# block 1

**src/rtl/loop_nest_counter.sv**
```systemverilog
// Nested-loop index generator: LEVELS chained counters (level 0 innermost) with programmable bounds.
// Optional value skipping per level is enabled by defining LNC_SKIP_EN.
module loop_nest_counter #(
  parameter int LEVELS   = 3,
  parameter int WIDTH    = 3,
  parameter int ONE_SHOT = 0
) (
  input  logic                    clk,
  input  logic                    rst,
  input  logic                    en,
  input  logic                    clear,
  input  logic                    load,
  input  logic [LEVELS*WIDTH-1:0] bound_in,
`ifdef LNC_SKIP_EN
  input  logic [LEVELS-1:0]       skip_mask,
  input  logic [LEVELS*WIDTH-1:0] skip_val,
`endif
  output logic [LEVELS*WIDTH-1:0] count,
  output logic [LEVELS*WIDTH-1:0] prev_count,
  output logic [LEVELS-1:0]       level_wrap,
  output logic                    at_max,
  output logic                    done
);

  localparam bit HOLD = (ONE_SHOT != 0);

  logic [LEVELS*WIDTH-1:0] bound_q;
  logic [LEVELS*WIDTH-1:0] count_nxt;
  logic [LEVELS-1:0]       wrap_nxt;
  logic [LEVELS-1:0]       at_bound;
  logic [WIDTH-1:0]        inc;
  logic                    carry;

  // Ripple the carry from level 0 upward; a level at its bound passes it on.
  always_comb begin
    count_nxt = count;
    wrap_nxt  = '0;
    at_bound  = '0;
    inc       = '0;
    carry     = 1'b1;
    for (int i = 0; i < LEVELS; i++) begin
      at_bound[i] = (count[i*WIDTH +: WIDTH] == bound_q[i*WIDTH +: WIDTH]);
      inc = count[i*WIDTH +: WIDTH] + WIDTH'(1);
`ifdef LNC_SKIP_EN
      if (skip_mask[i] && (skip_val[i*WIDTH +: WIDTH] != '0) &&
          (skip_val[i*WIDTH +: WIDTH] < bound_q[i*WIDTH +: WIDTH]) &&
          (inc == skip_val[i*WIDTH +: WIDTH]))
        inc = inc + WIDTH'(1);
`endif
      if (carry) begin
        if (at_bound[i]) begin
          count_nxt[i*WIDTH +: WIDTH] = '0;
          wrap_nxt[i] = 1'b1;
        end else begin
          count_nxt[i*WIDTH +: WIDTH] = inc;
        end
      end
      carry = carry & at_bound[i];
    end
  end

  assign at_max = &at_bound;

  always_ff @(posedge clk or posedge rst) begin
    if (rst) begin
      bound_q    <= '1;
      count      <= '0;
      prev_count <= '0;
      level_wrap <= '0;
      done       <= 1'b0;
    end else if (clear) begin
      count      <= '0;
      prev_count <= '0;
      level_wrap <= '0;
      done       <= 1'b0;
    end else if (load) begin
      bound_q    <= bound_in;
      count      <= '0;
      prev_count <= '0;
      level_wrap <= '0;
      done       <= 1'b0;
    end else if (en && !(HOLD && done)) begin
      prev_count <= count;
      if (HOLD && at_max) begin
        // one-shot terminal: freeze at bounds and latch done
        level_wrap <= '0;
        done       <= 1'b1;
      end else begin
        count      <= count_nxt;
        level_wrap <= wrap_nxt;
        done       <= at_max;
      end
    end else begin
      level_wrap <= '0;
      if (!HOLD) done <= 1'b0;
    end
  end

endmodule
```
**config.mk**
```make
export PLATFORM = sky130hd
export DESIGN_NAME = loop_nest_counter
export DESIGN_NICKNAME = d
export VERILOG_FILES = /design/src/rtl/loop_nest_counter.sv
export SDC_FILE = /design/constraint.sdc
export NUM_CORES = 1
export LEC_CHECK = 0
export CAP_MARGIN = 20
export CORE_AREA = 5 5 90 67
export CTS_CLUSTER_SIZE = 12
export DETAILED_ROUTE_END_ITERATION = 8
export DIE_AREA = 0 0 95 72
export PLACE_DENSITY_LB_ADDON = 0.2
export SETUP_SLACK_MARGIN = 0.1
export SLEW_MARGIN = 20
export SYNTH_ARGS = -nofsm -noshare
export SYNTH_HDL_FRONTEND = slang
export SYNTH_SLANG_ARGS = --single-unit
export TNS_END_PERCENT = 10
```
**constraint.sdc**
```tcl
create_clock -name clk -period 2.2 [get_ports clk]
set_input_delay 0.33 -clock clk [delete_from_list [all_inputs] [get_ports clk]]
set_output_delay 0.33 -clock clk [all_outputs]
set_load 0.01 [all_outputs]
```
# block 2

$ cat config.mk
export PLATFORM = sky130hd
export DESIGN_NAME = imem_dmem_port_arbiter
export DESIGN_NICKNAME = d
export VERILOG_FILES = /design/src/rtl/imem_dmem_port_arbiter.sv
export SDC_FILE = /design/constraint.sdc
export NUM_CORES = 1
export LEC_CHECK = 0
export ABC_CLOCK_PERIOD_IN_PS = 4900
export CAP_MARGIN = 5
export CORE_MARGIN = 2
export CORE_UTILIZATION = 39
export CTS_BUF_LIST = sky130_fd_sc_hd__clkbuf_8
export DETAILED_ROUTE_END_ITERATION = 10
export PLACE_DENSITY = 0.78
export RECOVER_POWER = 100
export SLEW_MARGIN = 25
export SYNTH_ARGS = -nofsm -noshare
export SYNTH_HDL_FRONTEND = slang
export SYNTH_SLANG_ARGS = --single-unit
$ cat constraint.sdc
create_clock -name clk -period 4.9 [get_ports clk]
set_input_delay 0.98 -clock clk [delete_from_list [all_inputs] [get_ports clk]]
set_output_delay 0.98 -clock clk [all_outputs]
set_load 0.1 [all_outputs]
$ cat src/rtl/imem_dmem_port_arbiter.sv
// Arbiter sharing one single-port fixed-latency memory between instruction fetch and the
// load/store stage. Accesses are serialised, one in flight; DM has priority with an IF starvation guard.
module imem_dmem_port_arbiter #(
    parameter int ADDR_W       = 32,
    parameter int DATA_W       = 32,
    parameter int MEM_LATENCY  = 2,
    parameter int STARVE_LIMIT = 4
) (
    input  logic              clk,
    input  logic              reset,
    input  logic              if_req,
    input  logic [ADDR_W-1:0] if_addr,
    output logic [DATA_W-1:0] if_rdata,
    output logic              if_ack,
    input  logic              dm_req,
    input  logic              dm_we,
    input  logic [ADDR_W-1:0] dm_addr,
    input  logic [DATA_W-1:0] dm_wdata,
    output logic [DATA_W-1:0] dm_rdata,
    output logic              dm_ack,
    output logic              mem_en,
    output logic              mem_we,
    output logic [ADDR_W-1:0] mem_addr,
    output logic [DATA_W-1:0] mem_wdata,
    input  logic [DATA_W-1:0] mem_rdata,
    output logic              busy,
    output logic              grant_dm,
    output logic [1:0]        fsm_state
);

    // Handshake: a requester raises req with its address/data stable and holds it until the
    // single-cycle ack; requests are only sampled in IDLE, so a new access presented during ACK
    // is arbitrated in the following cycle.

    localparam int WCW = $clog2(MEM_LATENCY + 1);
    localparam int SCW = $clog2(STARVE_LIMIT + 1);
    localparam logic [WCW-1:0] WAIT_INIT  = WCW'(MEM_LATENCY);
    localparam logic [WCW-1:0] WAIT_LAST  = WCW'(1);
    localparam logic [SCW-1:0] STARVE_MAX = SCW'(STARVE_LIMIT);

    typedef enum logic [1:0] {
        IDLE  = 2'd0,
        ISSUE = 2'd1,
        WAIT  = 2'd2,
        ACK   = 2'd3
    } state_t;

    state_t         state;
    logic [WCW-1:0] wait_cnt;
    logic [SCW-1:0] starve_cnt;
    logic           is_store;
    logic           dm_win;

    assign fsm_state = state;

    // IF is forced once DM has won STARVE_LIMIT times in a row against a waiting fetch.
    assign dm_win = dm_req && !(if_req && (starve_cnt == STARVE_MAX));

    always_ff @(posedge clk or posedge reset) begin
        if (reset) begin
            state      <= IDLE;
            wait_cnt   <= '0;
            starve_cnt <= '0;
            is_store   <= 1'b0;
            if_rdata   <= '0;
            if_ack     <= 1'b0;
            dm_rdata   <= '0;
            dm_ack     <= 1'b0;
            mem_en     <= 1'b0;
            mem_we     <= 1'b0;
            mem_addr   <= '0;
            mem_wdata  <= '0;
            busy       <= 1'b0;
            grant_dm   <= 1'b0;
        end else begin
            case (state)
                IDLE: begin
                    if (if_req || dm_req) begin
                        if (dm_win) begin
                            grant_dm  <= 1'b1;
                            is_store  <= dm_we;
                            mem_we    <= dm_we;
                            mem_addr  <= dm_addr;
                            mem_wdata <= dm_wdata;
                            if (!if_req)
                                starve_cnt <= '0;
                            else if (starve_cnt != STARVE_MAX)
                                starve_cnt <= starve_cnt + SCW'(1);
                        end else begin
                            grant_dm   <= 1'b0;
                            is_store   <= 1'b0;
                            mem_we     <= 1'b0;
                            mem_addr   <= if_addr;
                            mem_wdata  <= '0;
                            starve_cnt <= '0;
                        end
                        mem_en <= 1'b1;
                        busy   <= 1'b1;
                        state  <= ISSUE;
                    end
                end
                ISSUE: begin
                    mem_en   <= 1'b0;
                    mem_we   <= 1'b0;
                    wait_cnt <= WAIT_INIT;
                    state    <= WAIT;
                end
                WAIT: begin
                    if (wait_cnt == WAIT_LAST) begin
                        if (!grant_dm)
                            if_rdata <= mem_rdata;
                        else if (!is_store)
                            dm_rdata <= mem_rdata;
                        if_ack   <= !grant_dm;
                        dm_ack   <= grant_dm;
                        wait_cnt <= '0;
                        state    <= ACK;
                    end else begin
                        wait_cnt <= wait_cnt - WCW'(1);
                    end
                end
                ACK: begin
                    if_ack <= 1'b0;
                    dm_ack <= 1'b0;
                    busy   <= 1'b0;
                    state  <= IDLE;
                end
                default: state <= IDLE;
            endcase
        end
    end

endmodule

# block 3

### src/rtl/uart_8n1_rx_buffer.sv
// Receive-side controller for the 8N1 receiver plus the first-word-fall-through byte FIFO.
// Arms one frame at a time, stores good bytes, and counts and drops errored frames.
module uart_8n1_rx_buffer #(
    parameter int unsigned DEPTH_LOG2 = 4
) (
    input  logic                  clk_baud_16x,
    input  logic                  reset,
    input  logic                  enable,
    input  logic [7:0]            recv_data,
    input  logic                  recv_busy,
    input  logic                  recv_error,
    output logic                  recv_read,
    output logic [7:0]            rd_data,
    output logic                  rd_valid,
    input  logic                  rd_pop,
    output logic [DEPTH_LOG2:0]   level,
    output logic                  overrun,
    output logic                  frame_error,
    output logic [7:0]            error_count,
    input  logic                  clear_status
);

    localparam int unsigned Depth = 2 ** DEPTH_LOG2;
    localparam logic [DEPTH_LOG2:0] LevelFull = (DEPTH_LOG2 + 1)'(Depth);

    typedef enum logic [1:0] {StIdle, StArm, StRecv} state_t;

    state_t state_q, state_d;

    logic [7:0]            mem [Depth];
    logic [DEPTH_LOG2-1:0] wr_ptr_q, rd_ptr_q;
    logic [DEPTH_LOG2:0]   level_q, level_d;
    logic                  overrun_q, overrun_d;
    logic                  frame_error_q, frame_error_d;
    logic [7:0]            error_count_q, error_count_d;

    logic commit, full, pop_ok, push, err_set, overrun_set;

    always_comb begin
        state_d = state_q;
        commit  = 1'b0;
        unique case (state_q)
            StIdle: if (enable) state_d = StArm;
            // A busy receiver means the frame is already in flight, so it beats enable=0.
            StArm: begin
                if (recv_busy) begin
                    state_d = StRecv;
                end else if (!enable) begin
                    state_d = StIdle;
                end
            end
            StRecv: begin
                if (!recv_busy) begin
                    commit  = 1'b1;
                    state_d = enable ? StArm : StIdle;
                end
            end
            default: state_d = StIdle;
        endcase
    end

    assign recv_read = (state_q == StArm);

    assign full        = (level_q == LevelFull);
    assign pop_ok      = rd_pop && (level_q != '0);
    assign err_set     = commit && recv_error;
    assign overrun_set = commit && !recv_error && full && !pop_ok;
    assign push        = commit && !recv_error && (!full || pop_ok);

    always_comb begin
        level_d = level_q;
        if (push && !pop_ok) begin
            level_d = level_q + 1'b1;
        end else if (pop_ok && !push) begin
            level_d = level_q - 1'b1;
        end
    end

    // A setting event in the same cycle as clear_status wins over the clear.
    always_comb begin
        overrun_d     = overrun_q;
        frame_error_d = frame_error_q;
        error_count_d = error_count_q;
        if (clear_status) begin
            overrun_d     = 1'b0;
            frame_error_d = 1'b0;
            error_count_d = 8'd0;
        end
        if (overrun_set) begin
            overrun_d = 1'b1;
        end
        if (err_set) begin
            frame_error_d = 1'b1;
            if (clear_status) begin
                error_count_d = 8'd1;
            end else if (error_count_q != 8'hFF) begin
                error_count_d = error_count_q + 8'd1;
            end
        end
    end

    always_ff @(posedge clk_baud_16x) begin
        if (reset) begin
            state_q       <= StIdle;
            wr_ptr_q      <= '0;
            rd_ptr_q      <= '0;
            level_q       <= '0;
            overrun_q     <= 1'b0;
            frame_error_q <= 1'b0;
            error_count_q <= 8'd0;
        end else begin
            state_q       <= state_d;
            level_q       <= level_d;
            overrun_q     <= overrun_d;
            frame_error_q <= frame_error_d;
            error_count_q <= error_count_d;
            if (push) begin
                wr_ptr_q <= wr_ptr_q + 1'b1;
            end
            if (pop_ok) begin
                rd_ptr_q <= rd_ptr_q + 1'b1;
            end
        end
    end

    always_ff @(posedge clk_baud_16x) begin
        if (push && !reset) begin
            mem[wr_ptr_q] <= recv_data;
        end
    end

    assign rd_valid    = (level_q != '0);
    assign rd_data     = rd_valid ? mem[rd_ptr_q] : 8'd0;
    assign level       = level_q;
    assign overrun     = overrun_q;
    assign frame_error = frame_error_q;
    assign error_count = error_count_q;

endmodule

### config.mk
export PLATFORM = sky130hd
export DESIGN_NAME = uart_8n1_rx_buffer
export DESIGN_NICKNAME = d
export VERILOG_FILES = /design/src/rtl/uart_8n1_rx_buffer.sv
export SDC_FILE = /design/constraint.sdc
export NUM_CORES = 1
export LEC_CHECK = 0
export ABC_AREA = 1
export CAP_MARGIN = 30
export CORE_ASPECT_RATIO = 2
export CORE_MARGIN = 3
export CORE_UTILIZATION = 35
export DETAILED_ROUTE_END_ITERATION = 8
export GPL_TIMING_DRIVEN = 1
export SYNTH_ARGS = -nofsm -noshare
export SYNTH_HDL_FRONTEND = slang
export SYNTH_SLANG_ARGS = --single-unit
### constraint.sdc
create_clock -name clk_baud_16x -period 6.14 [get_ports clk_baud_16x]
set_input_delay 0.921 -clock clk_baud_16x [delete_from_list [all_inputs] [get_ports clk_baud_16x]]
set_output_delay 0.921 -clock clk_baud_16x [all_outputs]
set_load 0.01 [all_outputs]
# block 4

==> config.mk <==
export PLATFORM = sky130hd
export DESIGN_NAME = hazard_ctrl
export DESIGN_NICKNAME = d
export VERILOG_FILES = /design/src/rtl/hazard_ctrl.sv
export SDC_FILE = /design/constraint.sdc
export NUM_CORES = 1
export LEC_CHECK = 0
export CAP_MARGIN = 20
export CORE_UTILIZATION = 51
export DETAILED_ROUTE_END_ITERATION = 16
export PLACE_DENSITY = 0.8
export SETUP_SLACK_MARGIN = 0.4
export SLEW_MARGIN = 20
export SYNTH_ARGS = -nofsm -noshare
export SYNTH_HDL_FRONTEND = slang
export SYNTH_SLANG_ARGS = --single-unit
==> constraint.sdc <==
create_clock -name clk -period 2.4 [get_ports clk]
set_input_delay 0.48 -clock clk [delete_from_list [all_inputs] [get_ports clk]]
set_output_delay 0.48 -clock clk [all_outputs]
set_load 0.01 [all_outputs]
==> src/rtl/hazard_ctrl.sv <==
// Pipeline sequencing controller: hazard stall, branch squash, memory freeze, perf counters.
// Optional feature macro: HAZ_EXFWD_EN (EX/MEM forwarding present; only load-use and BR-source hazards stall).
module hazard_ctrl #(
  parameter int unsigned TIMEOUT = 255
) (
  input  logic        clk,
  input  logic        rst,
  input  logic        id_valid,
  input  logic [3:0]  id_src1,
  input  logic [3:0]  id_src2,
  input  logic        id_use1,
  input  logic        id_use2,
  input  logic [3:0]  id_dst,
  input  logic        id_regwrite,
  input  logic        id_memread,
  input  logic        id_branch_reg,
  input  logic        br_taken,
  input  logic        mem_busy,
  output logic        pc_write,
  output logic        ifid_write,
  output logic        ifid_flush,
  output logic        idex_bubble,
  output logic        pipe_freeze,
  output logic        mem_timeout,
  output logic [15:0] stall_cycles,
  output logic [15:0] freeze_cycles
);

  typedef struct packed {
    logic       v;
    logic [3:0] dst;
    logic       rw;
    logic       mr;
  } slot_t;

  typedef enum logic [1:0] {
    S_RUN  = 2'd0,
    S_HAZ  = 2'd1,
    S_WAIT = 2'd2
  } state_t;

  slot_t      ex_q, mem_q, ex_d, mem_d;
  state_t     state_q, state_d;
  logic [7:0] run_q, run_d;
  logic       hazard;
  logic       rd1;

  function automatic logic match(input slot_t s, input logic [3:0] r);
    return s.v && s.rw && (s.dst == r) && (r != 4'd0);
  endfunction

  // A BR instruction reads src1 as its target even if id_use1 is not flagged.
  assign rd1 = id_use1 | id_branch_reg;

  always_comb begin
    hazard = 1'b0;
`ifdef HAZ_EXFWD_EN
    if (id_valid) begin
      hazard = (((rd1 && match(ex_q, id_src1)) || (id_use2 && match(ex_q, id_src2))) && ex_q.mr)
             || (id_branch_reg && (match(ex_q, id_src1) || (match(mem_q, id_src1) && mem_q.mr)));
    end
`else
    if (id_valid) begin
      hazard = (rd1 && (match(ex_q, id_src1) || match(mem_q, id_src1)))
             || (id_use2 && (match(ex_q, id_src2) || match(mem_q, id_src2)));
    end
`endif
  end

  always_comb begin
    pc_write    = 1'b1;
    ifid_write  = 1'b1;
    ifid_flush  = 1'b0;
    idex_bubble = 1'b0;
    pipe_freeze = 1'b0;
    state_d     = S_RUN;
    if (rst) begin
      pc_write    = 1'b0;
      ifid_write  = 1'b0;
      ifid_flush  = 1'b1;
      idex_bubble = 1'b1;
    end else if (mem_busy) begin
      pipe_freeze = 1'b1;
      pc_write    = 1'b0;
      ifid_write  = 1'b0;
      state_d     = S_WAIT;
    end else if (hazard) begin
      pc_write    = 1'b0;
      ifid_write  = 1'b0;
      idex_bubble = 1'b1;
      state_d     = S_HAZ;
    end else begin
      ifid_flush  = id_valid & br_taken;
    end
  end

  always_comb begin
    ex_d  = ex_q;
    mem_d = mem_q;
    if (!mem_busy) begin
      mem_d = ex_q;
      if (hazard) begin
        ex_d.v = 1'b0;
      end else begin
        ex_d = '{v: id_valid, dst: id_dst, rw: id_regwrite, mr: id_memread};
      end
    end
  end

  // Busy run length: a WAIT state means the previous cycle was already frozen.
  always_comb begin
    run_d = '0;
    if (mem_busy) begin
      if (state_q == S_WAIT) begin
        run_d = (run_q == 8'hFF) ? run_q : run_q + 8'd1;
      end else begin
        run_d = 8'd1;
      end
    end
  end

  always_ff @(posedge clk) begin
    if (rst) begin
      ex_q          <= '0;
      mem_q         <= '0;
      state_q       <= S_RUN;
      run_q         <= '0;
      mem_timeout   <= 1'b0;
      stall_cycles  <= '0;
      freeze_cycles <= '0;
    end else begin
      ex_q    <= ex_d;
      mem_q   <= mem_d;
      state_q <= state_d;
      run_q   <= run_d;
      if (mem_busy && (32'(run_d) >= TIMEOUT)) begin
        mem_timeout <= 1'b1;
      end
      if (mem_busy) begin
        if (freeze_cycles != 16'hFFFF) begin
          freeze_cycles <= freeze_cycles + 16'd1;
        end
      end else if (hazard) begin
        if (stall_cycles != 16'hFFFF) begin
          stall_cycles <= stall_cycles + 16'd1;
        end
      end
    end
  end

endmodule

Block 1, register map, names as in the netlist:
(4 px per um)
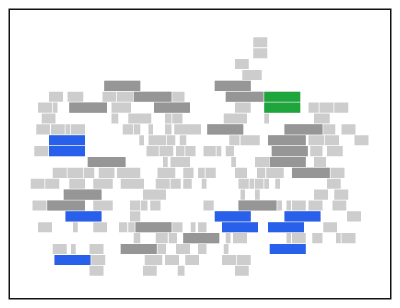
Blue marks prev_count, placed flops 9. Green marks level_wrap, placed flops 2.
Another 19 sequential cells are not coloured.

Block 1, clock routing:
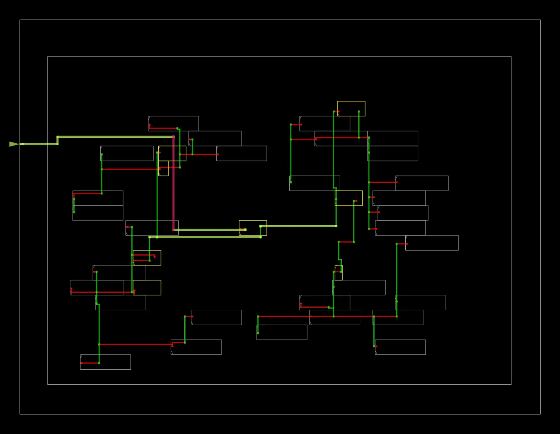
Sink Count: 30
registers: 30
Latency at later pin: 0.28 ns

==> flow_summary.json, block 1 <==
{
  "top_cell_area_share": 0.361,
  "dpl_cell_area_um2": 1960,
  "n_antenna_cell": 0,
  "status": "completed",
  "r2r_start": "bound_q[5]",
  "numCtsBuffers": 5,
  "top_cells_by_count": "dfrtp_1, nor2_1, mux2i_1, dfstp_2, mux2_2",
  "route.detailed.wl_per_inst_um": 13.7,
  "top_area_cell": "dfrtp_1",
  "clk_path_buf_depth": 2,
  "top_regs": "bound_q: 9 flops, count: 9 flops, prev_count: 9 flops",
  "worst_r2r_path_depth": 5,
  "setup_ws_ns": 0.265,
  "mostFrequentLayoutCells": "clkdlybuf4s50_1, dfrtp_1, nor2_1, buf_4, mux2i_1",
  "m1WireLength_mm": 1.62,
  "initCoreUtil": 0.287,
  "worstPathCellList": "xor2_1 -> nor3_2 -> nor3b_4 -> clkbuf_2",
  "io_pins": 37,
  "grt_max_degree": 31,
  "cp.arrival_ns": 1.61,
  "firstDrtPassIters": 4,
  "htree_levels": 2,
  "slowest_stage": "dfstp_2"
}
block 1: stage by stage:
step | TNS [ns] | std cells
final | 0 | 243
after global routing | 0 | 243
after CTS | 0 | 243
after detailed placement | -0.0408 | 235
after global placement | 0 | 235
after floorplan | 0 | 122
block 1: area by class of cell:
cell class	count	area, um2	share of cell area
clock inverters	1	5.00	0.00243
clock buffers	7	86.3	0.0418
well taps	72	90.1	0.0437
repair buffers	47	438	0.212
inverters	6	22.5	0.0109
multi-input cells	80	658	0.319
flip-flops and latches	30	763	0.370
block 1: worst min path at each step:
| stage | start | slack, ns | to | depth (start not counted) |
|---|---|---|---|---|
| final | rst | 0.43 | prev_count[8] | 3 |
| after global routing | rst | 0.51 | count[0] | 3 |
| after CTS | rst | 0.44 | prev_count[8] | 3 |
| after detailed placement | prev_count[2] | 0.52 | prev_count[2] | 2 |
| after global placement | prev_count[2] | 0.50 | prev_count[2] | 2 |
| after floorplan | rst | 0.41 | count[0] | 1 |
Block 4, register map, names as in the netlist:
(6 px per um)
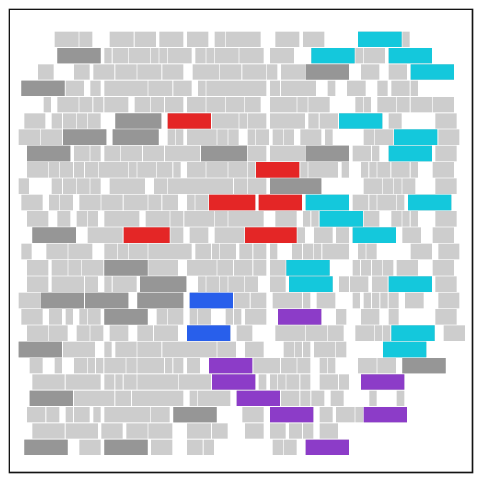
Cyan marks freeze_cycles, placed flops 16. Red marks ex_q, placed flops 6, where middle. Purple marks run_q, placed flops 8. Blue marks state_q, placed flops 2.

==> flow_summary.json, block 4 <==
{
  "synth_area_um2": 2870,
  "die_y_um": 77.0,
  "path_class": "input pin to primary output",
  "setup_ws_ns": 0.0529,
  "top_usage_layer": "met2",
  "chip_area_um2": 5920,
  "top_logic_kind": "simple AND/OR/NAND/NOR gates",
  "status": "completed",
  "crit_path_start_kind": "input pin",
  "nWellTaps": 70,
  "first_iter_violations": 264,
  "clockBufferCount": 6,
  "hold_depth": 2,
  "compound_area_frac": 0.0982,
  "drc": 0,
  "nonClkBufAreaFrac": 0.208
}
block 4: cells in the mapped netlist, types with 2 or more instances:
cell | count | share of area
inv_1 | 5 | 0.0065
nand3_1 | 24 | 0.042
buf_4 | 3 | 0.0079
nor4_1 | 2 | 0.0044
nand4b_1 | 2 | 0.0061
dfxtp_1 | 55 | 0.38
a31oi_1 | 5 | 0.011
buf_1 | 3 | 0.0039
xnor2_1 | 18 | 0.055
clkbuf_1 | 10 | 0.013
or3_1 | 7 | 0.015
nor3_1 | 8 | 0.014
mux2_2 | 7 | 0.028
nor3b_1 | 4 | 0.010
xor2_1 | 15 | 0.046
nor2_1 | 44 | 0.058
and3_1 | 10 | 0.022
nand4_1 | 18 | 0.039
or4_1 | 3 | 0.0079
and2_1 | 3 | 0.0065
and4_1 | 5 | 0.015
o21ai_0 | 10 | 0.017
o22ai_1 | 2 | 0.0044
nor2b_1 | 9 | 0.020
a21oi_1 | 16 | 0.028
nand2_1 | 28 | 0.037
mux2i_1 | 8 | 0.028
ha_1 | 3 | 0.013
o311ai_0 | 5 | 0.015
block 4: registers in the layout (all words and copies together), names as in the netlist:
signal         count
freeze_cycles     16
state_q            2
stall_cycles      16
mem_timeout        1
run_q              8
mem_q              6
ex_q               6
Block 3, register map, names as in the netlist:
(3 px per um)
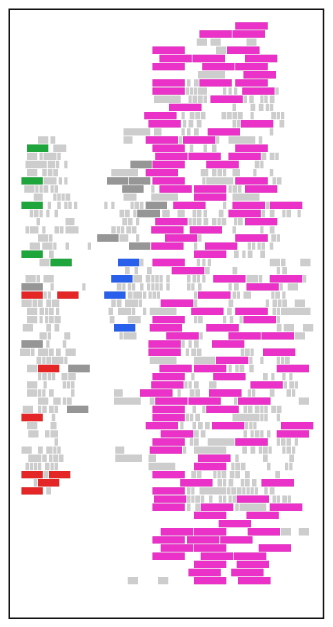
Green marks level, placed flops 5. Blue marks wr_ptr_q, placed flops 4. Red marks error_count, placed flops 8. Magenta marks mem, placed flops 128.
Another 12 sequential cells are not coloured.
final core occ: 0.416
sequential cell area share: 0.562
Reg area: 4430 um2

Block 3, routed metal, one colour a layer:
(3 px per um)
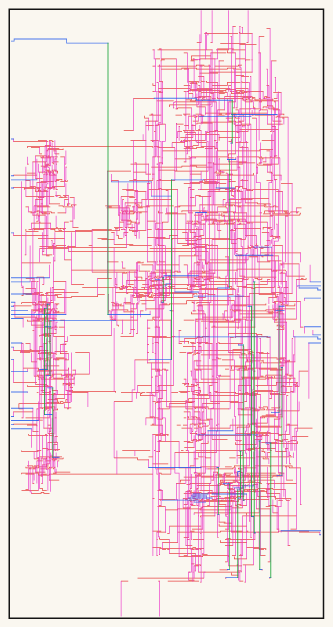
Green marks met4, wire length 768 um. Blue marks met3, wire length 577 um. Red marks met1, wire length 5,600 um. Magenta marks met2, wire length 8,550 um.

==> flow_summary.json, block 3 <==
{
  "status": "completed",
  "setup_tns_ns": 0,
  "area_growth_pct": 16.6,
  "routed_via_density": 4.94,
  "r2r_start": "level[0]",
  "ys_cells": 644,
  "worst-path-max-fanout": 65,
  "ys_types": 30,
  "dominantRegCellSynth": "edfxtp_1",
  "n_antenna_cell": 0,
  "vias": 4689,
  "pre_cts_ws_ns": 2.60,
  "chip_area_um2": 21100,
  "compound_area_frac": 0.0345,
  "highest_layer": "met4",
  "setup_ws_ns": 2.22,
  "finalSetupViolations": 0,
  "max_slew_margin": 0.342,
  "rr_endpoint": "level[3]",
  "endpoint": "rd_data[7]",
  "yosys_area_um2": 6760
}
-- block 3: cell type report --
cell class,count,area share
Clock buffer,18,0.0545
Clock inverter,14,0.0153
Inverter,32,0.0153
Multi-Input combinational cell,428,0.253
Sequential cell,157,0.562
Tap cell,255,0.0405
Timing Repair Buffer,45,0.0599
-- block 3: metrics by stage --
step,utilization,cells
5_1_grt,0.416,949
3_5_place_dp,0.387,917
6_report,0.416,949
4_1_cts,0.416,949
3_3_place_gp,0.384,913
2_1_floorplan,-,644
-- block 3: worst max-delay path: stages (launching register included) --
cell and delay (ns):
dfxtp_2 0.31, buf_4 0.32, inv_2 0.43, buf_12 0.27, nand2_1 0.07, nand3_1 0.07, nand3_1 0.10, nand2_1 0.10
nand2_1 0.05, a21oi_1 0.25, clkdlybuf4s50_1 0.59
-- block 3: flip-flops by register name (all words and copies together) (netlist names), named ones only --
signal / count
error_count: 8
wr_ptr_q: 4
frame_error: 1
mem: 128
state_q: 2
level: 5
overrun: 1
rd_ptr_q: 4
Block 2, clock routing:
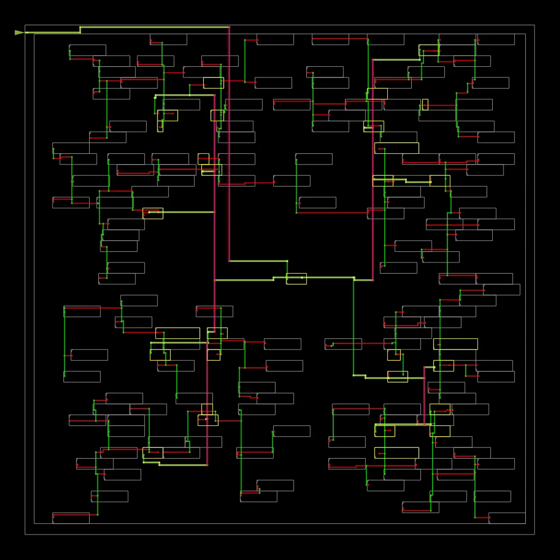
Sink Count: 142
registers: 142
Latency at later pin: 0.45 ns
total CTS buffers: 17

Block 2, routed metal, one colour a layer:
(4 px per um)
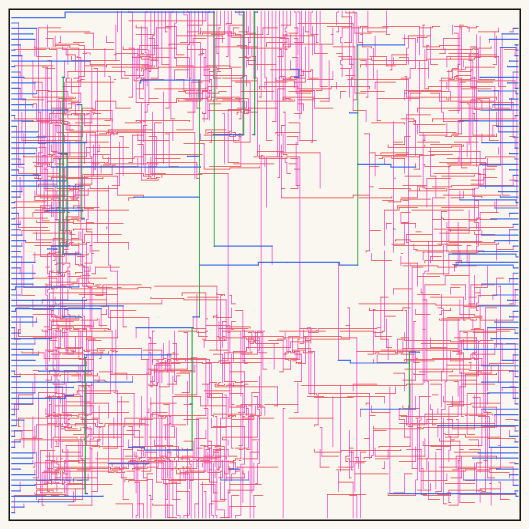
Green marks met4, wire length 437 um. Magenta marks met2, wire length 7,840 um. Blue marks met3, wire length 1,430 um. Red marks met1, wire length 6,530 um.

==> flow_summary.json, block 2 <==
{
  "stdcell_area_um2": 9010,
  "dpl_cell_area_um2": 8710,
  "ys_types": 33,
  "top_cells_by_count": "dfrtp_1, nand2_1, mux2_2, nand4_1",
  "simple_gate_area_frac": 0.0934,
  "grt_pass1_vias": 4887,
  "final_max_slew_viol_count": 225,
  "syn_area_per_cell_um2": 12.9,
  "core-area_um2": 15000,
  "slowest_stage": "clkbuf_1",
  "failed_checks": "max-capacitance violations, max-slew violations",
  "gp_congestion": 0.822,
  "drv_cap": 4,
  "ant_nets": 0,
  "skew_ns": 0.00853,
  "status": "complete, but fails checks"
}
==> block 2: flip-flops by register name (all words and copies together), names as in the netlist <==
register	flops
is_store	1
if_rdata	32
dm_rdata	32
wait_cnt	2
busy	1
grant_dm	1
mem_addr	32
if_ack	1
fsm_state	2
mem_we	1
mem_wdata	32
dm_ack	1
mem_en	1
starve_cnt	3
==> block 2: cell usage in the layout (no fill, tap or decap), drive strengths merged <==
cell / count
a21o: 3
a21oi: 2
a22o: 32
and2: 1
and3: 1
buf: 5
bufinv: 4
clkbuf: 23
clkdlybuf4s50: 130
clkinv: 3
clkinvlp: 3
dfrtp: 142
dlygate4sd3: 136
ha: 7
inv: 10
mux2: 65
mux2i: 1
nand2: 69
nand2b: 2
nand3: 3
nand3b: 1
nand4: 33
nor2: 3
nor2b: 1
nor3b: 1
o211ai: 32
o21a: 1
o21ai: 10
o22a: 1
o22ai: 1
o31ai: 1
or2: 1
xnor2: 1

# block 5

==> config.mk <==
export PLATFORM = sky130hd
export DESIGN_NAME = fifo_sync_param_flat
export DESIGN_NICKNAME = d
export VERILOG_FILES = /design/src/rtl/fifo_sync_param_if.sv /design/src/rtl/fifo_sync_param.sv /design/src/flat_wrapper.sv
export SDC_FILE = /design/constraint.sdc
export NUM_CORES = 1
export LEC_CHECK = 0
export CORE_ASPECT_RATIO = 0.75
export CORE_MARGIN = 4
export CORE_UTILIZATION = 60
export CTS_BUF_LIST = sky130_fd_sc_hd__clkbuf_8
export DETAILED_ROUTE_END_ITERATION = 6
export PLACE_DENSITY = 0.83
export RECOVER_POWER = 50
export REMOVE_ABC_BUFFERS = 1
export SETUP_SLACK_MARGIN = 0.1
export SLEW_MARGIN = 10
export SYNTH_ARGS = -nofsm -noshare
export SYNTH_HDL_FRONTEND = slang
export SYNTH_SLANG_ARGS = --single-unit
==> constraint.sdc <==
create_clock -name clk -period 6.1 [get_ports clk]
set_input_delay 1.22 -clock clk [delete_from_list [all_inputs] [get_ports clk]]
set_output_delay 1.22 -clock clk [all_outputs]
set_load 0.01 [all_outputs]
==> src/rtl/fifo_sync_param_if.sv <==
// Handshake and status bundle for fifo_sync_param.
// master: the producer/consumer side; slave: the FIFO itself.
interface fifo_sync_param_if #(
    parameter int unsigned DATA_W = 8,
    parameter int unsigned DEPTH  = 8
);
    localparam int unsigned AW = $clog2(DEPTH);

    logic [DATA_W-1:0] data_in;
    logic              enable_wrt;
    logic              enable_rd;
    logic [DATA_W-1:0] data_out;
    logic              valid_out;
    logic [AW:0]       count;
    logic              full;
    logic              empty;
    logic              almost_full;
    logic              almost_empty;
    logic              overflow;
    logic              underflow;

    modport master (
        output data_in, enable_wrt, enable_rd,
        input  data_out, valid_out, count, full, empty,
        input  almost_full, almost_empty, overflow, underflow
    );

    modport slave (
        input  data_in, enable_wrt, enable_rd,
        output data_out, valid_out, count, full, empty,
        output almost_full, almost_empty, overflow, underflow
    );
endinterface

==> src/rtl/fifo_sync_param.sv <==
// Parametrised single-clock FIFO with occupancy, threshold flags and error pulses.
// Define FIFO_FWFT_EN for first-word fall-through; otherwise reads are registered.
module fifo_sync_param #(
    parameter int unsigned DATA_W = 8,
    parameter int unsigned DEPTH  = 8,
    parameter int unsigned AF_TH  = 6,
    parameter int unsigned AE_TH  = 2
) (
    input logic              clk,
    input logic              rst,
    fifo_sync_param_if.slave bus
);
    localparam int unsigned AW = $clog2(DEPTH);
    localparam int unsigned CW = AW + 1;
    localparam logic [CW-1:0] CntFull = CW'(DEPTH);
    localparam logic [CW-1:0] CntAf   = CW'(AF_TH);
    localparam logic [CW-1:0] CntAe   = CW'(AE_TH);

    logic [DATA_W-1:0] mem_q [DEPTH];
    logic [AW-1:0]     wr_ptr_q, rd_ptr_q;
    logic [CW-1:0]     count_q, count_d;
    logic              overflow_q, underflow_q;
    logic              full, empty, rd_acc, wr_acc;

    assign full   = (count_q == CntFull);
    assign empty  = (count_q == '0);
    assign rd_acc = bus.enable_rd & ~empty;
    // A write at full still goes in when the same edge pops a word.
    assign wr_acc = bus.enable_wrt & (~full | rd_acc);

    always_comb begin
        count_d = count_q;
        unique case ({wr_acc, rd_acc})
            2'b10:   count_d = count_q + CW'(1);
            2'b01:   count_d = count_q - CW'(1);
            default: count_d = count_q;
        endcase
    end

    // Storage is deliberately left out of reset.
    always_ff @(posedge clk) begin
        if (!rst && wr_acc) begin
            mem_q[wr_ptr_q] <= bus.data_in;
        end
    end

    always_ff @(posedge clk) begin
        if (rst) begin
            wr_ptr_q    <= '0;
            rd_ptr_q    <= '0;
            count_q     <= '0;
            overflow_q  <= 1'b0;
            underflow_q <= 1'b0;
        end else begin
            if (wr_acc) wr_ptr_q <= wr_ptr_q + AW'(1);
            if (rd_acc) rd_ptr_q <= rd_ptr_q + AW'(1);
            count_q     <= count_d;
            overflow_q  <= bus.enable_wrt & full & ~rd_acc;
            underflow_q <= bus.enable_rd & empty;
        end
    end

`ifdef FIFO_FWFT_EN
    assign bus.data_out  = mem_q[rd_ptr_q];
    assign bus.valid_out = ~empty;
`else
    logic [DATA_W-1:0] data_q;
    logic              valid_q;

    always_ff @(posedge clk) begin
        if (rst) begin
            data_q  <= '0;
            valid_q <= 1'b0;
        end else begin
            valid_q <= rd_acc;
            if (rd_acc) data_q <= mem_q[rd_ptr_q];
        end
    end

    assign bus.data_out  = data_q;
    assign bus.valid_out = valid_q;
`endif

    assign bus.count        = count_q;
    assign bus.full         = full;
    assign bus.empty        = empty;
    assign bus.almost_full  = (count_q >= CntAf);
    assign bus.almost_empty = (count_q <= CntAe);
    assign bus.overflow     = overflow_q;
    assign bus.underflow    = underflow_q;
endmodule
==> src/flat_wrapper.sv <==
// flat-port wrapper written by rule: the top's interface ports become plain ports
module fifo_sync_param_flat 
#(
    parameter int unsigned DATA_W = 8,
    parameter int unsigned DEPTH  = 8,
    parameter int unsigned AF_TH  = 6,
    parameter int unsigned AE_TH  = 2
)
  (clk, rst, bus_data_in, bus_enable_wrt, bus_enable_rd, bus_data_out, bus_valid_out, bus_count, bus_full, bus_empty, bus_almost_full, bus_almost_empty, bus_overflow, bus_underflow);
  fifo_sync_param_if #(.DATA_W(DATA_W), .DEPTH(DEPTH)) bus_i ();
  input logic clk;
  input logic rst;
  input wire logic [$bits(bus_i.data_in)-1:0] bus_data_in;
  input wire logic [$bits(bus_i.enable_wrt)-1:0] bus_enable_wrt;
  input wire logic [$bits(bus_i.enable_rd)-1:0] bus_enable_rd;
  output wire logic [$bits(bus_i.data_out)-1:0] bus_data_out;
  output wire logic [$bits(bus_i.valid_out)-1:0] bus_valid_out;
  output wire logic [$bits(bus_i.count)-1:0] bus_count;
  output wire logic [$bits(bus_i.full)-1:0] bus_full;
  output wire logic [$bits(bus_i.empty)-1:0] bus_empty;
  output wire logic [$bits(bus_i.almost_full)-1:0] bus_almost_full;
  output wire logic [$bits(bus_i.almost_empty)-1:0] bus_almost_empty;
  output wire logic [$bits(bus_i.overflow)-1:0] bus_overflow;
  output wire logic [$bits(bus_i.underflow)-1:0] bus_underflow;
  assign bus_i.data_in = bus_data_in;
  assign bus_i.enable_wrt = bus_enable_wrt;
  assign bus_i.enable_rd = bus_enable_rd;
  assign bus_data_out = bus_i.data_out;
  assign bus_valid_out = bus_i.valid_out;
  assign bus_count = bus_i.count;
  assign bus_full = bus_i.full;
  assign bus_empty = bus_i.empty;
  assign bus_almost_full = bus_i.almost_full;
  assign bus_almost_empty = bus_i.almost_empty;
  assign bus_overflow = bus_i.overflow;
  assign bus_underflow = bus_i.underflow;
  fifo_sync_param #(.DATA_W(DATA_W), .DEPTH(DEPTH), .AF_TH(AF_TH), .AE_TH(AE_TH)) u_core (.clk(clk), .rst(rst), .bus(bus_i));
endmodule
# block 6

**src/rtl/i_prefetch_buffer.sv**
```systemverilog
// ============================================================================
// Module   : i_prefetch_buffer
// Purpose  : Single-line next-line instruction prefetch buffer sitting between
//            the I-cache memory port and physical memory.
// Revision : 1.0 - initial release
// ============================================================================
`default_nettype none

module i_prefetch_buffer #(
    parameter int PREFETCH_EN = 1,
    parameter int LINE_BITS   = 5
) (
    input  logic         clk,
    input  logic         rst_n,
    input  logic         icache_read,
    input  logic [31:0]  icache_address,
    output logic         icache_resp,
    output logic [255:0] icache_rdata,
    output logic         mem_read,
    output logic [31:0]  mem_address,
    input  logic         mem_resp,
    input  logic [255:0] mem_rdata,
    output logic [31:0]  pf_hit_count,
    output logic [31:0]  pf_issue_count
);

    localparam int c_TAG_W = 32 - LINE_BITS;

    typedef enum logic [1:0] {
        S_IDLE     = 2'd0,
        S_HIT_RESP = 2'd1,
        S_DEMAND   = 2'd2,
        S_PREFETCH = 2'd3
    } state_t;

    state_t               r_state;
    state_t               w_next_state;
    logic                 r_buf_valid;
    logic [c_TAG_W-1:0]   r_buf_tag;
    logic [255:0]         r_buf_data;
    logic [c_TAG_W-1:0]   r_pf_tag;
    logic [c_TAG_W-1:0]   r_req_tag;
    logic [31:0]          r_hit_cnt;
    logic [31:0]          r_issue_cnt;
    logic [c_TAG_W-1:0]   w_req_tag;
    logic                 w_pf_en;
    logic                 w_buf_hit;
    logic                 w_enter_pf;
    logic                 w_unused_addr_bits;

    generate
        if (PREFETCH_EN != 0) begin : g_pf_on
            assign w_pf_en = 1'b1;
        end else begin : g_pf_off
            assign w_pf_en = 1'b0;
        end
    endgenerate

    assign w_req_tag          = icache_address[31:LINE_BITS];
    assign w_unused_addr_bits = ^icache_address[LINE_BITS-1:0];
    assign w_buf_hit          = r_buf_valid && (r_buf_tag == w_req_tag);
    assign w_enter_pf         = (w_next_state == S_PREFETCH) && (r_state != S_PREFETCH);
    assign pf_hit_count       = r_hit_cnt;
    assign pf_issue_count     = r_issue_cnt;

    always_comb begin
        w_next_state = r_state;
        icache_resp  = 1'b0;
        icache_rdata = '0;
        mem_read     = 1'b0;
        mem_address  = '0;
        case (r_state)
            S_IDLE: begin
                if (icache_read) begin
                    w_next_state = w_buf_hit ? S_HIT_RESP : S_DEMAND;
                end
            end
            S_HIT_RESP: begin
                icache_resp  = 1'b1;
                icache_rdata = r_buf_data;
                w_next_state = w_pf_en ? S_PREFETCH : S_IDLE;
            end
            S_DEMAND: begin
                mem_read    = 1'b1;
                mem_address = {r_req_tag, {LINE_BITS{1'b0}}};
                // Memory data is forwarded straight to the I-cache in the response cycle
                if (mem_resp) begin
                    icache_resp  = 1'b1;
                    icache_rdata = mem_rdata;
                    w_next_state = w_pf_en ? S_PREFETCH : S_IDLE;
                end
            end
            S_PREFETCH: begin
                mem_read    = 1'b1;
                mem_address = {r_pf_tag, {LINE_BITS{1'b0}}};
                if (mem_resp) begin
                    w_next_state = S_IDLE;
                end
            end
            default: begin
                w_next_state = S_IDLE;
            end
        endcase
    end

    always_ff @(posedge clk or negedge rst_n) begin
        if (!rst_n) begin
            r_state     <= S_IDLE;
            r_buf_valid <= 1'b0;
            r_buf_tag   <= '0;
            r_buf_data  <= '0;
            r_pf_tag    <= '0;
            r_req_tag   <= '0;
            r_hit_cnt   <= '0;
            r_issue_cnt <= '0;
        end else begin
            r_state <= w_next_state;
            if (r_state == S_IDLE && icache_read) begin
                r_req_tag <= w_req_tag;
            end
            // Tag arithmetic wraps naturally at the top of the address space
            if (w_enter_pf) begin
                r_pf_tag <= r_req_tag + c_TAG_W'(1);
                if (r_issue_cnt != 32'hFFFF_FFFF) begin
                    r_issue_cnt <= r_issue_cnt + 32'd1;
                end
            end
            if (r_state == S_HIT_RESP) begin
                r_buf_valid <= 1'b0;
                if (r_hit_cnt != 32'hFFFF_FFFF) begin
                    r_hit_cnt <= r_hit_cnt + 32'd1;
                end
            end
            if (r_state == S_PREFETCH && mem_resp) begin
                r_buf_valid <= 1'b1;
                r_buf_tag   <= r_pf_tag;
                r_buf_data  <= mem_rdata;
            end
        end
    end

endmodule

`default_nettype wire

```
**config.mk**
```make
export PLATFORM = sky130hd
export DESIGN_NAME = i_prefetch_buffer
export DESIGN_NICKNAME = d
export VERILOG_FILES = /design/src/rtl/i_prefetch_buffer.sv
export SDC_FILE = /design/constraint.sdc
export NUM_CORES = 1
export LEC_CHECK = 0
export CAP_MARGIN = 25
export CORE_AREA = 2 2 250 252
export CTS_CLUSTER_DIAMETER = 120
export DETAILED_ROUTE_END_ITERATION = 7
export DIE_AREA = 0 0 252 254
export PLACE_DENSITY = 0.73
export SLEW_MARGIN = 10
export SYNTH_ARGS = -nofsm -noshare
export SYNTH_HDL_FRONTEND = slang
export SYNTH_SLANG_ARGS = --single-unit
```
**constraint.sdc**
```tcl
create_clock -name clk -period 2 [get_ports clk]
set_clock_uncertainty 0.05 [all_clocks]
set_input_delay 0.4 -clock clk [delete_from_list [all_inputs] [get_ports clk]]
set_output_delay 0.4 -clock clk [all_outputs]
set_load 0.01 [all_outputs]
```
# block 7

### src/rtl/ps2_scancode_decoder.sv
`default_nettype none
// ============================================================================
//  Module      : ps2_scancode_decoder
//  Description : Decodes PS/2 set-2 scancodes (with E0/F0 prefixes), tracks
//                shift/caps modifiers, translates letters, digits and a few
//                control keys to ASCII and buffers them in a small
//                first-word-fall-through FIFO with a sticky overflow flag.
//  Revision    : 1.0 - initial release
// ============================================================================
module ps2_scancode_decoder #(
    parameter int FIFO_DEPTH = 4
) (
    input  logic       clk_cpu,
    input  logic       reset,
    input  logic [7:0] scancode,
    input  logic       is_valid,
    input  logic       rd_en,
    output logic [7:0] ascii,
    output logic       empty,
    output logic       overflow
);

    localparam int PTR_W = $clog2(FIFO_DEPTH);
    localparam int CNT_W = PTR_W + 1;
    localparam logic [CNT_W-1:0] FULL_CNT = CNT_W'(FIFO_DEPTH);

    localparam logic [7:0] SC_BREAK  = 8'hF0;
    localparam logic [7:0] SC_EXT    = 8'hE0;
    localparam logic [7:0] SC_LSHIFT = 8'h12;
    localparam logic [7:0] SC_RSHIFT = 8'h59;
    localparam logic [7:0] SC_CAPS   = 8'h58;

    typedef enum logic [1:0] {
        IDLE    = 2'd0,
        BRK     = 2'd1,
        EXT     = 2'd2,
        EXT_BRK = 2'd3
    } state_t;

    state_t           state;
    state_t           state_next;
    logic             shift;
    logic             shift_next;
    logic             caps;
    logic             caps_next;
    logic             push;

    logic [7:0]       xl_char;
    logic             xl_hit;
    logic             xl_letter;
    logic [7:0]       push_char;
    logic             is_shift_code;

    logic [7:0]       mem [FIFO_DEPTH];
    logic [PTR_W-1:0] wr_ptr;
    logic [PTR_W-1:0] rd_ptr;
    logic [CNT_W-1:0] count;
    logic             ovf_flag;
    logic             full;
    logic             pop;
    logic             push_ok;

    // Scancode to base character; letters come out lowercase, 0x00 means no mapping.
    always_comb begin
        xl_char = 8'h00;
        case (scancode)
            8'h1C: xl_char = 8'h61;  8'h32: xl_char = 8'h62;  8'h21: xl_char = 8'h63;
            8'h23: xl_char = 8'h64;  8'h24: xl_char = 8'h65;  8'h2B: xl_char = 8'h66;
            8'h34: xl_char = 8'h67;  8'h33: xl_char = 8'h68;  8'h43: xl_char = 8'h69;
            8'h3B: xl_char = 8'h6A;  8'h42: xl_char = 8'h6B;  8'h4B: xl_char = 8'h6C;
            8'h3A: xl_char = 8'h6D;  8'h31: xl_char = 8'h6E;  8'h44: xl_char = 8'h6F;
            8'h4D: xl_char = 8'h70;  8'h15: xl_char = 8'h71;  8'h2D: xl_char = 8'h72;
            8'h1B: xl_char = 8'h73;  8'h2C: xl_char = 8'h74;  8'h3C: xl_char = 8'h75;
            8'h2A: xl_char = 8'h76;  8'h1D: xl_char = 8'h77;  8'h22: xl_char = 8'h78;
            8'h35: xl_char = 8'h79;  8'h1A: xl_char = 8'h7A;
            8'h45: xl_char = 8'h30;  8'h16: xl_char = 8'h31;  8'h1E: xl_char = 8'h32;
            8'h26: xl_char = 8'h33;  8'h25: xl_char = 8'h34;  8'h2E: xl_char = 8'h35;
            8'h36: xl_char = 8'h36;  8'h3D: xl_char = 8'h37;  8'h3E: xl_char = 8'h38;
            8'h46: xl_char = 8'h39;
            8'h29: xl_char = 8'h20;  8'h5A: xl_char = 8'h0D;  8'h66: xl_char = 8'h08;
            default: xl_char = 8'h00;
        endcase
    end

    // Case selection uses the modifier state held before this strobe.
    assign xl_hit        = (xl_char != 8'h00);
    assign xl_letter     = (xl_char >= 8'h61);
    assign push_char     = (xl_letter && (shift ^ caps)) ? (xl_char & 8'hDF) : xl_char;
    assign is_shift_code = (scancode == SC_LSHIFT) || (scancode == SC_RSHIFT);

    // Prefix state, modifier flags and ASCII push request, all gated by is_valid.
    always_comb begin
        state_next = state;
        shift_next = shift;
        caps_next  = caps;
        push       = 1'b0;
        if (is_valid) begin
            case (state)
                IDLE: begin
                    if (scancode == SC_BREAK) begin
                        state_next = BRK;
                    end else if (scancode == SC_EXT) begin
                        state_next = EXT;
                    end else if (is_shift_code) begin
                        shift_next = 1'b1;
                    end else if (scancode == SC_CAPS) begin
                        caps_next = ~caps;
                    end else begin
                        push = xl_hit;
                    end
                end
                BRK: begin
                    state_next = IDLE;
                    if (is_shift_code) begin
                        shift_next = 1'b0;
                    end
                end
                EXT: begin
                    state_next = (scancode == SC_BREAK) ? EXT_BRK : IDLE;
                end
                EXT_BRK: begin
                    state_next = IDLE;
                end
                default: begin
                    state_next = IDLE;
                end
            endcase
        end
    end

    // Prefix state and modifier registers.
    always_ff @(posedge clk_cpu) begin
        if (reset) begin
            state <= IDLE;
            shift <= 1'b0;
            caps  <= 1'b0;
        end else begin
            state <= state_next;
            shift <= shift_next;
            caps  <= caps_next;
        end
    end

    // A push into a full FIFO still succeeds when a pop frees the slot in the same cycle.
    assign empty   = (count == '0);
    assign full    = (count == FULL_CNT);
    assign pop     = rd_en && !empty;
    assign push_ok = push && (!full || pop);

    // FIFO pointers, occupancy and sticky overflow.
    always_ff @(posedge clk_cpu) begin
        if (reset) begin
            wr_ptr   <= '0;
            rd_ptr   <= '0;
            count    <= '0;
            ovf_flag <= 1'b0;
        end else begin
            if (push_ok) begin
                wr_ptr <= wr_ptr + PTR_W'(1);
            end
            if (pop) begin
                rd_ptr <= rd_ptr + PTR_W'(1);
            end
            case ({push_ok, pop})
                2'b10:   count <= count + CNT_W'(1);
                2'b01:   count <= count - CNT_W'(1);
                default: count <= count;
            endcase
            if (push && full && !pop) begin
                ovf_flag <= 1'b1;
            end
        end
    end

    // FIFO storage; contents need no reset because ascii is masked while empty.
    always_ff @(posedge clk_cpu) begin
        if (!reset && push_ok) begin
            mem[wr_ptr] <= push_char;
        end
    end

    assign ascii    = empty ? 8'h00 : mem[rd_ptr];
    assign overflow = ovf_flag;

endmodule
`default_nettype wire

### config.mk
export PLATFORM = sky130hd
export DESIGN_NAME = ps2_scancode_decoder
export DESIGN_NICKNAME = d
export VERILOG_FILES = /design/src/rtl/ps2_scancode_decoder.sv
export SDC_FILE = /design/constraint.sdc
export NUM_CORES = 1
export LEC_CHECK = 0
export ABC_AREA = 1
export CORE_UTILIZATION = 23
export DETAILED_ROUTE_END_ITERATION = 8
export PLACE_DENSITY = 0.38
export SLEW_MARGIN = 15
export SYNTH_ARGS = -nofsm -noshare
export SYNTH_HDL_FRONTEND = slang
export SYNTH_SLANG_ARGS = --single-unit
### constraint.sdc
create_clock -name clk_cpu -period 7.75 [get_ports clk_cpu]
set_input_delay 1.1625 -clock clk_cpu [delete_from_list [all_inputs] [get_ports clk_cpu]]
set_output_delay 1.1625 -clock clk_cpu [all_outputs]
set_load 0.01 [all_outputs]

==> layout pictures side by side <==
Register map, names as in the netlist.
(a)
(4 px per um)
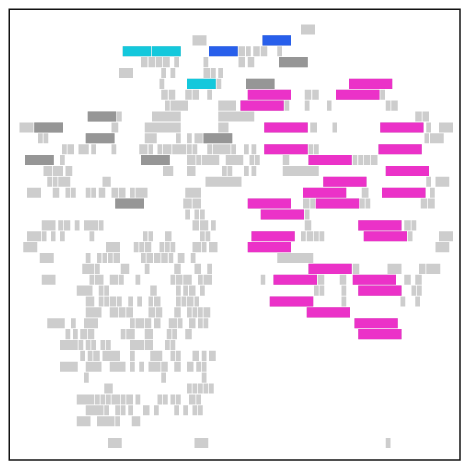
(b)
(4 px per um)
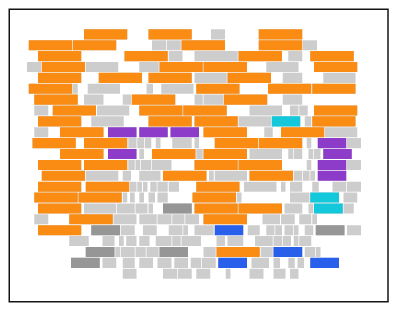
(c)
(2 px per um)
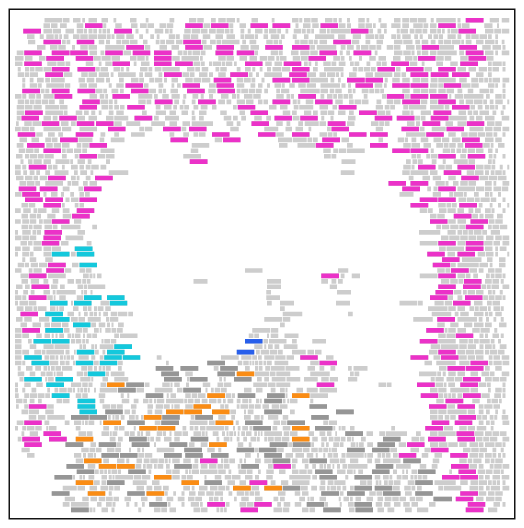
(b): block 5
(a): block 7
(c): block 6
Of these, most sequential cells: (c)
Of these, smallest die: (b)

Block 7, clock routing:
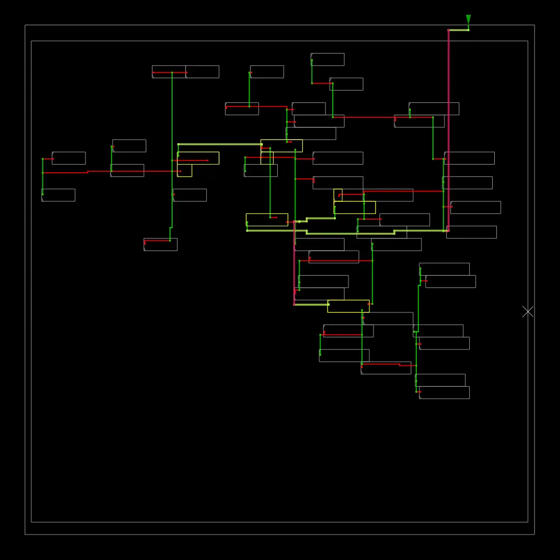
total CTS buffers: 5
Latency at later pin: 0.28 ns

==> flow_summary.json, block 7 <==
{
  "dp_cells": 527,
  "sh_seq_area": 0.345,
  "rrSetupSlack_ns": 5.40,
  "failed_checks": "design-rule violations",
  "hold_buffers": 0,
  "area_growth_pct": 16.1,
  "skew_ns": 0.00632,
  "syn_inst": 374,
  "layout-drive-gt1-share": 0.110,
  "finalSetupViolations": 0,
  "status": "complete, but fails checks",
  "worst_hold_path.endpoint": "overflow",
  "critPathLaunch": "scancode[3]",
  "fin_crit_ns": 4.44,
  "grt_pass1_vias": 2387,
  "warnings": 34,
  "met3_length_um": 292,
  "cts_tree": "built",
  "mostFrequentLayoutCells": "nand2_1, nor2_1, inv_1, edfxtp_1, nand3_1",
  "grt.total_usage": 0.122,
  "crit_buf_inv": 3,
  "worst_r2r_path_depth": 11,
  "synth_nets": 399,
  "simple_gate_area_frac": 0.321,
  "signal_buffers": 20,
  "dpl_cell_area_um2": 3100,
  "top_usage_layer": "met2",
  "io_pins": 22,
  "drc": 1,
  "layout_top_cell": "nand2_1"
}
block 7: power by group:
part / total, W / leakage (nW) / internal, W / switching (W)
clock: 0.000204 / 0.0698 / 0.000119 / 0.0000853
sequential: 0.000285 / 0.374 / 0.000262 / 0.0000225
combinational: 0.000274 / 0.920 / 0.000112 / 0.000162
total: 0.000764 / 1.36 / 0.000493 / 0.000270
block 7: worst reg2reg max path, cell delays in order (launching register included):
cell	delay [ns]
dfxtp_1	0.37
nor2_1	0.08
nand2_1	0.06
clkinv_1	0.27
nor2_1	0.36
ha_1	0.20
inv_1	0.06
fa_1	0.38
a21oi_1	0.14
o21ai_0	0.11
o21ai_0	0.15
a21oi_1	0.05
block 7: stage by stage:
stage	utilization	worst slack, ns	hold slack [ns]
2_1_floorplan	-	4.20	0.436
3_3_place_gp	0.267	2.91	0.459
3_5_place_dp	0.267	3.04	0.455
4_1_cts	0.280	3.33	0.464
5_1_grt	0.280	2.96	0.487
6_report	0.280	3.31	0.454
block 7: sequential cells by signal, indices dropped and copies added, names as in the netlist, named ones only:
signal	count
rd_ptr	2
shift	1
state	2
count	3
overflow	1
mem	28
caps	1
wr_ptr	2
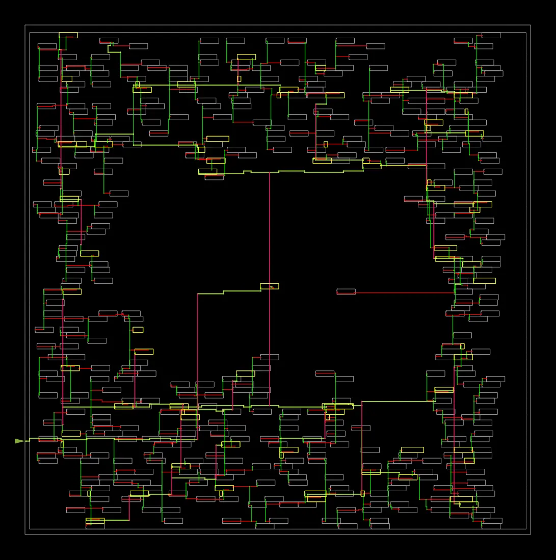
Block 6: clock routing
Sink Count: 404
registers: 404

==> flow_summary.json, block 6 <==
{
  "status": "complete, but fails checks",
  "failed_checks": "negative setup slack",
  "synth_area_um2": 20600,
  "route.detailed.wl_per_inst_um": 22.1,
  "critPathLaunch": "r_state[1]",
  "htree_levels": 2,
  "worst_r2r_path_depth": 10,
  "chipWidth_um": 252,
  "syn_area_per_cell_um2": 11.5,
  "clockBufferCount": 58,
  "initCoreUtil": 0.337,
  "synth-edff-count": 0,
  "rrSetupSlack_ns": -0.76,
  "yosys_area_um2": 20600,
  "setup_ws_ns": -0.824,
  "hold_viol": 0,
  "stdcell_area_um2": 32800,
  "dpl_cell_area_um2": 29500,
  "top_area_cell_class": "combinational gates",
  "finalSetupViolations": 676,
  "layout-drive-gt1-share": 0.434,
  "dominantRegCellSynth": "dfrtp_1"
}
## block 6: worst reg2reg max path: stages (launching register included)
cell       delay, ns
dfrtp_1         0.41
inv_2           0.12
ha_4            0.21
buf_12          0.12
buf_12          0.12
buf_16          0.13
and3_4          0.18
or4b_4          0.50
a2111oi_4       0.45
nand3_2         0.18
xnor2_2         0.17
## block 6: logic make-up after synthesis
kind of cell / count (synthesis) / synth area share
flops: 404 / 0.490
mux: 314 / 0.171
compound gates: 327 / 0.119
xor+xnor: 107 / 0.0454
fa+ha+maj: 8 / 0.00485
buf+inv: 153 / 0.0291
other cells: 1 / 0.000182
simple gates: 488 / 0.141
## block 6: where the power goes
group          switching (W)  internal, W  leakage [nW]
combinational         0.0133       0.0176          8.52
clock                0.00345      0.00523         0.763
sequential           0.00273       0.0119          4.89
## block 6: sequential cells by signal (all words and copies together), names as in the netlist
signal          flops
r_buf_data        256
pf_hit_count       32
pf_issue_count     32
r_buf_tag          27
r_pf_tag           27
r_req_tag          27
r_state             2
r_buf_valid         1
Block 5, cell density map:
(4 px per um) 9 x 7 tiles, from white (low) to dark blue (high), 0 to 100% covered.
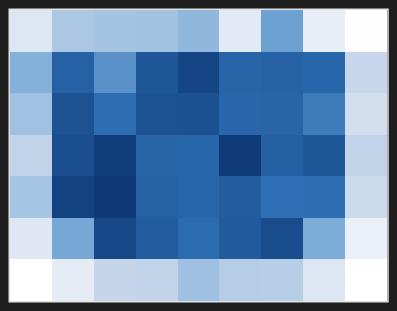
4.8% of the tiles are nearly empty. The mean over all tiles is 56%. The densest ninth of the die: middle. The fullest tile reaches 96%. 44% of the tiles are over 75% full.
Init Core Util: 0.623
final core occ: 0.726
core box area: 5380 um2

Block 5, supply network:
(4 px per um) Pins as bars on the die edge. Tap cells in grey.
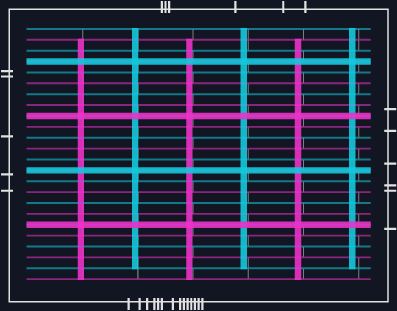
Cyan marks VDD. Magenta marks VSS.
75 tap cells. 24 met1 rails follow the rows.

==> flow_summary.json, block 5 <==
{
  "internal_power_w": 0.00109,
  "worst_hold_path.endpoint": "u_core.bus.data_out[0]",
  "warnings": 26,
  "rr_endpoint": "u_core.bus.count[3]",
  "post_cts_resized": 0,
  "regArea_um2": 2340,
  "fin_crit_ns": 3.76,
  "dominantRegCellSynth": "edfxtp_1",
  "final_max_slew_viol_count": 0,
  "synth-edff-count": 64,
  "drv_cap": 0,
  "slowest_stage": "dlygate4sd3_1",
  "clk_latency_ns": 0.35,
  "status": "completed",
  "setup_tns_ns": 0
}
==> block 5: cell usage after synthesis (2+ instances only) <==
cell      instances
a21oi_1           3
buf_2             2
buf_4             2
buf_6             2
clkbuf_1          4
dfxtp_1          21
edfxtp_1         64
ha_1              5
mux2i_1           3
mux4_2           16
nand2_1           3
nor2_1           21
nor2b_1           5
nor3_1           11
nor4_1            2
nor4b_1           2
o211ai_1          2
o22ai_1           8
xor2_1            6
==> block 5: registers in the layout, indices dropped and copies added, names as in the netlist <==
register              count
u_core.wr_ptr_q           3
u_core.rd_ptr_q           3
u_core.bus.underflow      1
u_core.mem_q             64
u_core.bus.count          4
u_core.bus.valid_out      1
u_core.bus.overflow       1
u_core.bus.data_out       8
==> block 5: through the flow <==
stage          total power (W)  hold slack (ns)
2_1_floorplan         0.000978            0.492
3_3_place_gp           0.00116            0.486
5_1_grt                0.00160            0.534
3_5_place_dp           0.00117            0.491
6_report               0.00151            0.499
4_1_cts                0.00154            0.503
==> block 5: worst max-delay path: cells and delay by family <==
family	cells	cell delay [ns]
compound gates	2	0.77
buf+inv	1	0.68
simple gates	1	0.52
fa+ha+maj	1	0.43
mux	1	0.36

# block 8

Block 8, cell density map:
(1.5 px per um) 27 x 28 tiles, from white (low) to dark blue (high), 0 to 100% covered.
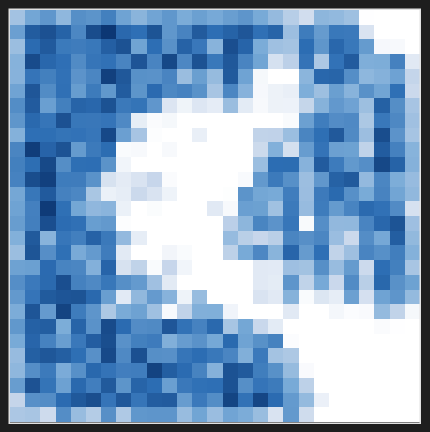

**config.mk**
```make
export PLATFORM = sky130hd
export DESIGN_NAME = dram_kernel_loader
export DESIGN_NICKNAME = d
export VERILOG_FILES = /design/src/rtl/dram_kernel_loader.sv
export SDC_FILE = /design/constraint.sdc
export NUM_CORES = 1
export LEC_CHECK = 0
export CORE_AREA = 2 2 271 273
export CTS_BUF_LIST = sky130_fd_sc_hd__clkbuf_4 sky130_fd_sc_hd__clkbuf_8
export CTS_CLUSTER_DIAMETER = 80
export DETAILED_ROUTE_END_ITERATION = 7
export DIE_AREA = 0 0 273 275
export GPL_TIMING_DRIVEN = 0
export PLACE_DENSITY = 0.68
export SYNTH_ARGS = -nofsm -noshare
export SYNTH_HDL_FRONTEND = slang
export SYNTH_SLANG_ARGS = --single-unit
```
**constraint.sdc**
```tcl
create_clock -name clk -period 8.8 [get_ports clk]
set_clock_uncertainty 0.15 [all_clocks]
set_input_delay 0.88 -clock clk [delete_from_list [all_inputs] [get_ports clk]]
set_output_delay 0.88 -clock clk [all_outputs]
set_load 0.05 [all_outputs]
```
**src/rtl/dram_kernel_loader.sv**
```systemverilog
// Loads one kernel BRAM bank from DRAM: issues single-beat reads and unpacks each beat into rows.
// Optional statistics outputs (stall_cycles, beat_count) are enabled by defining KER_LOADER_STATS_EN.
module dram_kernel_loader #(
   parameter int KER_NUM         = 3,
   parameter int KER_WIDTH       = 75,
   parameter int KER_HEIGHT_MAX  = 1920,
   parameter int DRAM_DATA_BITS  = 512,
   parameter int DRAM_ADDR_BITS  = 29,
   parameter int MAX_OUTSTANDING = 4
) (
   input  logic                                clk,
   input  logic                                rst,
   input  logic                                start,
   input  logic [$clog2(KER_NUM)-1:0]          ker_sel,
   input  logic [$clog2(KER_HEIGHT_MAX)-1:0]   ker_base,
   input  logic [DRAM_ADDR_BITS-1:0]           dram_base,
   input  logic [$clog2(KER_HEIGHT_MAX):0]     row_count,
   output logic                                busy,
   output logic                                done,
   output logic                                err,
   output logic                                dram_rd_req,
   output logic [DRAM_ADDR_BITS-1:0]           dram_rd_addr,
   input  logic                                dram_rd_gnt,
   input  logic                                dram_rd_valid,
   output logic                                dram_rd_ready,
   input  logic [DRAM_DATA_BITS-1:0]           dram_rd_data,
   output logic [KER_NUM-1:0]                  ker_wr_en,
   output logic [$clog2(KER_HEIGHT_MAX)-1:0]   ker_wr_addr,
   output logic [KER_WIDTH-1:0]                ker_wr_data
`ifdef KER_LOADER_STATS_EN
   ,
   output logic [31:0]                         stall_cycles,
   output logic [15:0]                         beat_count
`endif
);

   localparam int SEL_W  = $clog2(KER_NUM);
   localparam int ROW_W  = $clog2(KER_HEIGHT_MAX);
   localparam int CNT_W  = ROW_W + 1;
   localparam int REQ_W  = CNT_W + 1;
   localparam int WPB    = DRAM_DATA_BITS / KER_WIDTH;
   localparam int SLOT_W = (WPB > 1) ? $clog2(WPB) : 1;
   localparam int IF_W   = $clog2(MAX_OUTSTANDING) + 1;
   localparam int USED_W = WPB * KER_WIDTH;

   typedef enum logic [1:0] {IDLE, CHECK, RUN, FIN} state_t;
   state_t state_q, state_d;

   logic [SEL_W-1:0]          cfg_sel;
   logic [ROW_W-1:0]          cfg_base;
   logic [DRAM_ADDR_BITS-1:0] cfg_dram;
   logic [CNT_W-1:0]          cfg_cnt;
   logic [CNT_W-1:0]          issued;
   logic [REQ_W-1:0]          req_rows;
   logic [REQ_W-1:0]          acc_rows;
   logic [CNT_W-1:0]          rows_written;
   logic [IF_W-1:0]           in_flight;
   logic                      ub_vld;
   logic [SLOT_W-1:0]         ub_slot;
   logic [SLOT_W-1:0]         ub_last;
   logic [USED_W-1:0]         ub_data;
   logic                      err_q;

   logic              in_run, accept_start, cfg_bad, gnt_fire, acc, wr_fire, ub_final;
   logic [REQ_W-1:0]  rows_left;
   logic [SLOT_W-1:0] beat_rows_m1;

   generate
      if (USED_W < DRAM_DATA_BITS) begin : g_unused
         logic unused_hi;
         assign unused_hi = ^dram_rd_data[DRAM_DATA_BITS-1:USED_W];
      end
   endgenerate

   assign in_run       = (state_q == RUN);
   assign accept_start = (state_q == IDLE) && start;
   assign cfg_bad      = (int'(cfg_sel) >= KER_NUM) ||
                         (REQ_W'(cfg_base) + REQ_W'(cfg_cnt) > REQ_W'(KER_HEIGHT_MAX));
   // A beat is needed while fewer rows have been requested than the load asks for.
   assign dram_rd_req  = in_run && (req_rows < REQ_W'(cfg_cnt)) &&
                         (in_flight < IF_W'(MAX_OUTSTANDING));
   assign gnt_fire     = dram_rd_req && dram_rd_gnt;
   assign ub_final     = (ub_slot == ub_last);
   assign dram_rd_ready = in_run && (!ub_vld || ub_final);
   assign acc          = dram_rd_valid && dram_rd_ready;
   assign wr_fire      = in_run && ub_vld;
   assign rows_left    = REQ_W'(cfg_cnt) - acc_rows;
   assign beat_rows_m1 = (rows_left >= REQ_W'(WPB)) ? SLOT_W'(WPB - 1) : SLOT_W'(rows_left - REQ_W'(1));

   assign busy         = (state_q != IDLE);
   assign done         = (state_q == FIN);
   assign err          = err_q;
   assign dram_rd_addr = dram_rd_req ? cfg_dram + DRAM_ADDR_BITS'(issued) : '0;
   assign ker_wr_en    = wr_fire ? (KER_NUM'(1) << cfg_sel) : '0;
   assign ker_wr_addr  = wr_fire ? cfg_base + ROW_W'(rows_written) : '0;
   assign ker_wr_data  = wr_fire ? ub_data[KER_WIDTH*int'(ub_slot) +: KER_WIDTH] : '0;

   always_ff @(posedge clk or posedge rst) begin
      if (rst) state_q <= IDLE;
      else     state_q <= state_d;
   end

   always_comb begin
      state_d = state_q;
      unique case (state_q)
         IDLE:  if (start) state_d = CHECK;
         CHECK: state_d = (cfg_bad || cfg_cnt == '0) ? FIN : RUN;
         RUN:   if (rows_written == cfg_cnt && in_flight == '0) state_d = FIN;
         FIN:   state_d = IDLE;
         default: state_d = IDLE;
      endcase
   end

   // Control: configuration latch, request/response bookkeeping, unpack slot tracking
   always_ff @(posedge clk or posedge rst) begin
      if (rst) begin
         cfg_sel      <= '0;
         cfg_base     <= '0;
         cfg_dram     <= '0;
         cfg_cnt      <= '0;
         issued       <= '0;
         req_rows     <= '0;
         acc_rows     <= '0;
         rows_written <= '0;
         in_flight    <= '0;
         ub_vld       <= 1'b0;
         ub_slot      <= '0;
         ub_last      <= '0;
         err_q        <= 1'b0;
      end else begin
         if (accept_start) begin
            cfg_sel      <= ker_sel;
            cfg_base     <= ker_base;
            cfg_dram     <= dram_base;
            cfg_cnt      <= row_count;
            issued       <= '0;
            req_rows     <= '0;
            acc_rows     <= '0;
            rows_written <= '0;
            in_flight    <= '0;
            ub_vld       <= 1'b0;
            err_q        <= 1'b0;
         end else begin
            if (gnt_fire) begin
               issued   <= issued + CNT_W'(1);
               req_rows <= req_rows + REQ_W'(WPB);
            end
            unique case ({gnt_fire, acc})
               2'b10:   in_flight <= in_flight + IF_W'(1);
               2'b01:   in_flight <= in_flight - IF_W'(1);
               default: in_flight <= in_flight;
            endcase
            if (acc) begin
               ub_vld   <= 1'b1;
               ub_slot  <= '0;
               ub_last  <= beat_rows_m1;
               acc_rows <= acc_rows + REQ_W'(beat_rows_m1) + REQ_W'(1);
            end else if (wr_fire) begin
               if (ub_final) ub_vld  <= 1'b0;
               else          ub_slot <= ub_slot + SLOT_W'(1);
            end
            if (wr_fire) rows_written <= rows_written + CNT_W'(1);
         end
         // Stray read data outside a load is flagged; setting takes priority over the start clear.
         if ((state_q == CHECK && cfg_bad) ||
             (dram_rd_valid && (state_q == IDLE || state_q == FIN)))
            err_q <= 1'b1;
      end
   end

   always_ff @(posedge clk) begin
      if (acc) ub_data <= dram_rd_data[USED_W-1:0];
   end

`ifdef KER_LOADER_STATS_EN
   always_ff @(posedge clk or posedge rst) begin
      if (rst) begin
         stall_cycles <= '0;
         beat_count   <= '0;
      end else if (accept_start) begin
         stall_cycles <= '0;
         beat_count   <= '0;
      end else begin
         if (in_run && !wr_fire && stall_cycles != '1) stall_cycles <= stall_cycles + 32'd1;
         if (acc) beat_count <= beat_count + 16'd1;
      end
   end
`endif

endmodule

```
# block 9

--- src/rtl/fsm_pattern_serializer_if.sv ---
// fsm_pattern_serializer_if: start handshake, pattern, serial x/y/z and response bundle
interface fsm_pattern_serializer_if #(
    parameter int WIDTH = 16
);
    logic             start;
    logic [WIDTH-1:0] pat_x;
    logic [WIDTH-1:0] pat_y;
    logic             z_in;
    logic             ready;
    logic             x;
    logic             y;
    logic             bit_valid;
    logic [WIDTH-1:0] z_word;
    logic             done;
    modport master (
        output start, pat_x, pat_y, z_in,
        input  ready, x, y, bit_valid, z_word, done
    );
    modport slave (
        input  start, pat_x, pat_y, z_in,
        output ready, x, y, bit_valid, z_word, done
    );
endinterface

--- src/rtl/fsm_pattern_serializer.sv ---
// fsm_pattern_serializer: shifts two patterns out on x/y and captures z into a response word
module fsm_pattern_serializer #(
    parameter int WIDTH      = 16,
    parameter int MSB_FIRST  = 1,
    parameter int BIT_CYCLES = 1
) (
    input logic                    clk,
    input logic                    rst,
    fsm_pattern_serializer_if.slave bus
);
    typedef enum logic [1:0] {IDLE, SHIFT, DONE} state_t;
    localparam int IW = $clog2(WIDTH);
    localparam int CW = BIT_CYCLES > 1 ? $clog2(BIT_CYCLES) : 1;
    localparam int K0 = MSB_FIRST != 0 ? WIDTH - 1 : 0;
    state_t           state_q, state_d;
    logic [WIDTH-1:0] px_q, px_d, py_q, py_d, z_q, z_d;
    logic [IW-1:0]    idx_q, idx_d, idx_inc, k_cur, k_nxt;
    logic [CW-1:0]    cyc_q, cyc_d;
    logic             x_q, x_d, y_q, y_d;
    // idx counts bits already sent; k maps it to the pattern position on the wire
    assign idx_inc = idx_q + IW'(1);
    assign k_cur   = MSB_FIRST != 0 ? IW'(WIDTH - 1) - idx_q : idx_q;
    assign k_nxt   = MSB_FIRST != 0 ? IW'(WIDTH - 1) - idx_inc : idx_inc;
    always_comb begin
        state_d = state_q;
        px_d    = px_q;
        py_d    = py_q;
        z_d     = z_q;
        idx_d   = idx_q;
        cyc_d   = cyc_q;
        x_d     = 1'b0;
        y_d     = 1'b0;
        case (state_q)
            IDLE: if (bus.start) begin
                state_d = SHIFT;
                px_d    = bus.pat_x;
                py_d    = bus.pat_y;
                z_d     = '0;
                idx_d   = '0;
                cyc_d   = '0;
                x_d     = bus.pat_x[K0];
                y_d     = bus.pat_y[K0];
            end
            SHIFT: begin
                x_d = x_q;
                y_d = y_q;
                if (cyc_q == CW'(BIT_CYCLES - 1)) begin
                    z_d[k_cur] = bus.z_in;
                    cyc_d      = '0;
                    if (idx_q == IW'(WIDTH - 1)) begin
                        state_d = DONE;
                        x_d     = 1'b0;
                        y_d     = 1'b0;
                    end else begin
                        idx_d = idx_inc;
                        x_d   = px_q[k_nxt];
                        y_d   = py_q[k_nxt];
                    end
                end else begin
                    cyc_d = cyc_q + CW'(1);
                end
            end
            default: state_d = IDLE;
        endcase
    end
    always_ff @(posedge clk) begin
        if (rst) begin
            state_q <= IDLE;
            px_q    <= '0;
            py_q    <= '0;
            z_q     <= '0;
            idx_q   <= '0;
            cyc_q   <= '0;
            x_q     <= 1'b0;
            y_q     <= 1'b0;
        end else begin
            state_q <= state_d;
            px_q    <= px_d;
            py_q    <= py_d;
            z_q     <= z_d;
            idx_q   <= idx_d;
            cyc_q   <= cyc_d;
            x_q     <= x_d;
            y_q     <= y_d;
        end
    end
    assign bus.ready     = state_q == IDLE;
    assign bus.x         = x_q;
    assign bus.y         = y_q;
    assign bus.bit_valid = state_q == SHIFT;
    assign bus.done      = state_q == DONE;
    assign bus.z_word    = z_q;
endmodule

--- src/flat_wrapper.sv ---
// flat-port wrapper written by rule: the top's interface ports become plain ports
module fsm_pattern_serializer_flat 
#(
    parameter int WIDTH      = 16,
    parameter int MSB_FIRST  = 1,
    parameter int BIT_CYCLES = 1
)
  (clk, rst, bus_start, bus_pat_x, bus_pat_y, bus_z_in, bus_ready, bus_x, bus_y, bus_bit_valid, bus_z_word, bus_done);
  fsm_pattern_serializer_if #(.WIDTH(WIDTH)) bus_i ();
  input logic clk;
  input logic rst;
  input wire logic [$bits(bus_i.start)-1:0] bus_start;
  input wire logic [$bits(bus_i.pat_x)-1:0] bus_pat_x;
  input wire logic [$bits(bus_i.pat_y)-1:0] bus_pat_y;
  input wire logic [$bits(bus_i.z_in)-1:0] bus_z_in;
  output wire logic [$bits(bus_i.ready)-1:0] bus_ready;
  output wire logic [$bits(bus_i.x)-1:0] bus_x;
  output wire logic [$bits(bus_i.y)-1:0] bus_y;
  output wire logic [$bits(bus_i.bit_valid)-1:0] bus_bit_valid;
  output wire logic [$bits(bus_i.z_word)-1:0] bus_z_word;
  output wire logic [$bits(bus_i.done)-1:0] bus_done;
  assign bus_i.start = bus_start;
  assign bus_i.pat_x = bus_pat_x;
  assign bus_i.pat_y = bus_pat_y;
  assign bus_i.z_in = bus_z_in;
  assign bus_ready = bus_i.ready;
  assign bus_x = bus_i.x;
  assign bus_y = bus_i.y;
  assign bus_bit_valid = bus_i.bit_valid;
  assign bus_z_word = bus_i.z_word;
  assign bus_done = bus_i.done;
  fsm_pattern_serializer #(.WIDTH(WIDTH), .MSB_FIRST(MSB_FIRST), .BIT_CYCLES(BIT_CYCLES)) u_core (.clk(clk), .rst(rst), .bus(bus_i));
endmodule
--- config.mk ---
export PLATFORM = sky130hd
export DESIGN_NAME = fsm_pattern_serializer_flat
export DESIGN_NICKNAME = d
export VERILOG_FILES = /design/src/rtl/fsm_pattern_serializer_if.sv /design/src/rtl/fsm_pattern_serializer.sv /design/src/flat_wrapper.sv
export SDC_FILE = /design/constraint.sdc
export NUM_CORES = 1
export LEC_CHECK = 0
export ABC_CLOCK_PERIOD_IN_PS = 2800
export CORE_UTILIZATION = 50
export DETAILED_ROUTE_END_ITERATION = 8
export PLACE_DENSITY = 0.8
export REMOVE_ABC_BUFFERS = 1
export SYNTH_ARGS = -nofsm -noshare
export SYNTH_HDL_FRONTEND = slang
export SYNTH_SLANG_ARGS = --single-unit
--- constraint.sdc ---
create_clock -name clk -period 2.8 [get_ports clk]
set_clock_uncertainty 0.05 [all_clocks]
set_input_delay 0.42 -clock clk [delete_from_list [all_inputs] [get_ports clk]]
set_output_delay 0.42 -clock clk [all_outputs]
set_load 0.05 [all_outputs]
# block 10

<file path="src/rtl/down_counter_pkg.sv">
// Shared constants for the ripple-borrow down counter.
package down_counter_pkg;

    // Default counter width in bits.
    localparam int unsigned COUNT_W_DEFAULT = 3;

    // Largest count value at the default width; a wrap from zero lands here.
    localparam int unsigned COUNT_MAX = (1 << COUNT_W_DEFAULT) - 1;

    // Value forced into the counter by reset.
    localparam int unsigned RESET_VAL = 0;

endpackage : down_counter_pkg

</file>
<file path="src/rtl/down_counter_stage.sv">
// One bit of the down counter: synchronous reset, parallel load and toggle on borrow-in.
module down_counter_stage #(
    parameter logic RST_BIT = 1'b0
) (
    input  logic Clk,
    input  logic Rst,
    input  logic load,
    input  logic load_bit,
    input  logic borrow_in,
    output logic q,
    output logic borrow_out_c
);

    // Bit register: reset beats load, load beats toggle.
    always_ff @(posedge Clk) begin
        if (Rst) begin
            q <= RST_BIT;
        end else if (load) begin
            q <= load_bit;
        end else if (borrow_in) begin
            q <= ~q;
        end
    end

    // A borrow passes upward only when this bit is already zero.
    assign borrow_out_c = borrow_in & ~q;

endmodule : down_counter_stage

</file>
<file path="src/rtl/down_counter.sv">
// Loadable down counter built from a chain of ripple-borrow stages, with a sticky underflow flag.
module down_counter
    import down_counter_pkg::*;
#(
    parameter int unsigned COUNT_W = COUNT_W_DEFAULT
) (
    input  logic               Clk,
    input  logic               Rst,
    input  logic               En,
    input  logic               Load,
    input  logic [COUNT_W-1:0] LoadVal,
    output logic [COUNT_W-1:0] Count,
    output logic               Borrow2,
    output logic               Zero,
    output logic               Underflow
);

    localparam logic [COUNT_W-1:0] RST_VEC = COUNT_W'(RESET_VAL);

    // borrow[i] is the borrow into stage i; the last entry leaves the MSB.
    logic [COUNT_W:0] borrow;

    assign borrow[0] = En;

    // One stage per counter bit, chained LSB to MSB.
    for (genvar i = 0; i < COUNT_W; i++) begin : g_stage
        down_counter_stage #(
            .RST_BIT (RST_VEC[i])
        ) u_stage (
            .Clk          (Clk),
            .Rst          (Rst),
            .load         (Load),
            .load_bit     (LoadVal[i]),
            .borrow_in    (borrow[i]),
            .q            (Count[i]),
            .borrow_out_c (borrow[i+1])
        );
    end

    // Borrow out of the MSB means the next enabled edge wraps past zero.
    assign Borrow2 = borrow[COUNT_W];

    // Zero decode straight off the count register.
    assign Zero = (Count == '0);

    // Sticky underflow: set on a wrap, cleared only by reset or load.
    always_ff @(posedge Clk) begin
        if (Rst) begin
            Underflow <= 1'b0;
        end else if (Load) begin
            Underflow <= 1'b0;
        end else if (Borrow2) begin
            Underflow <= 1'b1;
        end
    end

endmodule : down_counter
</file>
<file path="config.mk">
export PLATFORM = sky130hd
export DESIGN_NAME = down_counter
export DESIGN_NICKNAME = d
export VERILOG_FILES = /design/src/rtl/down_counter_pkg.sv /design/src/rtl/down_counter_stage.sv /design/src/rtl/down_counter.sv
export SDC_FILE = /design/constraint.sdc
export NUM_CORES = 1
export LEC_CHECK = 0
export CAP_MARGIN = 20
export CORE_AREA = 2 2 39 41
export DETAILED_ROUTE_END_ITERATION = 16
export DIE_AREA = 0 0 41 43
export DONT_BUFFER_PORTS = 1
export PLACE_DENSITY = 0.4
export SYNTH_ARGS = -nofsm -noshare
export SYNTH_HDL_FRONTEND = slang
export SYNTH_HIERARCHICAL = 1
export SYNTH_SLANG_ARGS = --single-unit
</file>
<file path="constraint.sdc">
create_clock -name Clk -period 1.25 [get_ports Clk]
set_input_delay 0.125 -clock Clk [delete_from_list [all_inputs] [get_ports Clk]]
set_output_delay 0.125 -clock Clk [all_outputs]
set_load 0.05 [all_outputs]
</file>
# block 11

File: src/rtl/reg8file_arb.sv
// Two-requester round-robin arbiter in front of an external 8x8 register file.
// Define REG8FILE_ARB_SCRUB_EN to zero all eight registers after reset before the first grant.
module reg8file_arb (
  input  logic       clk,
  input  logic       clr_n,
  input  logic       req_a,
  input  logic       req_b,
  input  logic       we_a,
  input  logic       we_b,
  input  logic [2:0] addr_a,
  input  logic [2:0] addr_b,
  input  logic [7:0] wdata_a,
  input  logic [7:0] wdata_b,
  output logic       gnt_a,
  output logic       gnt_b,
  output logic [7:0] rdata_a,
  output logic [7:0] rdata_b,
  output logic       rvalid_a,
  output logic       rvalid_b,
  output logic       rf_clr,
  output logic       rf_en,
  output logic [2:0] rf_wsel,
  output logic [2:0] rf_rsel,
  output logic [7:0] rf_d,
  input  logic [7:0] rf_q,
  output logic       busy
);

  localparam logic [0:0] ST_INIT = 1'b0;
  localparam logic [0:0] ST_RUN  = 1'b1;

  logic [0:0] state_q, state_d;
  logic       ptr_q, ptr_d;        // 0: A wins a tie, 1: B wins a tie
  logic [2:0] wsel_q, wsel_d;
  logic [2:0] rsel_q, rsel_d;
  logic [7:0] wd_q, wd_d;
  logic [7:0] rdata_a_q, rdata_a_d, rdata_b_q, rdata_b_d;
  logic       rvalid_a_q, rvalid_a_d, rvalid_b_q, rvalid_b_d;
  logic       wen;
  logic       g_any, g_we;
  logic [2:0] g_addr;
  logic [7:0] g_wdata;
`ifdef REG8FILE_ARB_SCRUB_EN
  logic [2:0] scrub_cnt_q, scrub_cnt_d;
`endif

  always_comb begin
    // NOTE: every combinational output gets a default first so no path leaves it unassigned (no latch).
    state_d    = state_q;
    ptr_d      = ptr_q;
    wsel_d     = wsel_q;
    rsel_d     = rsel_q;
    wd_d       = wd_q;
    gnt_a      = 1'b0;
    gnt_b      = 1'b0;
    wen        = 1'b0;
`ifdef REG8FILE_ARB_SCRUB_EN
    scrub_cnt_d = scrub_cnt_q;
`endif

    if (state_q == ST_RUN) begin
      if (req_a && (!req_b || !ptr_q)) gnt_a = 1'b1;
      else if (req_b)                  gnt_b = 1'b1;
    end

    g_any   = gnt_a | gnt_b;
    g_we    = gnt_a ? we_a    : we_b;
    g_addr  = gnt_a ? addr_a  : addr_b;
    g_wdata = gnt_a ? wdata_a : wdata_b;

    if (g_any) begin
      ptr_d = gnt_a;
      if (g_we) begin
        wen    = 1'b1;
        wsel_d = g_addr;
        wd_d   = g_wdata;
      end else begin
        rsel_d = g_addr;
      end
    end

    if (state_q == ST_INIT) begin
`ifdef REG8FILE_ARB_SCRUB_EN
      wen         = 1'b1;
      wsel_d      = scrub_cnt_q;
      wd_d        = 8'h00;
      scrub_cnt_d = scrub_cnt_q + 3'd1;
      if (scrub_cnt_q == 3'd7) state_d = ST_RUN;
`else
      state_d = ST_RUN;
`endif
    end

    rvalid_a_d = gnt_a & ~we_a;
    rvalid_b_d = gnt_b & ~we_b;
    rdata_a_d  = rvalid_a_d ? rf_q : rdata_a_q;
    rdata_b_d  = rvalid_b_d ? rf_q : rdata_b_q;
  end

  always_ff @(posedge clk) begin
    // NOTE: reset is synchronous, so it lives inside the clocked branch; state uses <= only.
    if (!clr_n) begin
      state_q    <= ST_INIT;
      ptr_q      <= 1'b0;
      wsel_q     <= 3'd0;
      rsel_q     <= 3'd0;
      wd_q       <= 8'h00;
      rdata_a_q  <= 8'h00;
      rdata_b_q  <= 8'h00;
      rvalid_a_q <= 1'b0;
      rvalid_b_q <= 1'b0;
`ifdef REG8FILE_ARB_SCRUB_EN
      scrub_cnt_q <= 3'd0;
`endif
    end else begin
      state_q    <= state_d;
      ptr_q      <= ptr_d;
      wsel_q     <= wsel_d;
      rsel_q     <= rsel_d;
      wd_q       <= wd_d;
      rdata_a_q  <= rdata_a_d;
      rdata_b_q  <= rdata_b_d;
      rvalid_a_q <= rvalid_a_d;
      rvalid_b_q <= rvalid_b_d;
`ifdef REG8FILE_ARB_SCRUB_EN
      scrub_cnt_q <= scrub_cnt_d;
`endif
    end
  end

  // Writes are blocked while the file is being cleared so nothing lands on top of the clear.
  assign rf_en    = wen & clr_n;
  assign rf_wsel  = wsel_d;
  assign rf_d     = wd_d;
  assign rf_rsel  = rsel_d;
  assign rf_clr   = ~clr_n;
  assign busy     = (state_q != ST_RUN);
  assign rdata_a  = rdata_a_q;
  assign rdata_b  = rdata_b_q;
  assign rvalid_a = rvalid_a_q;
  assign rvalid_b = rvalid_b_q;

endmodule

File: config.mk
export PLATFORM = sky130hd
export DESIGN_NAME = reg8file_arb
export DESIGN_NICKNAME = d
export VERILOG_FILES = /design/src/rtl/reg8file_arb.sv
export SDC_FILE = /design/constraint.sdc
export NUM_CORES = 1
export LEC_CHECK = 0
export CORE_UTILIZATION = 43
export CTS_CLUSTER_SIZE = 12
export DETAILED_ROUTE_END_ITERATION = 12
export PLACE_DENSITY = 0.84
export RECOVER_POWER = 50
export SLEW_MARGIN = 10
export SYNTH_ARGS = -nofsm -noshare
export SYNTH_HDL_FRONTEND = slang
export SYNTH_SLANG_ARGS = --single-unit
File: constraint.sdc
create_clock -name clk -period 2.79 [get_ports clk]
set_input_delay 0.279 -clock clk [delete_from_list [all_inputs] [get_ports clk]]
set_output_delay 0.279 -clock clk [all_outputs]
set_load 0.01 [all_outputs]
# block 12

`config.mk`:
```
export PLATFORM = sky130hd
export DESIGN_NAME = wide_add_sequencer
export DESIGN_NICKNAME = d
export VERILOG_FILES = /design/src/rtl/wide_add_sequencer_pkg.sv /design/src/rtl/wide_add_sequencer_csa_adder.sv /design/src/rtl/wide_add_sequencer.sv
export SDC_FILE = /design/constraint.sdc
export NUM_CORES = 1
export LEC_CHECK = 0
export CORE_MARGIN = 2
export CORE_UTILIZATION = 30
export DETAILED_ROUTE_END_ITERATION = 10
export PLACE_DENSITY = 0.59
export SKIP_LAST_GASP = 1
export SYNTH_ARGS = -nofsm -noshare
export SYNTH_HDL_FRONTEND = slang
export SYNTH_SLANG_ARGS = --single-unit
```
`constraint.sdc`:
```
create_clock -name clk -period 5.9 [get_ports clk]
set_input_delay 0.59 -clock clk [delete_from_list [all_inputs] [get_ports clk]]
set_output_delay 0.59 -clock clk [all_outputs]
set_load 0.005 [all_outputs]
```
`src/rtl/wide_add_sequencer_pkg.sv`:
```
// Shared types for the wide add/subtract sequencer.
// Word width and FSM state encoding live here.
package wide_add_pkg;

  localparam int WORD_W = 32;

  typedef enum logic [1:0] {
    IDLE = 2'd0,
    RUN  = 2'd1,
    DONE = 2'd2
  } state_e;

endpackage

```
`src/rtl/wide_add_sequencer_csa_adder.sv`:
```
// 32-bit carry-select adder: ripple low half, select the
// precomputed high half on the low-half carry.
module csa_adder
  import wide_add_pkg::*;
(
  input  logic [WORD_W-1:0] a_i,
  input  logic [WORD_W-1:0] b_i,
  input  logic              cin_i,
  output logic [WORD_W-1:0] sum_o,
  output logic              cout_o
);

  localparam int H = WORD_W / 2;

  logic [H:0] lo;
  logic [H:0] hi0;
  logic [H:0] hi1;

  assign lo  = {1'b0, a_i[H-1:0]}
             + {1'b0, b_i[H-1:0]}
             + {{H{1'b0}}, cin_i};
  assign hi0 = {1'b0, a_i[WORD_W-1:H]}
             + {1'b0, b_i[WORD_W-1:H]};
  assign hi1 = hi0 + (H+1)'(1);

  assign sum_o[H-1:0] = lo[H-1:0];
  assign {cout_o, sum_o[WORD_W-1:H]} = lo[H] ? hi1 : hi0;

endmodule

```
`src/rtl/wide_add_sequencer.sv`:
```
// Multi-word add/subtract built from one shared 32-bit adder,
// stepping LS word first with the carry held in a register.
module wide_add_sequencer
  import wide_add_pkg::*;
#(
  parameter int NWORDS = 4,
  parameter int CW     = $clog2(NWORDS)
) (
  input  logic                     clk,
  input  logic                     rst,
  input  logic                     in_valid,
  output logic                     in_ready,
  input  logic [32*NWORDS-1:0]     in_a,
  input  logic [32*NWORDS-1:0]     in_b,
  input  logic                     in_sub,
  input  logic                     in_cin,
  output logic                     out_valid,
  input  logic                     out_ready,
  output logic [32*NWORDS-1:0]     out_sum,
  output logic                     out_cout,
  output logic                     out_ovf,
  output logic                     busy
);

  state_e state_q, state_d;
  logic [CW-1:0] idx_q, idx_d;
  logic carry_q, carry_d;
  logic cout_q, cout_d;
  logic ovf_q, ovf_d;
  logic vld_q, vld_d;
  logic [NWORDS-1:0][WORD_W-1:0] a_q, a_d;
  logic [NWORDS-1:0][WORD_W-1:0] b_q, b_d;
  logic [NWORDS-1:0][WORD_W-1:0] sum_q, sum_d;

  logic [WORD_W-1:0] add_s;
  logic              add_co;
  logic              last;
  logic              a_msb;
  logic              b_msb;

  csa_adder u_add (
    .a_i    (a_q[idx_q]),
    .b_i    (b_q[idx_q]),
    .cin_i  (carry_q),
    .sum_o  (add_s),
    .cout_o (add_co)
  );

  assign last  = (idx_q == CW'(NWORDS-1));
  assign a_msb = a_q[NWORDS-1][WORD_W-1];
  assign b_msb = b_q[NWORDS-1][WORD_W-1];

  always_comb begin
    state_d = state_q;
    idx_d   = idx_q;
    carry_d = carry_q;
    cout_d  = cout_q;
    ovf_d   = ovf_q;
    vld_d   = vld_q;
    a_d     = a_q;
    b_d     = b_q;
    sum_d   = sum_q;
    unique case (state_q)
      IDLE: begin
        if (in_valid) begin
          a_d     = in_a;
          b_d     = in_sub ? ~in_b : in_b;
          carry_d = in_sub ? 1'b1 : in_cin;
          idx_d   = '0;
          state_d = RUN;
        end
      end
      RUN: begin
        sum_d[idx_q] = add_s;
        carry_d      = add_co;
        if (last) begin
          cout_d  = add_co;
          ovf_d   = (a_msb == b_msb)
                 && (add_s[WORD_W-1] != a_msb);
          state_d = DONE;
        end else begin
          idx_d = idx_q + 1'b1;
        end
      end
      DONE: begin
        // out_valid is registered, so it rises one edge into DONE
        vld_d = 1'b1;
        if (vld_q && out_ready) begin
          vld_d   = 1'b0;
          state_d = IDLE;
        end
      end
      default: state_d = IDLE;
    endcase
  end

  always_ff @(posedge clk) begin
    if (rst) begin
      state_q <= IDLE;
      idx_q   <= '0;
      carry_q <= 1'b0;
      cout_q  <= 1'b0;
      ovf_q   <= 1'b0;
      vld_q   <= 1'b0;
      a_q     <= '0;
      b_q     <= '0;
      sum_q   <= '0;
    end else begin
      state_q <= state_d;
      idx_q   <= idx_d;
      carry_q <= carry_d;
      cout_q  <= cout_d;
      ovf_q   <= ovf_d;
      vld_q   <= vld_d;
      a_q     <= a_d;
      b_q     <= b_d;
      sum_q   <= sum_d;
    end
  end

  assign in_ready  = (state_q == IDLE);
  assign busy      = (state_q != IDLE);
  assign out_valid = vld_q;
  assign out_sum   = sum_q;
  assign out_cout  = cout_q;
  assign out_ovf   = ovf_q;

endmodule

```
Block 12, routed metal, one colour a layer:
(2 px per um)
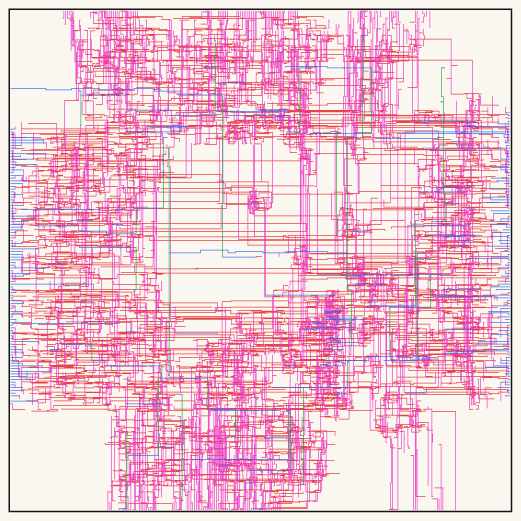
Green marks met4, wire length 1,100 um. Magenta marks met2, wire length 26.5 mm. Blue marks met3, wire length 3,100 um. Red marks met1, wire length 28.6 mm.

==> flow_summary.json, block 12 <==
{
  "clk_path_buf_depth": 3,
  "clk_share": 0.0611,
  "layout-drive-gt1-share": 0.0759,
  "top_area_cell": "dfxtp_1",
  "yosys_area_um2": 18200,
  "status": "completed",
  "fin_nets": 2644,
  "crit_top_cell": "buf_4",
  "row_count": 90,
  "die_y_um": 250,
  "final_max_slew_viol_count": 0,
  "period_used_share": 0.818,
  "grt_overflow": 0,
  "p_leak_nw": 8.39,
  "crit_path_max_incr_delay_ns": 0.82,
  "clk_latency_ns": 0.58,
  "top_cells_by_count": "dfxtp_1, nand2_1, nor2_1, a21oi_1, a211oi_1",
  "hold_buffers": 0,
  "holdWs_ns": 0.451,
  "logic_area_um2": 9680,
  "synth_nets": 2356
}
## block 12: routing by layer
metal  GRT usage  vias up  share of wire
met1       0.261     7401           0.48
met2       0.291      442           0.45
met4      0.0474        0          0.018
met3      0.0310       65          0.052
li1            -     7745              -
met5           0        -              0
## block 12: metrics by stage
| step | utilization | cells | instance area [um2] |
|---|---|---|---|
| floorplan | - | 2055 | 18200 |
| global placement | 0.377 | 3078 | 22700 |
| detailed placement | 0.377 | 3078 | 22700 |
| CTS | 0.401 | 3155 | 24100 |
| global route | 0.401 | 3155 | 24100 |
| finish | 0.401 | 3156 | 24100 |
## block 12: power by group
part | internal (W) | total, W | switching, W
combinational | 0.000576 | 0.00128 | 0.000701
sequential | 0.00281 | 0.00291 | 0.000105
clock | 0.00169 | 0.00283 | 0.00114
## block 12: cells in the final DEF, fill, tap and decap left out, drive strengths merged, types with 6 or more instances in the layout
cell and count:
inv 21, nor2 213, clkinv 9, nand4 7, a21oi 209, nand2 387
nand3b 21, o21ai 33, dfxtp 392, a211oi 189, clkbuf 58, buf 15
ha 36, xor2 14, nor3 21, a21o 10, mux4 64, clkdlybuf4s50 392
o311ai 8, a31oi 6, nand2b 9, xnor2 149, nand3 21, and2 7
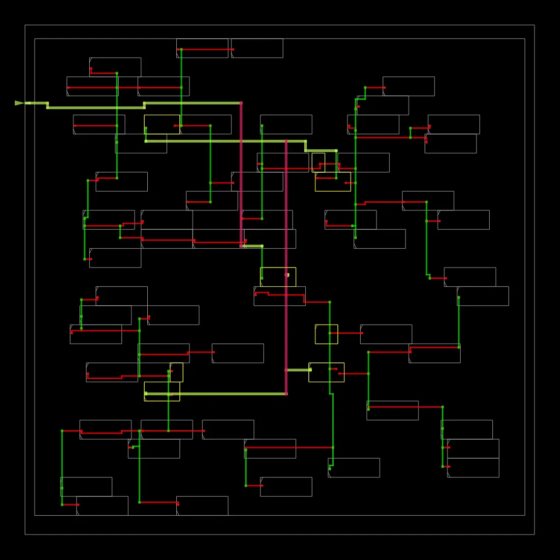
Block 9: clock routing
clock buffers: 5
registers: 56
Clk power: 0.000439 W
Latency at later pin: 0.31 ns
Sink Count: 56

Block 9, cell density map:
(4 px per um) 7 x 7 tiles, from white (low) to dark blue (high), 0 to 100% covered.
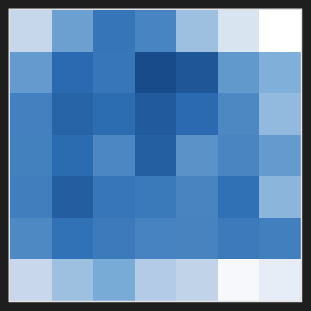
20% of the tiles are over 75% full. The mean over all tiles is 58%. The fullest tile reaches 89%. 2.0% of the tiles are nearly empty.
core box area: 4750 um2
final core occ: 0.665
Init Core Util: 0.525

==> flow_summary.json, block 9 <==
{
  "hold_viol": 0,
  "cp.required_ns": 2.33,
  "topCellsByArea": "dfxtp_1, nand2_1, a21oi_1",
  "crit_path_start_kind": "flip-flop",
  "vias": 2171,
  "worstMarginPinSlew_ns": 0.577,
  "p_comb_w": 0.000232,
  "ir_worst_vdd_uv": 382,
  "compound_area_frac": 0.172,
  "grt.total_usage": 0.215,
  "chip_area_um2": 5280,
  "syn_area_per_cell_um2": 8.61,
  "p_comb_frac": 0.153,
  "cellPowerDensity_nw_per_um2": 479,
  "status": "completed",
  "synth_warnings": 0,
  "cp-end-kind": "primary output",
  "inverters": 4,
  "power.share.clock": 0.289,
  "setup_tns_ns": 0,
  "dpl_cell_area_um2": 3080,
  "logic_area_um2": 1250,
  "max_slew_margin": 0.615,
  "post_cts_buffers": 0,
  "internal_power_w": 0.00111
}
-- block 9: worst register-to-register path, cell delays in order, from the launching register on --
cell and delay (ns):
dfxtp_1 0.41, inv_1 0.09, ha_1 0.50, mux4_1 0.59
mux2i_1 0.15, o22ai_1 0.10, a21o_1 0.15
-- block 9: worst paths after layout --
check	from	end	slack, ns	cells after the start
hold reg to reg	u_core.px_q[2]	u_core.px_q[2]	0.41	2
hold / removal	u_core.px_q[2]	u_core.px_q[2]	0.41	2
setup / recovery	u_core.state_q[1]	bus_bit_valid	0.34	3
setup reg to reg	u_core.idx_q[1]	u_core.bus.y	0.66	6
-- block 9: per-stage QoR --
| stage | hold slack (ns) | worst slack [ns] | cells |
|---|---|---|---|
| floorplan | 0.375 | 0.186 | 266 |
| global placement | 0.388 | 0.729 | 395 |
| detailed placement | 0.394 | 0.668 | 395 |
| CTS | 0.408 | 0.356 | 403 |
| global route | 0.432 | 0.253 | 403 |
| finish | 0.406 | 0.343 | 403 |
-- block 9: per-layer routing --
layer	part of all wire	routed length, um	global-route usage	vias to the layer above
met1	0.45	2360	0.270	990
met3	0.041	216	0.0456	10
li1	-	-	-	1108
met4	0.016	82	0.0719	0
met2	0.49	2610	0.367	63
met5	0	0	0	-
Block 8, routed metal, one colour a layer:
(1.5 px per um)
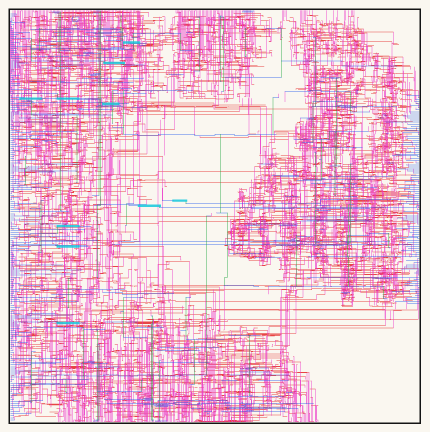
Cyan marks met5, wire length 124 um. Blue marks met3, wire length 7,620 um. Red marks met1, wire length 32.6 mm. Green marks met4, wire length 2,110 um. Magenta marks met2, wire length 40.5 mm.

Block 8, metal 4:
(2 px per um) Supply wires on this layer in grey. Cells faint in the background.
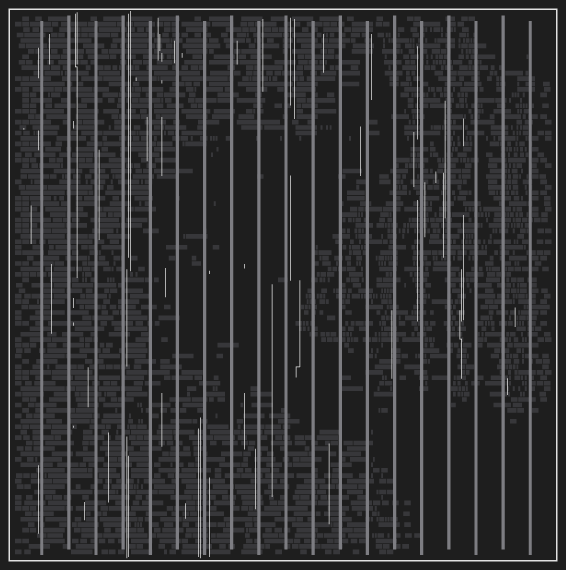
The layer holds 2.5% of the routed length. The wires run mostly vertical.

Notes on 'cell density map' of block 8 above:
The emptiest ninth of the die: bottom right. 18% of the tiles are nearly empty. The mean over all tiles is 45%. The fullest tile reaches 97%. 17% of the tiles are over 75% full.
final core occ: 0.486
core box area: 72,300 um2
Init Core Util: 0.350

==> flow_summary.json, block 8 <==
{
  "status": "completed",
  "synth-xor-area-share": 0.0301,
  "row_count": 99,
  "worst-path-max-fanout": 10,
  "critical-path-top-delay-family": "buffers and inverters",
  "setup_tns_ns": 0,
  "syn_inst": 1799,
  "worstPathCellList": "clkbuf_1 -> buf_2 -> clkbuf_1 -> clkbuf_1 -> mux2_2 -> a22oi_1 -> nor2_1 -> clkdlybuf4s50_1",
  "crit_path_start_kind": "flip-flop",
  "rsz0062_at_grt": "false",
  "routed_via_density": 5.06,
  "grt_overflow": 0,
  "clk_path_buf_depth": 3,
  "syn_area_per_cell_um2": 14.1,
  "p_seq_w": 0.00384,
  "p_comb_w": 0.00447,
  "first_iter_violations": 1506,
  "warnings": 99,
  "worst_r2r_path_depth": 20,
  "rr_endpoint": "acc_rows[10]",
  "clock.fmax_mhz": 157,
  "final-instance-count-excl-fill": 3590
}
==> block 8: metal layers <==
metal | vias to the layer above | global-route usage | routed length [um]
li1 | 8258 | - | -
met1 | 8957 | 0.267 | 32600
met2 | 770 | 0.360 | 40500
met3 | 151 | 0.0727 | 7620
met4 | 20 | 0.0657 | 2110
met5 | - | 0 | 124
==> block 8: how the worst max path moves through the flow <==
stage | startpoint | end | slack [ns] | depth (start not counted)
final | ub_slot[0] | ker_wr_data[73] | 2.43 | 8
after global routing | ub_slot[0] | ker_wr_data[72] | 1.93 | 8
after CTS | ub_slot[0] | ker_wr_data[72] | 1.82 | 8
after detailed placement | ub_slot[0] | ker_wr_data[72] | 2.57 | 8
after global placement | ub_slot[0] | acc_rows[7] | -2.30 | 9
after floorplan | ub_slot[0] | acc_rows[7] | 0.94 | 9
==> block 8: flip-flops by register name, indices dropped and copies added (netlist names) <==
register and cells:
ub_vld 1, cfg_dram 29, err 1, cfg_sel 2, ub_slot 3, ub_last 3, cfg_base 11, rows_written 12
acc_rows 13, state_q 2, cfg_cnt 12, ub_data 450, req_rows 12, in_flight 3, issued 12
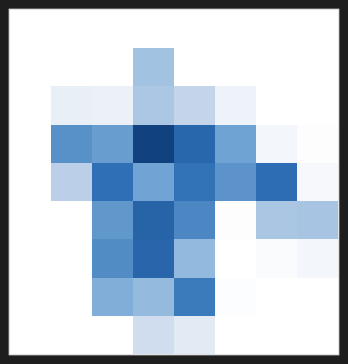
Block 10: cell density map
(8 px per um) 8 x 9 tiles, from white (low) to dark blue (high), 0 to 100% covered.
The densest ninth of the die: middle. The fullest tile reaches 93%. 53% of the tiles are nearly empty. 6.9% of the tiles are over 75% full.
core box area: 1380 um2
Init Core Util: 0.162
final core occ: 0.279

==> flow_summary.json, block 10 <==
{
  "status": "complete, but fails checks",
  "warnings": 29,
  "worstHoldPathType": "input pin to flip-flop",
  "wl_met2_um": 249,
  "post_cts_buffers": 2,
  "area_growth_pct": 72.6,
  "rsz0062_at_grt": "true",
  "setup_ws_ns": -0.175,
  "worst_r2r_path_depth": 6,
  "clk_latency_ns": 0.24,
  "htree_levels": 1,
  "failed_checks": "negative setup slack",
  "chip_area_um2": 1760,
  "max_slew_margin": 0.841,
  "r2r_start": "g_stage[0].u_stage/q",
  "layout-drive-gt1-share": 0.611,
  "setup_tns_ns": -0.216,
  "grt_pass1_vias": 223,
  "finalSetupViolations": 2,
  "max_flop_register": "g_stage.u_stage/q",
  "synth.area.mux_share": 0,
  "fillCellCount": 157,
  "route.detailed.wl_per_inst_um": 9.88
}
block 10: layout make-up:
cell class | count | area share
Tap cell | 16 | 0.0518
Sequential cell | 4 | 0.220
Multi-Input combinational cell | 15 | 0.382
Clock buffer | 4 | 0.0680
Timing Repair Buffer | 10 | 0.249
Inverter | 3 | 0.0291
block 10: layer usage:
metal | vias to the layer above | global-route usage
li1 | 100 | -
met1 | 84 | 0.0675
met2 | 12 | 0.103
met3 | 4 | 0.0262
met4 | 0 | 0.140
met5 | - | 0
block 10: critical path, cell delays in order, from the launching register on:
cell and delay [ns]:
dfxtp_4 0.33, and2b_2 0.21, and2b_2 0.20, and2b_4 0.18, buf_12 0.14
block 10: cell usage in the layout (no fill, tap or decap), types with 2 or more instances in the layout:
cell and n:
a211oi_2 3, and2b_2 2, buf_4 6, clkbuf_4 3
dfxtp_1 2, dlygate4sd3_1 2, inv_1 3, nor2b_1 3
xnor2_1 3
block 10: synth_stat cells (all sizes together):
master,n,share of area
inv,3,0.050
xnor2,3,0.12
nor2,1,0.017
and2b,3,0.12
nor2b,3,0.084
dfxtp,4,0.36
nor3,2,0.089
a211oi,3,0.17
Block 11, routed metal, one colour a layer:
(8 px per um)
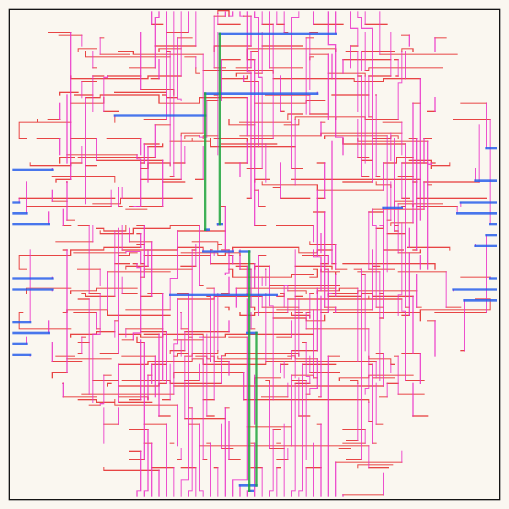
Magenta marks met2, wire length 1,880 um. Green marks met4, wire length 89.8 um. Blue marks met3, wire length 123 um. Red marks met1, wire length 1,590 um.
vias: 1,381
Global Route Usage Sum: 0.204

==> flow_summary.json, block 11 <==
{
  "chipWidth_um": 61.1,
  "use_met1": 0.239,
  "p_leak_nw": 0.995,
  "holdWs_ns": 0.500,
  "cts_tree": "built",
  "fin_nets": 260,
  "top_cells_by_count": "dfxtp_1, mux2i_1, a21oi_1, nor2_1, a211oi_1",
  "htree_levels": 2,
  "final-instance-count-excl-fill": 270,
  "io_buffers": 72,
  "sh_comb_area": 0.327,
  "total_power_w": 0.00103,
  "worstHoldPathType": "flip-flop to flip-flop",
  "async_flop_share": 0,
  "rsz0062_at_grt": "false",
  "status": "completed",
  "path_class": "input pin to primary output",
  "cp-end-kind": "primary output"
}
==> block 11: sequential cells by signal (all words and copies together) (netlist names) <==
signal / flops
rdata_a: 8
rdata_b: 8
wd_q: 8
rsel_q: 3
wsel_q: 3
ptr_q: 1
rvalid_a: 1
rvalid_b: 1
state_q: 1
==> block 11: critical path, delay by kind of cell <==
kind                   cells  cell delay [ns]
AND-OR/OR-AND              4             0.69
buffers and inverters      3             1.30
==> block 11: placed cells by master (no fill, tap or decap), types with 5 or more instances in the layout <==
cell type	count
a21oi_1	26
a211oi_1	11
clkbuf_4	5
mux2i_1	27
dlygate4sd3_1	19
nor2_1	20
clkdlybuf4s50_1	53
dfxtp_1	34
==> block 11: cells by family (layout without fill, tap and decap cells) <==
group                  after synthesis  count (layout)  share of synthesized area
AOI/OAI and AO/OA                   47              47                      0.214
buffers and inverters               15              86                     0.0500
DFF                                 34              34                      0.453
muxes                               27              27                      0.180
and+or+nand+nor                     30              30                      0.103
==> block 11: where the power goes <==
part | switching (W) | internal [W]
registers | 0.00000993 | 0.000509
clock network | 0.000155 | 0.0000905
logic | 0.000121 | 0.000144

## Gallery

Register map, names as in the netlist.
panel A
(8 px per um)
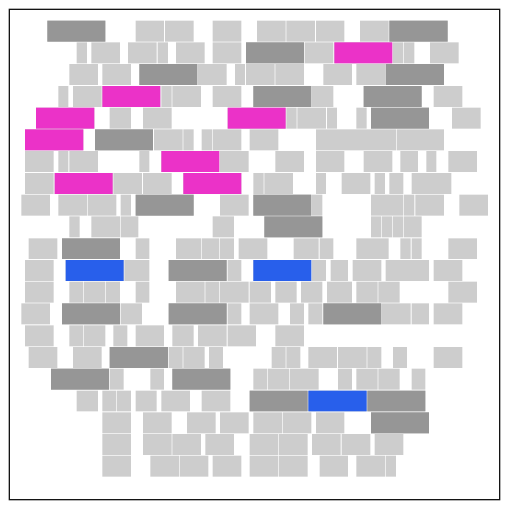
panel B
(1.5 px per um)
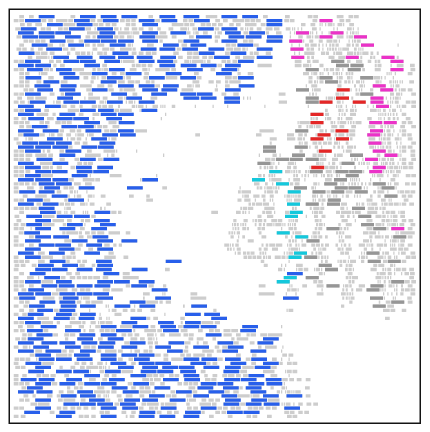
panel C
(2 px per um)
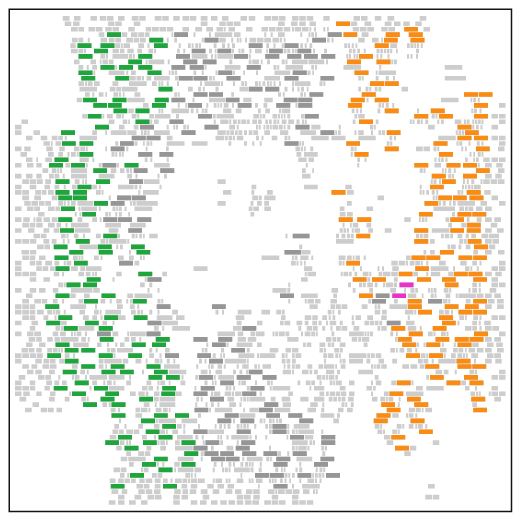
panel D
(6 px per um)
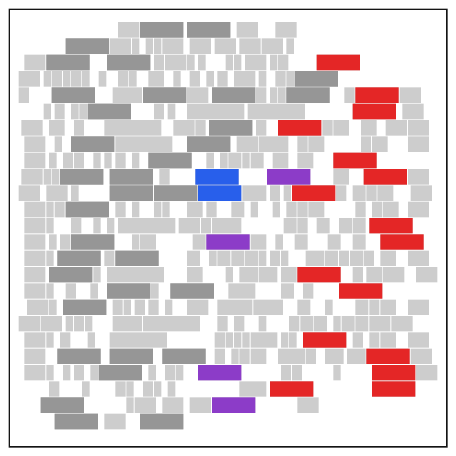
block 8: panel B
block 12: panel C
block 11: panel A
block 9: panel D
- most sequential cells: panel B
- largest die: panel B

Key to panel D:
Blue marks u_core.state_q, placed flops 2. Purple marks u_core.idx_q, placed flops 4. Red marks u_core.bus.z_word, placed flops 16.


# block 13

--- src/rtl/hazard_scoreboard.sv ---
// hazard_scoreboard
//   Decode-stage RAW hazard interlock for the 5-stage pipeline. A 3-slot
//   shifting scoreboard (EX, MEM, WB) records the destination register of
//   every instruction in flight. When the instruction in Decode reads a
//   register that an in-flight instruction still has to write, PC and
//   Fetch_To_Decode are frozen and a bubble is injected into Decode_To_Execute.
//   There is no forwarding, so the stall lasts until the producer's value can
//   be read from the register file.
//
// Parameters
//   WB_BYPASS  1 = register file returns a same-cycle WB write on read, so the
//              WB slot never stalls; 0 = the WB slot stalls as well.
//   CNT_W      width of the statistics counters.
//
// Optional feature macro: HAZARD_STATS_EN
//   When defined, adds StallCycles / HazardEvents saturating counters.
//
// Ports
//   Clk               pipeline clock, rising edge
//   Reset             asynchronous, active-high
//   Rs, Rt            decode source register fields
//   UsesRs, UsesRt    decode instruction actually reads rs / rt
//   DecRegWrite       un-bubbled RegWrite from the controller
//   DecRd             final destination register (after RegDst/Jal muxes)
//   PCWrite           1 = PC advances
//   DecodeWrite       1 = Fetch_To_Decode loads
//   controlMuxSignal  1 = pass controls, 0 = bubble
//   Stall             hazard active this cycle (~PCWrite)
//   StallCycles       clocks spent stalled        (HAZARD_STATS_EN only)
//   HazardEvents      number of stall episodes    (HAZARD_STATS_EN only)

module hazard_scoreboard #(
  parameter int WB_BYPASS = 0,
  parameter int CNT_W     = 32
) (
  input  logic       Clk,
  input  logic       Reset,
  input  logic [4:0] Rs,
  input  logic [4:0] Rt,
  input  logic       UsesRs,
  input  logic       UsesRt,
  input  logic       DecRegWrite,
  input  logic [4:0] DecRd,
  output logic       PCWrite,
  output logic       DecodeWrite,
  output logic       controlMuxSignal,
  output logic       Stall
`ifdef HAZARD_STATS_EN
  ,
  output logic [CNT_W-1:0] StallCycles,
  output logic [CNT_W-1:0] HazardEvents
`endif
);

  if (CNT_W < 1) begin : g_bad_cnt_w
    $error("hazard_scoreboard: CNT_W must be at least 1");
  end

  logic       r_ex_v;
  logic [4:0] r_ex_rd;
  logic       r_mem_v;
  logic [4:0] r_mem_rd;
  logic       r_wb_v;
  logic [4:0] r_wb_rd;

  logic w_ex_prod;
  logic w_mem_prod;
  logic w_wb_prod;
  logic w_haz_rs;
  logic w_haz_rt;
  logic w_stall;

  // Register 0 is hard-wired, so an entry writing it is never a producer.
  assign w_ex_prod  = r_ex_v  && (r_ex_rd  != 5'd0);
  assign w_mem_prod = r_mem_v && (r_mem_rd != 5'd0);
  // With the write-through register file the WB value is already readable.
  assign w_wb_prod  = (WB_BYPASS == 0) && r_wb_v && (r_wb_rd != 5'd0);

  assign w_haz_rs = UsesRs && (Rs != 5'd0) &&
                    ((w_ex_prod  && (Rs == r_ex_rd))  ||
                     (w_mem_prod && (Rs == r_mem_rd)) ||
                     (w_wb_prod  && (Rs == r_wb_rd)));

  assign w_haz_rt = UsesRt && (Rt != 5'd0) &&
                    ((w_ex_prod  && (Rt == r_ex_rd))  ||
                     (w_mem_prod && (Rt == r_mem_rd)) ||
                     (w_wb_prod  && (Rt == r_wb_rd)));

  assign w_stall = w_haz_rs || w_haz_rt;

  assign Stall            = w_stall;
  assign PCWrite          = ~w_stall;
  assign DecodeWrite      = ~w_stall;
  assign controlMuxSignal = ~w_stall;

  // Shift every clock; a stalled Decode instruction enters EX as a bubble so
  // it is recorded only once, on the cycle it actually leaves Decode.
  always_ff @(posedge Clk or posedge Reset) begin
    if (Reset) begin
      r_ex_v   <= 1'b0;
      r_ex_rd  <= 5'd0;
      r_mem_v  <= 1'b0;
      r_mem_rd <= 5'd0;
      r_wb_v   <= 1'b0;
      r_wb_rd  <= 5'd0;
    end else begin
      r_wb_v   <= r_mem_v;
      r_wb_rd  <= r_mem_rd;
      r_mem_v  <= r_ex_v;
      r_mem_rd <= r_ex_rd;
      if (w_stall) begin
        r_ex_v  <= 1'b0;
        r_ex_rd <= 5'd0;
      end else begin
        r_ex_v  <= DecRegWrite && (DecRd != 5'd0);
        r_ex_rd <= DecRd;
      end
    end
  end

`ifdef HAZARD_STATS_EN
  localparam logic [CNT_W-1:0] CNT_ONE = {{(CNT_W-1){1'b0}}, 1'b1};

  logic             r_stall_q;
  logic [CNT_W-1:0] r_stall_cycles;
  logic [CNT_W-1:0] r_hazard_events;

  always_ff @(posedge Clk or posedge Reset) begin
    if (Reset) begin
      r_stall_q       <= 1'b0;
      r_stall_cycles  <= '0;
      r_hazard_events <= '0;
    end else begin
      r_stall_q <= w_stall;
      if (w_stall && !(&r_stall_cycles)) begin
        r_stall_cycles <= r_stall_cycles + CNT_ONE;
      end
      // New episode = Stall rising relative to the previous clock.
      if (w_stall && !r_stall_q && !(&r_hazard_events)) begin
        r_hazard_events <= r_hazard_events + CNT_ONE;
      end
    end
  end

  assign StallCycles  = r_stall_cycles;
  assign HazardEvents = r_hazard_events;
`endif

endmodule

--- config.mk ---
export PLATFORM = sky130hd
export DESIGN_NAME = hazard_scoreboard
export DESIGN_NICKNAME = d
export VERILOG_FILES = /design/src/rtl/hazard_scoreboard.sv
export SDC_FILE = /design/constraint.sdc
export NUM_CORES = 1
export LEC_CHECK = 0
export CAP_MARGIN = 20
export CORE_MARGIN = 2
export CORE_UTILIZATION = 43
export CTS_CLUSTER_DIAMETER = 100
export DETAILED_ROUTE_END_ITERATION = 10
export PLACE_DENSITY = 0.78
export SYNTH_ARGS = -nofsm -noshare
export SYNTH_HDL_FRONTEND = slang
export SYNTH_SLANG_ARGS = --single-unit
export TNS_END_PERCENT = 1
--- constraint.sdc ---
create_clock -name Clk -period 2.1 [get_ports Clk]
set_clock_uncertainty 0.15 [all_clocks]
set_input_delay 0.42 -clock Clk [delete_from_list [all_inputs] [get_ports Clk]]
set_output_delay 0.42 -clock Clk [all_outputs]
set_load 0.05 [all_outputs]
Block 13, supply network:
(8 px per um) Pins as bars on the die edge. Tap cells in grey.
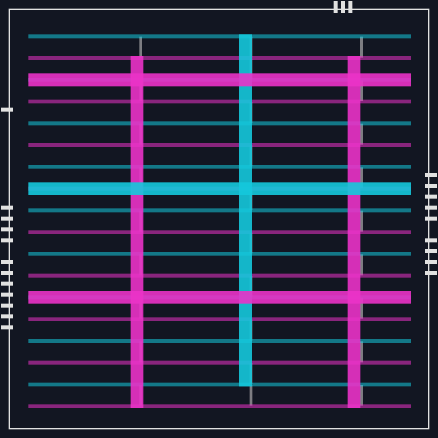
Cyan marks VDD. Magenta marks VSS.
18 met1 rails follow the rows. 28 tap cells. 24 signal pins sit on the boundary.
die height: 52.2 um
core box area: 2210 um2

Block 13, cell density map:
(8 px per um) 10 x 10 tiles, from white (low) to dark blue (high), 0 to 100% covered.
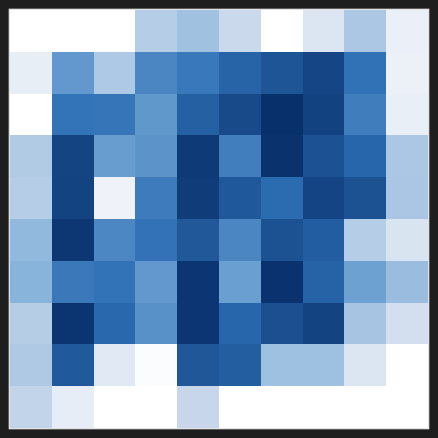
The densest ninth of the die: middle. The fullest tile reaches 100%. The emptiest ninth of the die: bottom right. The mean over all tiles is 52%. 14% of the tiles are nearly empty.
Init Core Util: 0.452
final core occ: 0.655

==> flow_summary.json <==
{
  "fillCellCount": 177,
  "hold_viol": 0,
  "setup_tns_ns": -2.17,
  "use_met3": 0.0286,
  "root_buffer": "clkbuf_4",
  "status": "complete, but fails checks",
  "setup_ws_ns": -0.613,
  "worst-path-max-fanout": 4,
  "crit_path_start_kind": "flip-flop",
  "synth_area_um2": 1000,
  "numCtsBuffers": 3,
  "finalSetupViolations": 4,
  "wl_mm": 2.29,
  "hold_buffers": 0,
  "cellPowerDensity_nw_per_um2": 541,
  "wl_met2_mm": 1.22,
  "failed_checks": "negative setup slack",
  "htree_levels": 1,
  "dominantRegCellSynth": "dfrtp_1"
}
==> area by class of cell <==
| type | count | area, um2 | share of cell area |
|---|---|---|---|
| clock buffers | 3 | 22.5 | 0.0155 |
| well taps | 28 | 35.0 | 0.0242 |
| inverters | 1 | 3.75 | 0.00259 |
| multi-input cells | 64 | 587 | 0.405 |
| repair buffers | 38 | 349 | 0.241 |
| flip-flops and latches | 18 | 452 | 0.312 |
==> power groups by stage <==
| stage | Clock (W) | Combinational [W] | Sequential, W |
|---|---|---|---|
| final | 0.000160 | 0.000216 | 0.000409 |
| after global routing | 0.000183 | 0.000233 | 0.000413 |
| after CTS | 0.000167 | 0.000217 | 0.000408 |
| after detailed placement | 0 | 0.000210 | 0.000412 |
| after global placement | 0 | 0.000205 | 0.000411 |
| after floorplan | 0 | 0.000116 | 0.000406 |
==> worst max-delay path by stage <==
| stage | startpoint | endpoint | slack [ns] |
|---|---|---|---|
| floorplan | r_ex_rd[1] | PCWrite | -0.37 |
| global placement | Rs[1] | Stall | -0.88 |
| detailed placement | Rs[1] | Stall | -0.93 |
| CTS | r_mem_rd[1] | Stall | -0.62 |
| global route | r_mem_rd[4] | Stall | -0.69 |
| finish | r_mem_rd[1] | Stall | -0.61 |


==> layout pictures side by side <==
Cell density map.
image #1
(1.5 px per um) 25 x 25 tiles, from white (low) to dark blue (high), 0 to 100% covered.
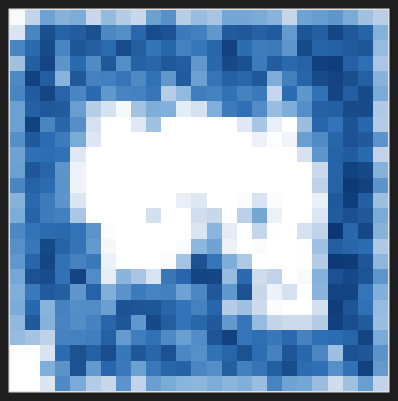
image #2
(4 px per um) 10 x 7 tiles, from white (low) to dark blue (high), 0 to 100% covered.
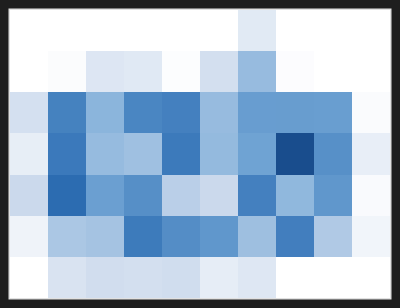
image #3
(3 px per um) 11 x 11 tiles, from white (low) to dark blue (high), 0 to 100% covered.
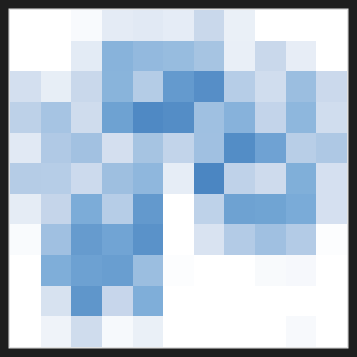
image #4
(6 px per um) 6 x 6 tiles, from white (low) to dark blue (high), 0 to 100% covered.
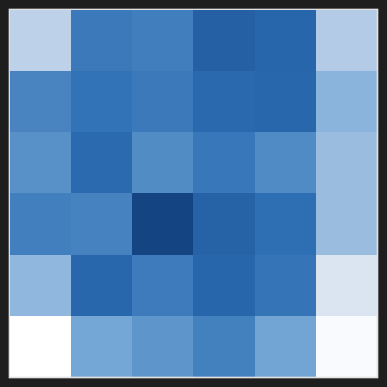
image #5
(4 px per um) 8 x 8 tiles, from white (low) to dark blue (high), 0 to 100% covered.
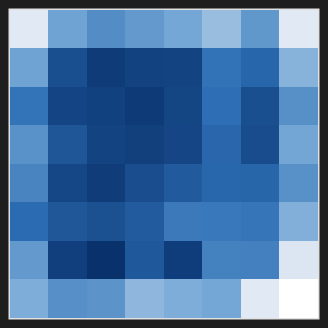
image #6
(1.5 px per um) 25 x 25 tiles, from white (low) to dark blue (high), 0 to 100% covered.
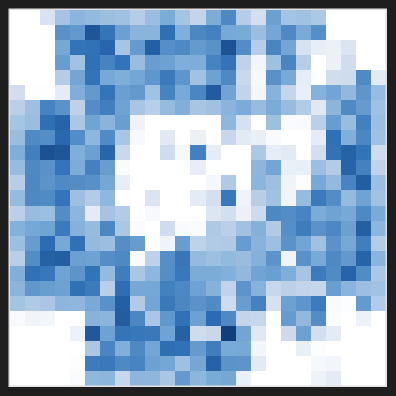
block 7: image #3
block 6: image #1
block 1: image #2
block 4: image #5
block 12: image #6
block 11: image #4
Of these, lowest utilization: image #3
Of these, smallest die: image #4

Key to image #3:
24% of the tiles are nearly empty. The emptiest ninth of the die: bottom right. The mean over all tiles is 24%. The fullest tile reaches 65%.


==> notes/layouts.md <==
Pictures saved along the way, in no particular order.

Supply network.
shot_01.png
(6 px per um) Pins as bars on the die edge. Tap cells in grey.
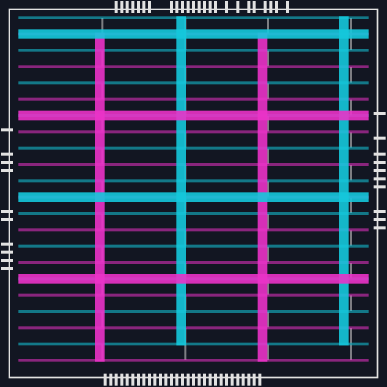
shot_02.png
(3 px per um) Pins as bars on the die edge. Tap cells in grey.
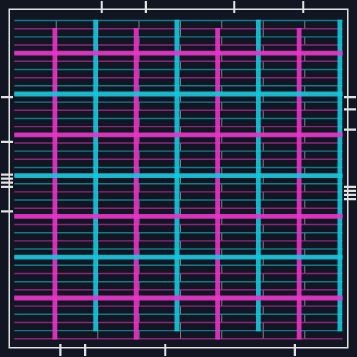
shot_03.png
(4 px per um) Pins as bars on the die edge. Tap cells in grey.
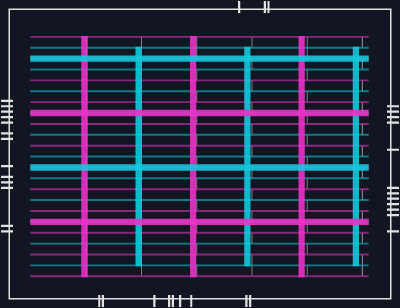
shot_04.png
(4 px per um) Pins as bars on the die edge. Tap cells in grey.
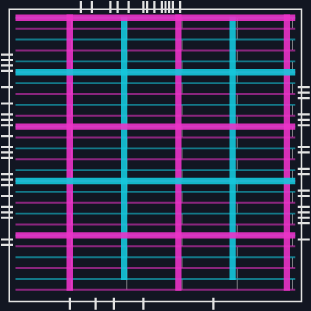
shot_05.png
(8 px per um) Pins as bars on the die edge. Tap cells in grey.
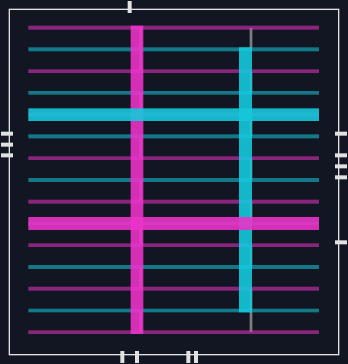
Of these, fewest pins: shot_05.png
Block 11 is shot_01.png.
Block 9 is shot_04.png.
Block 7 is shot_02.png.
Block 1 is shot_03.png.
Block 10 is shot_05.png.

Key to shot_02.png:
Cyan marks VDD. Magenta marks VSS.
8 straps on met4. 143 tap cells. 7 straps on met5. 40 met1 rails follow the rows.

No activity file was given, so power comes from the tool's default toggle rates.
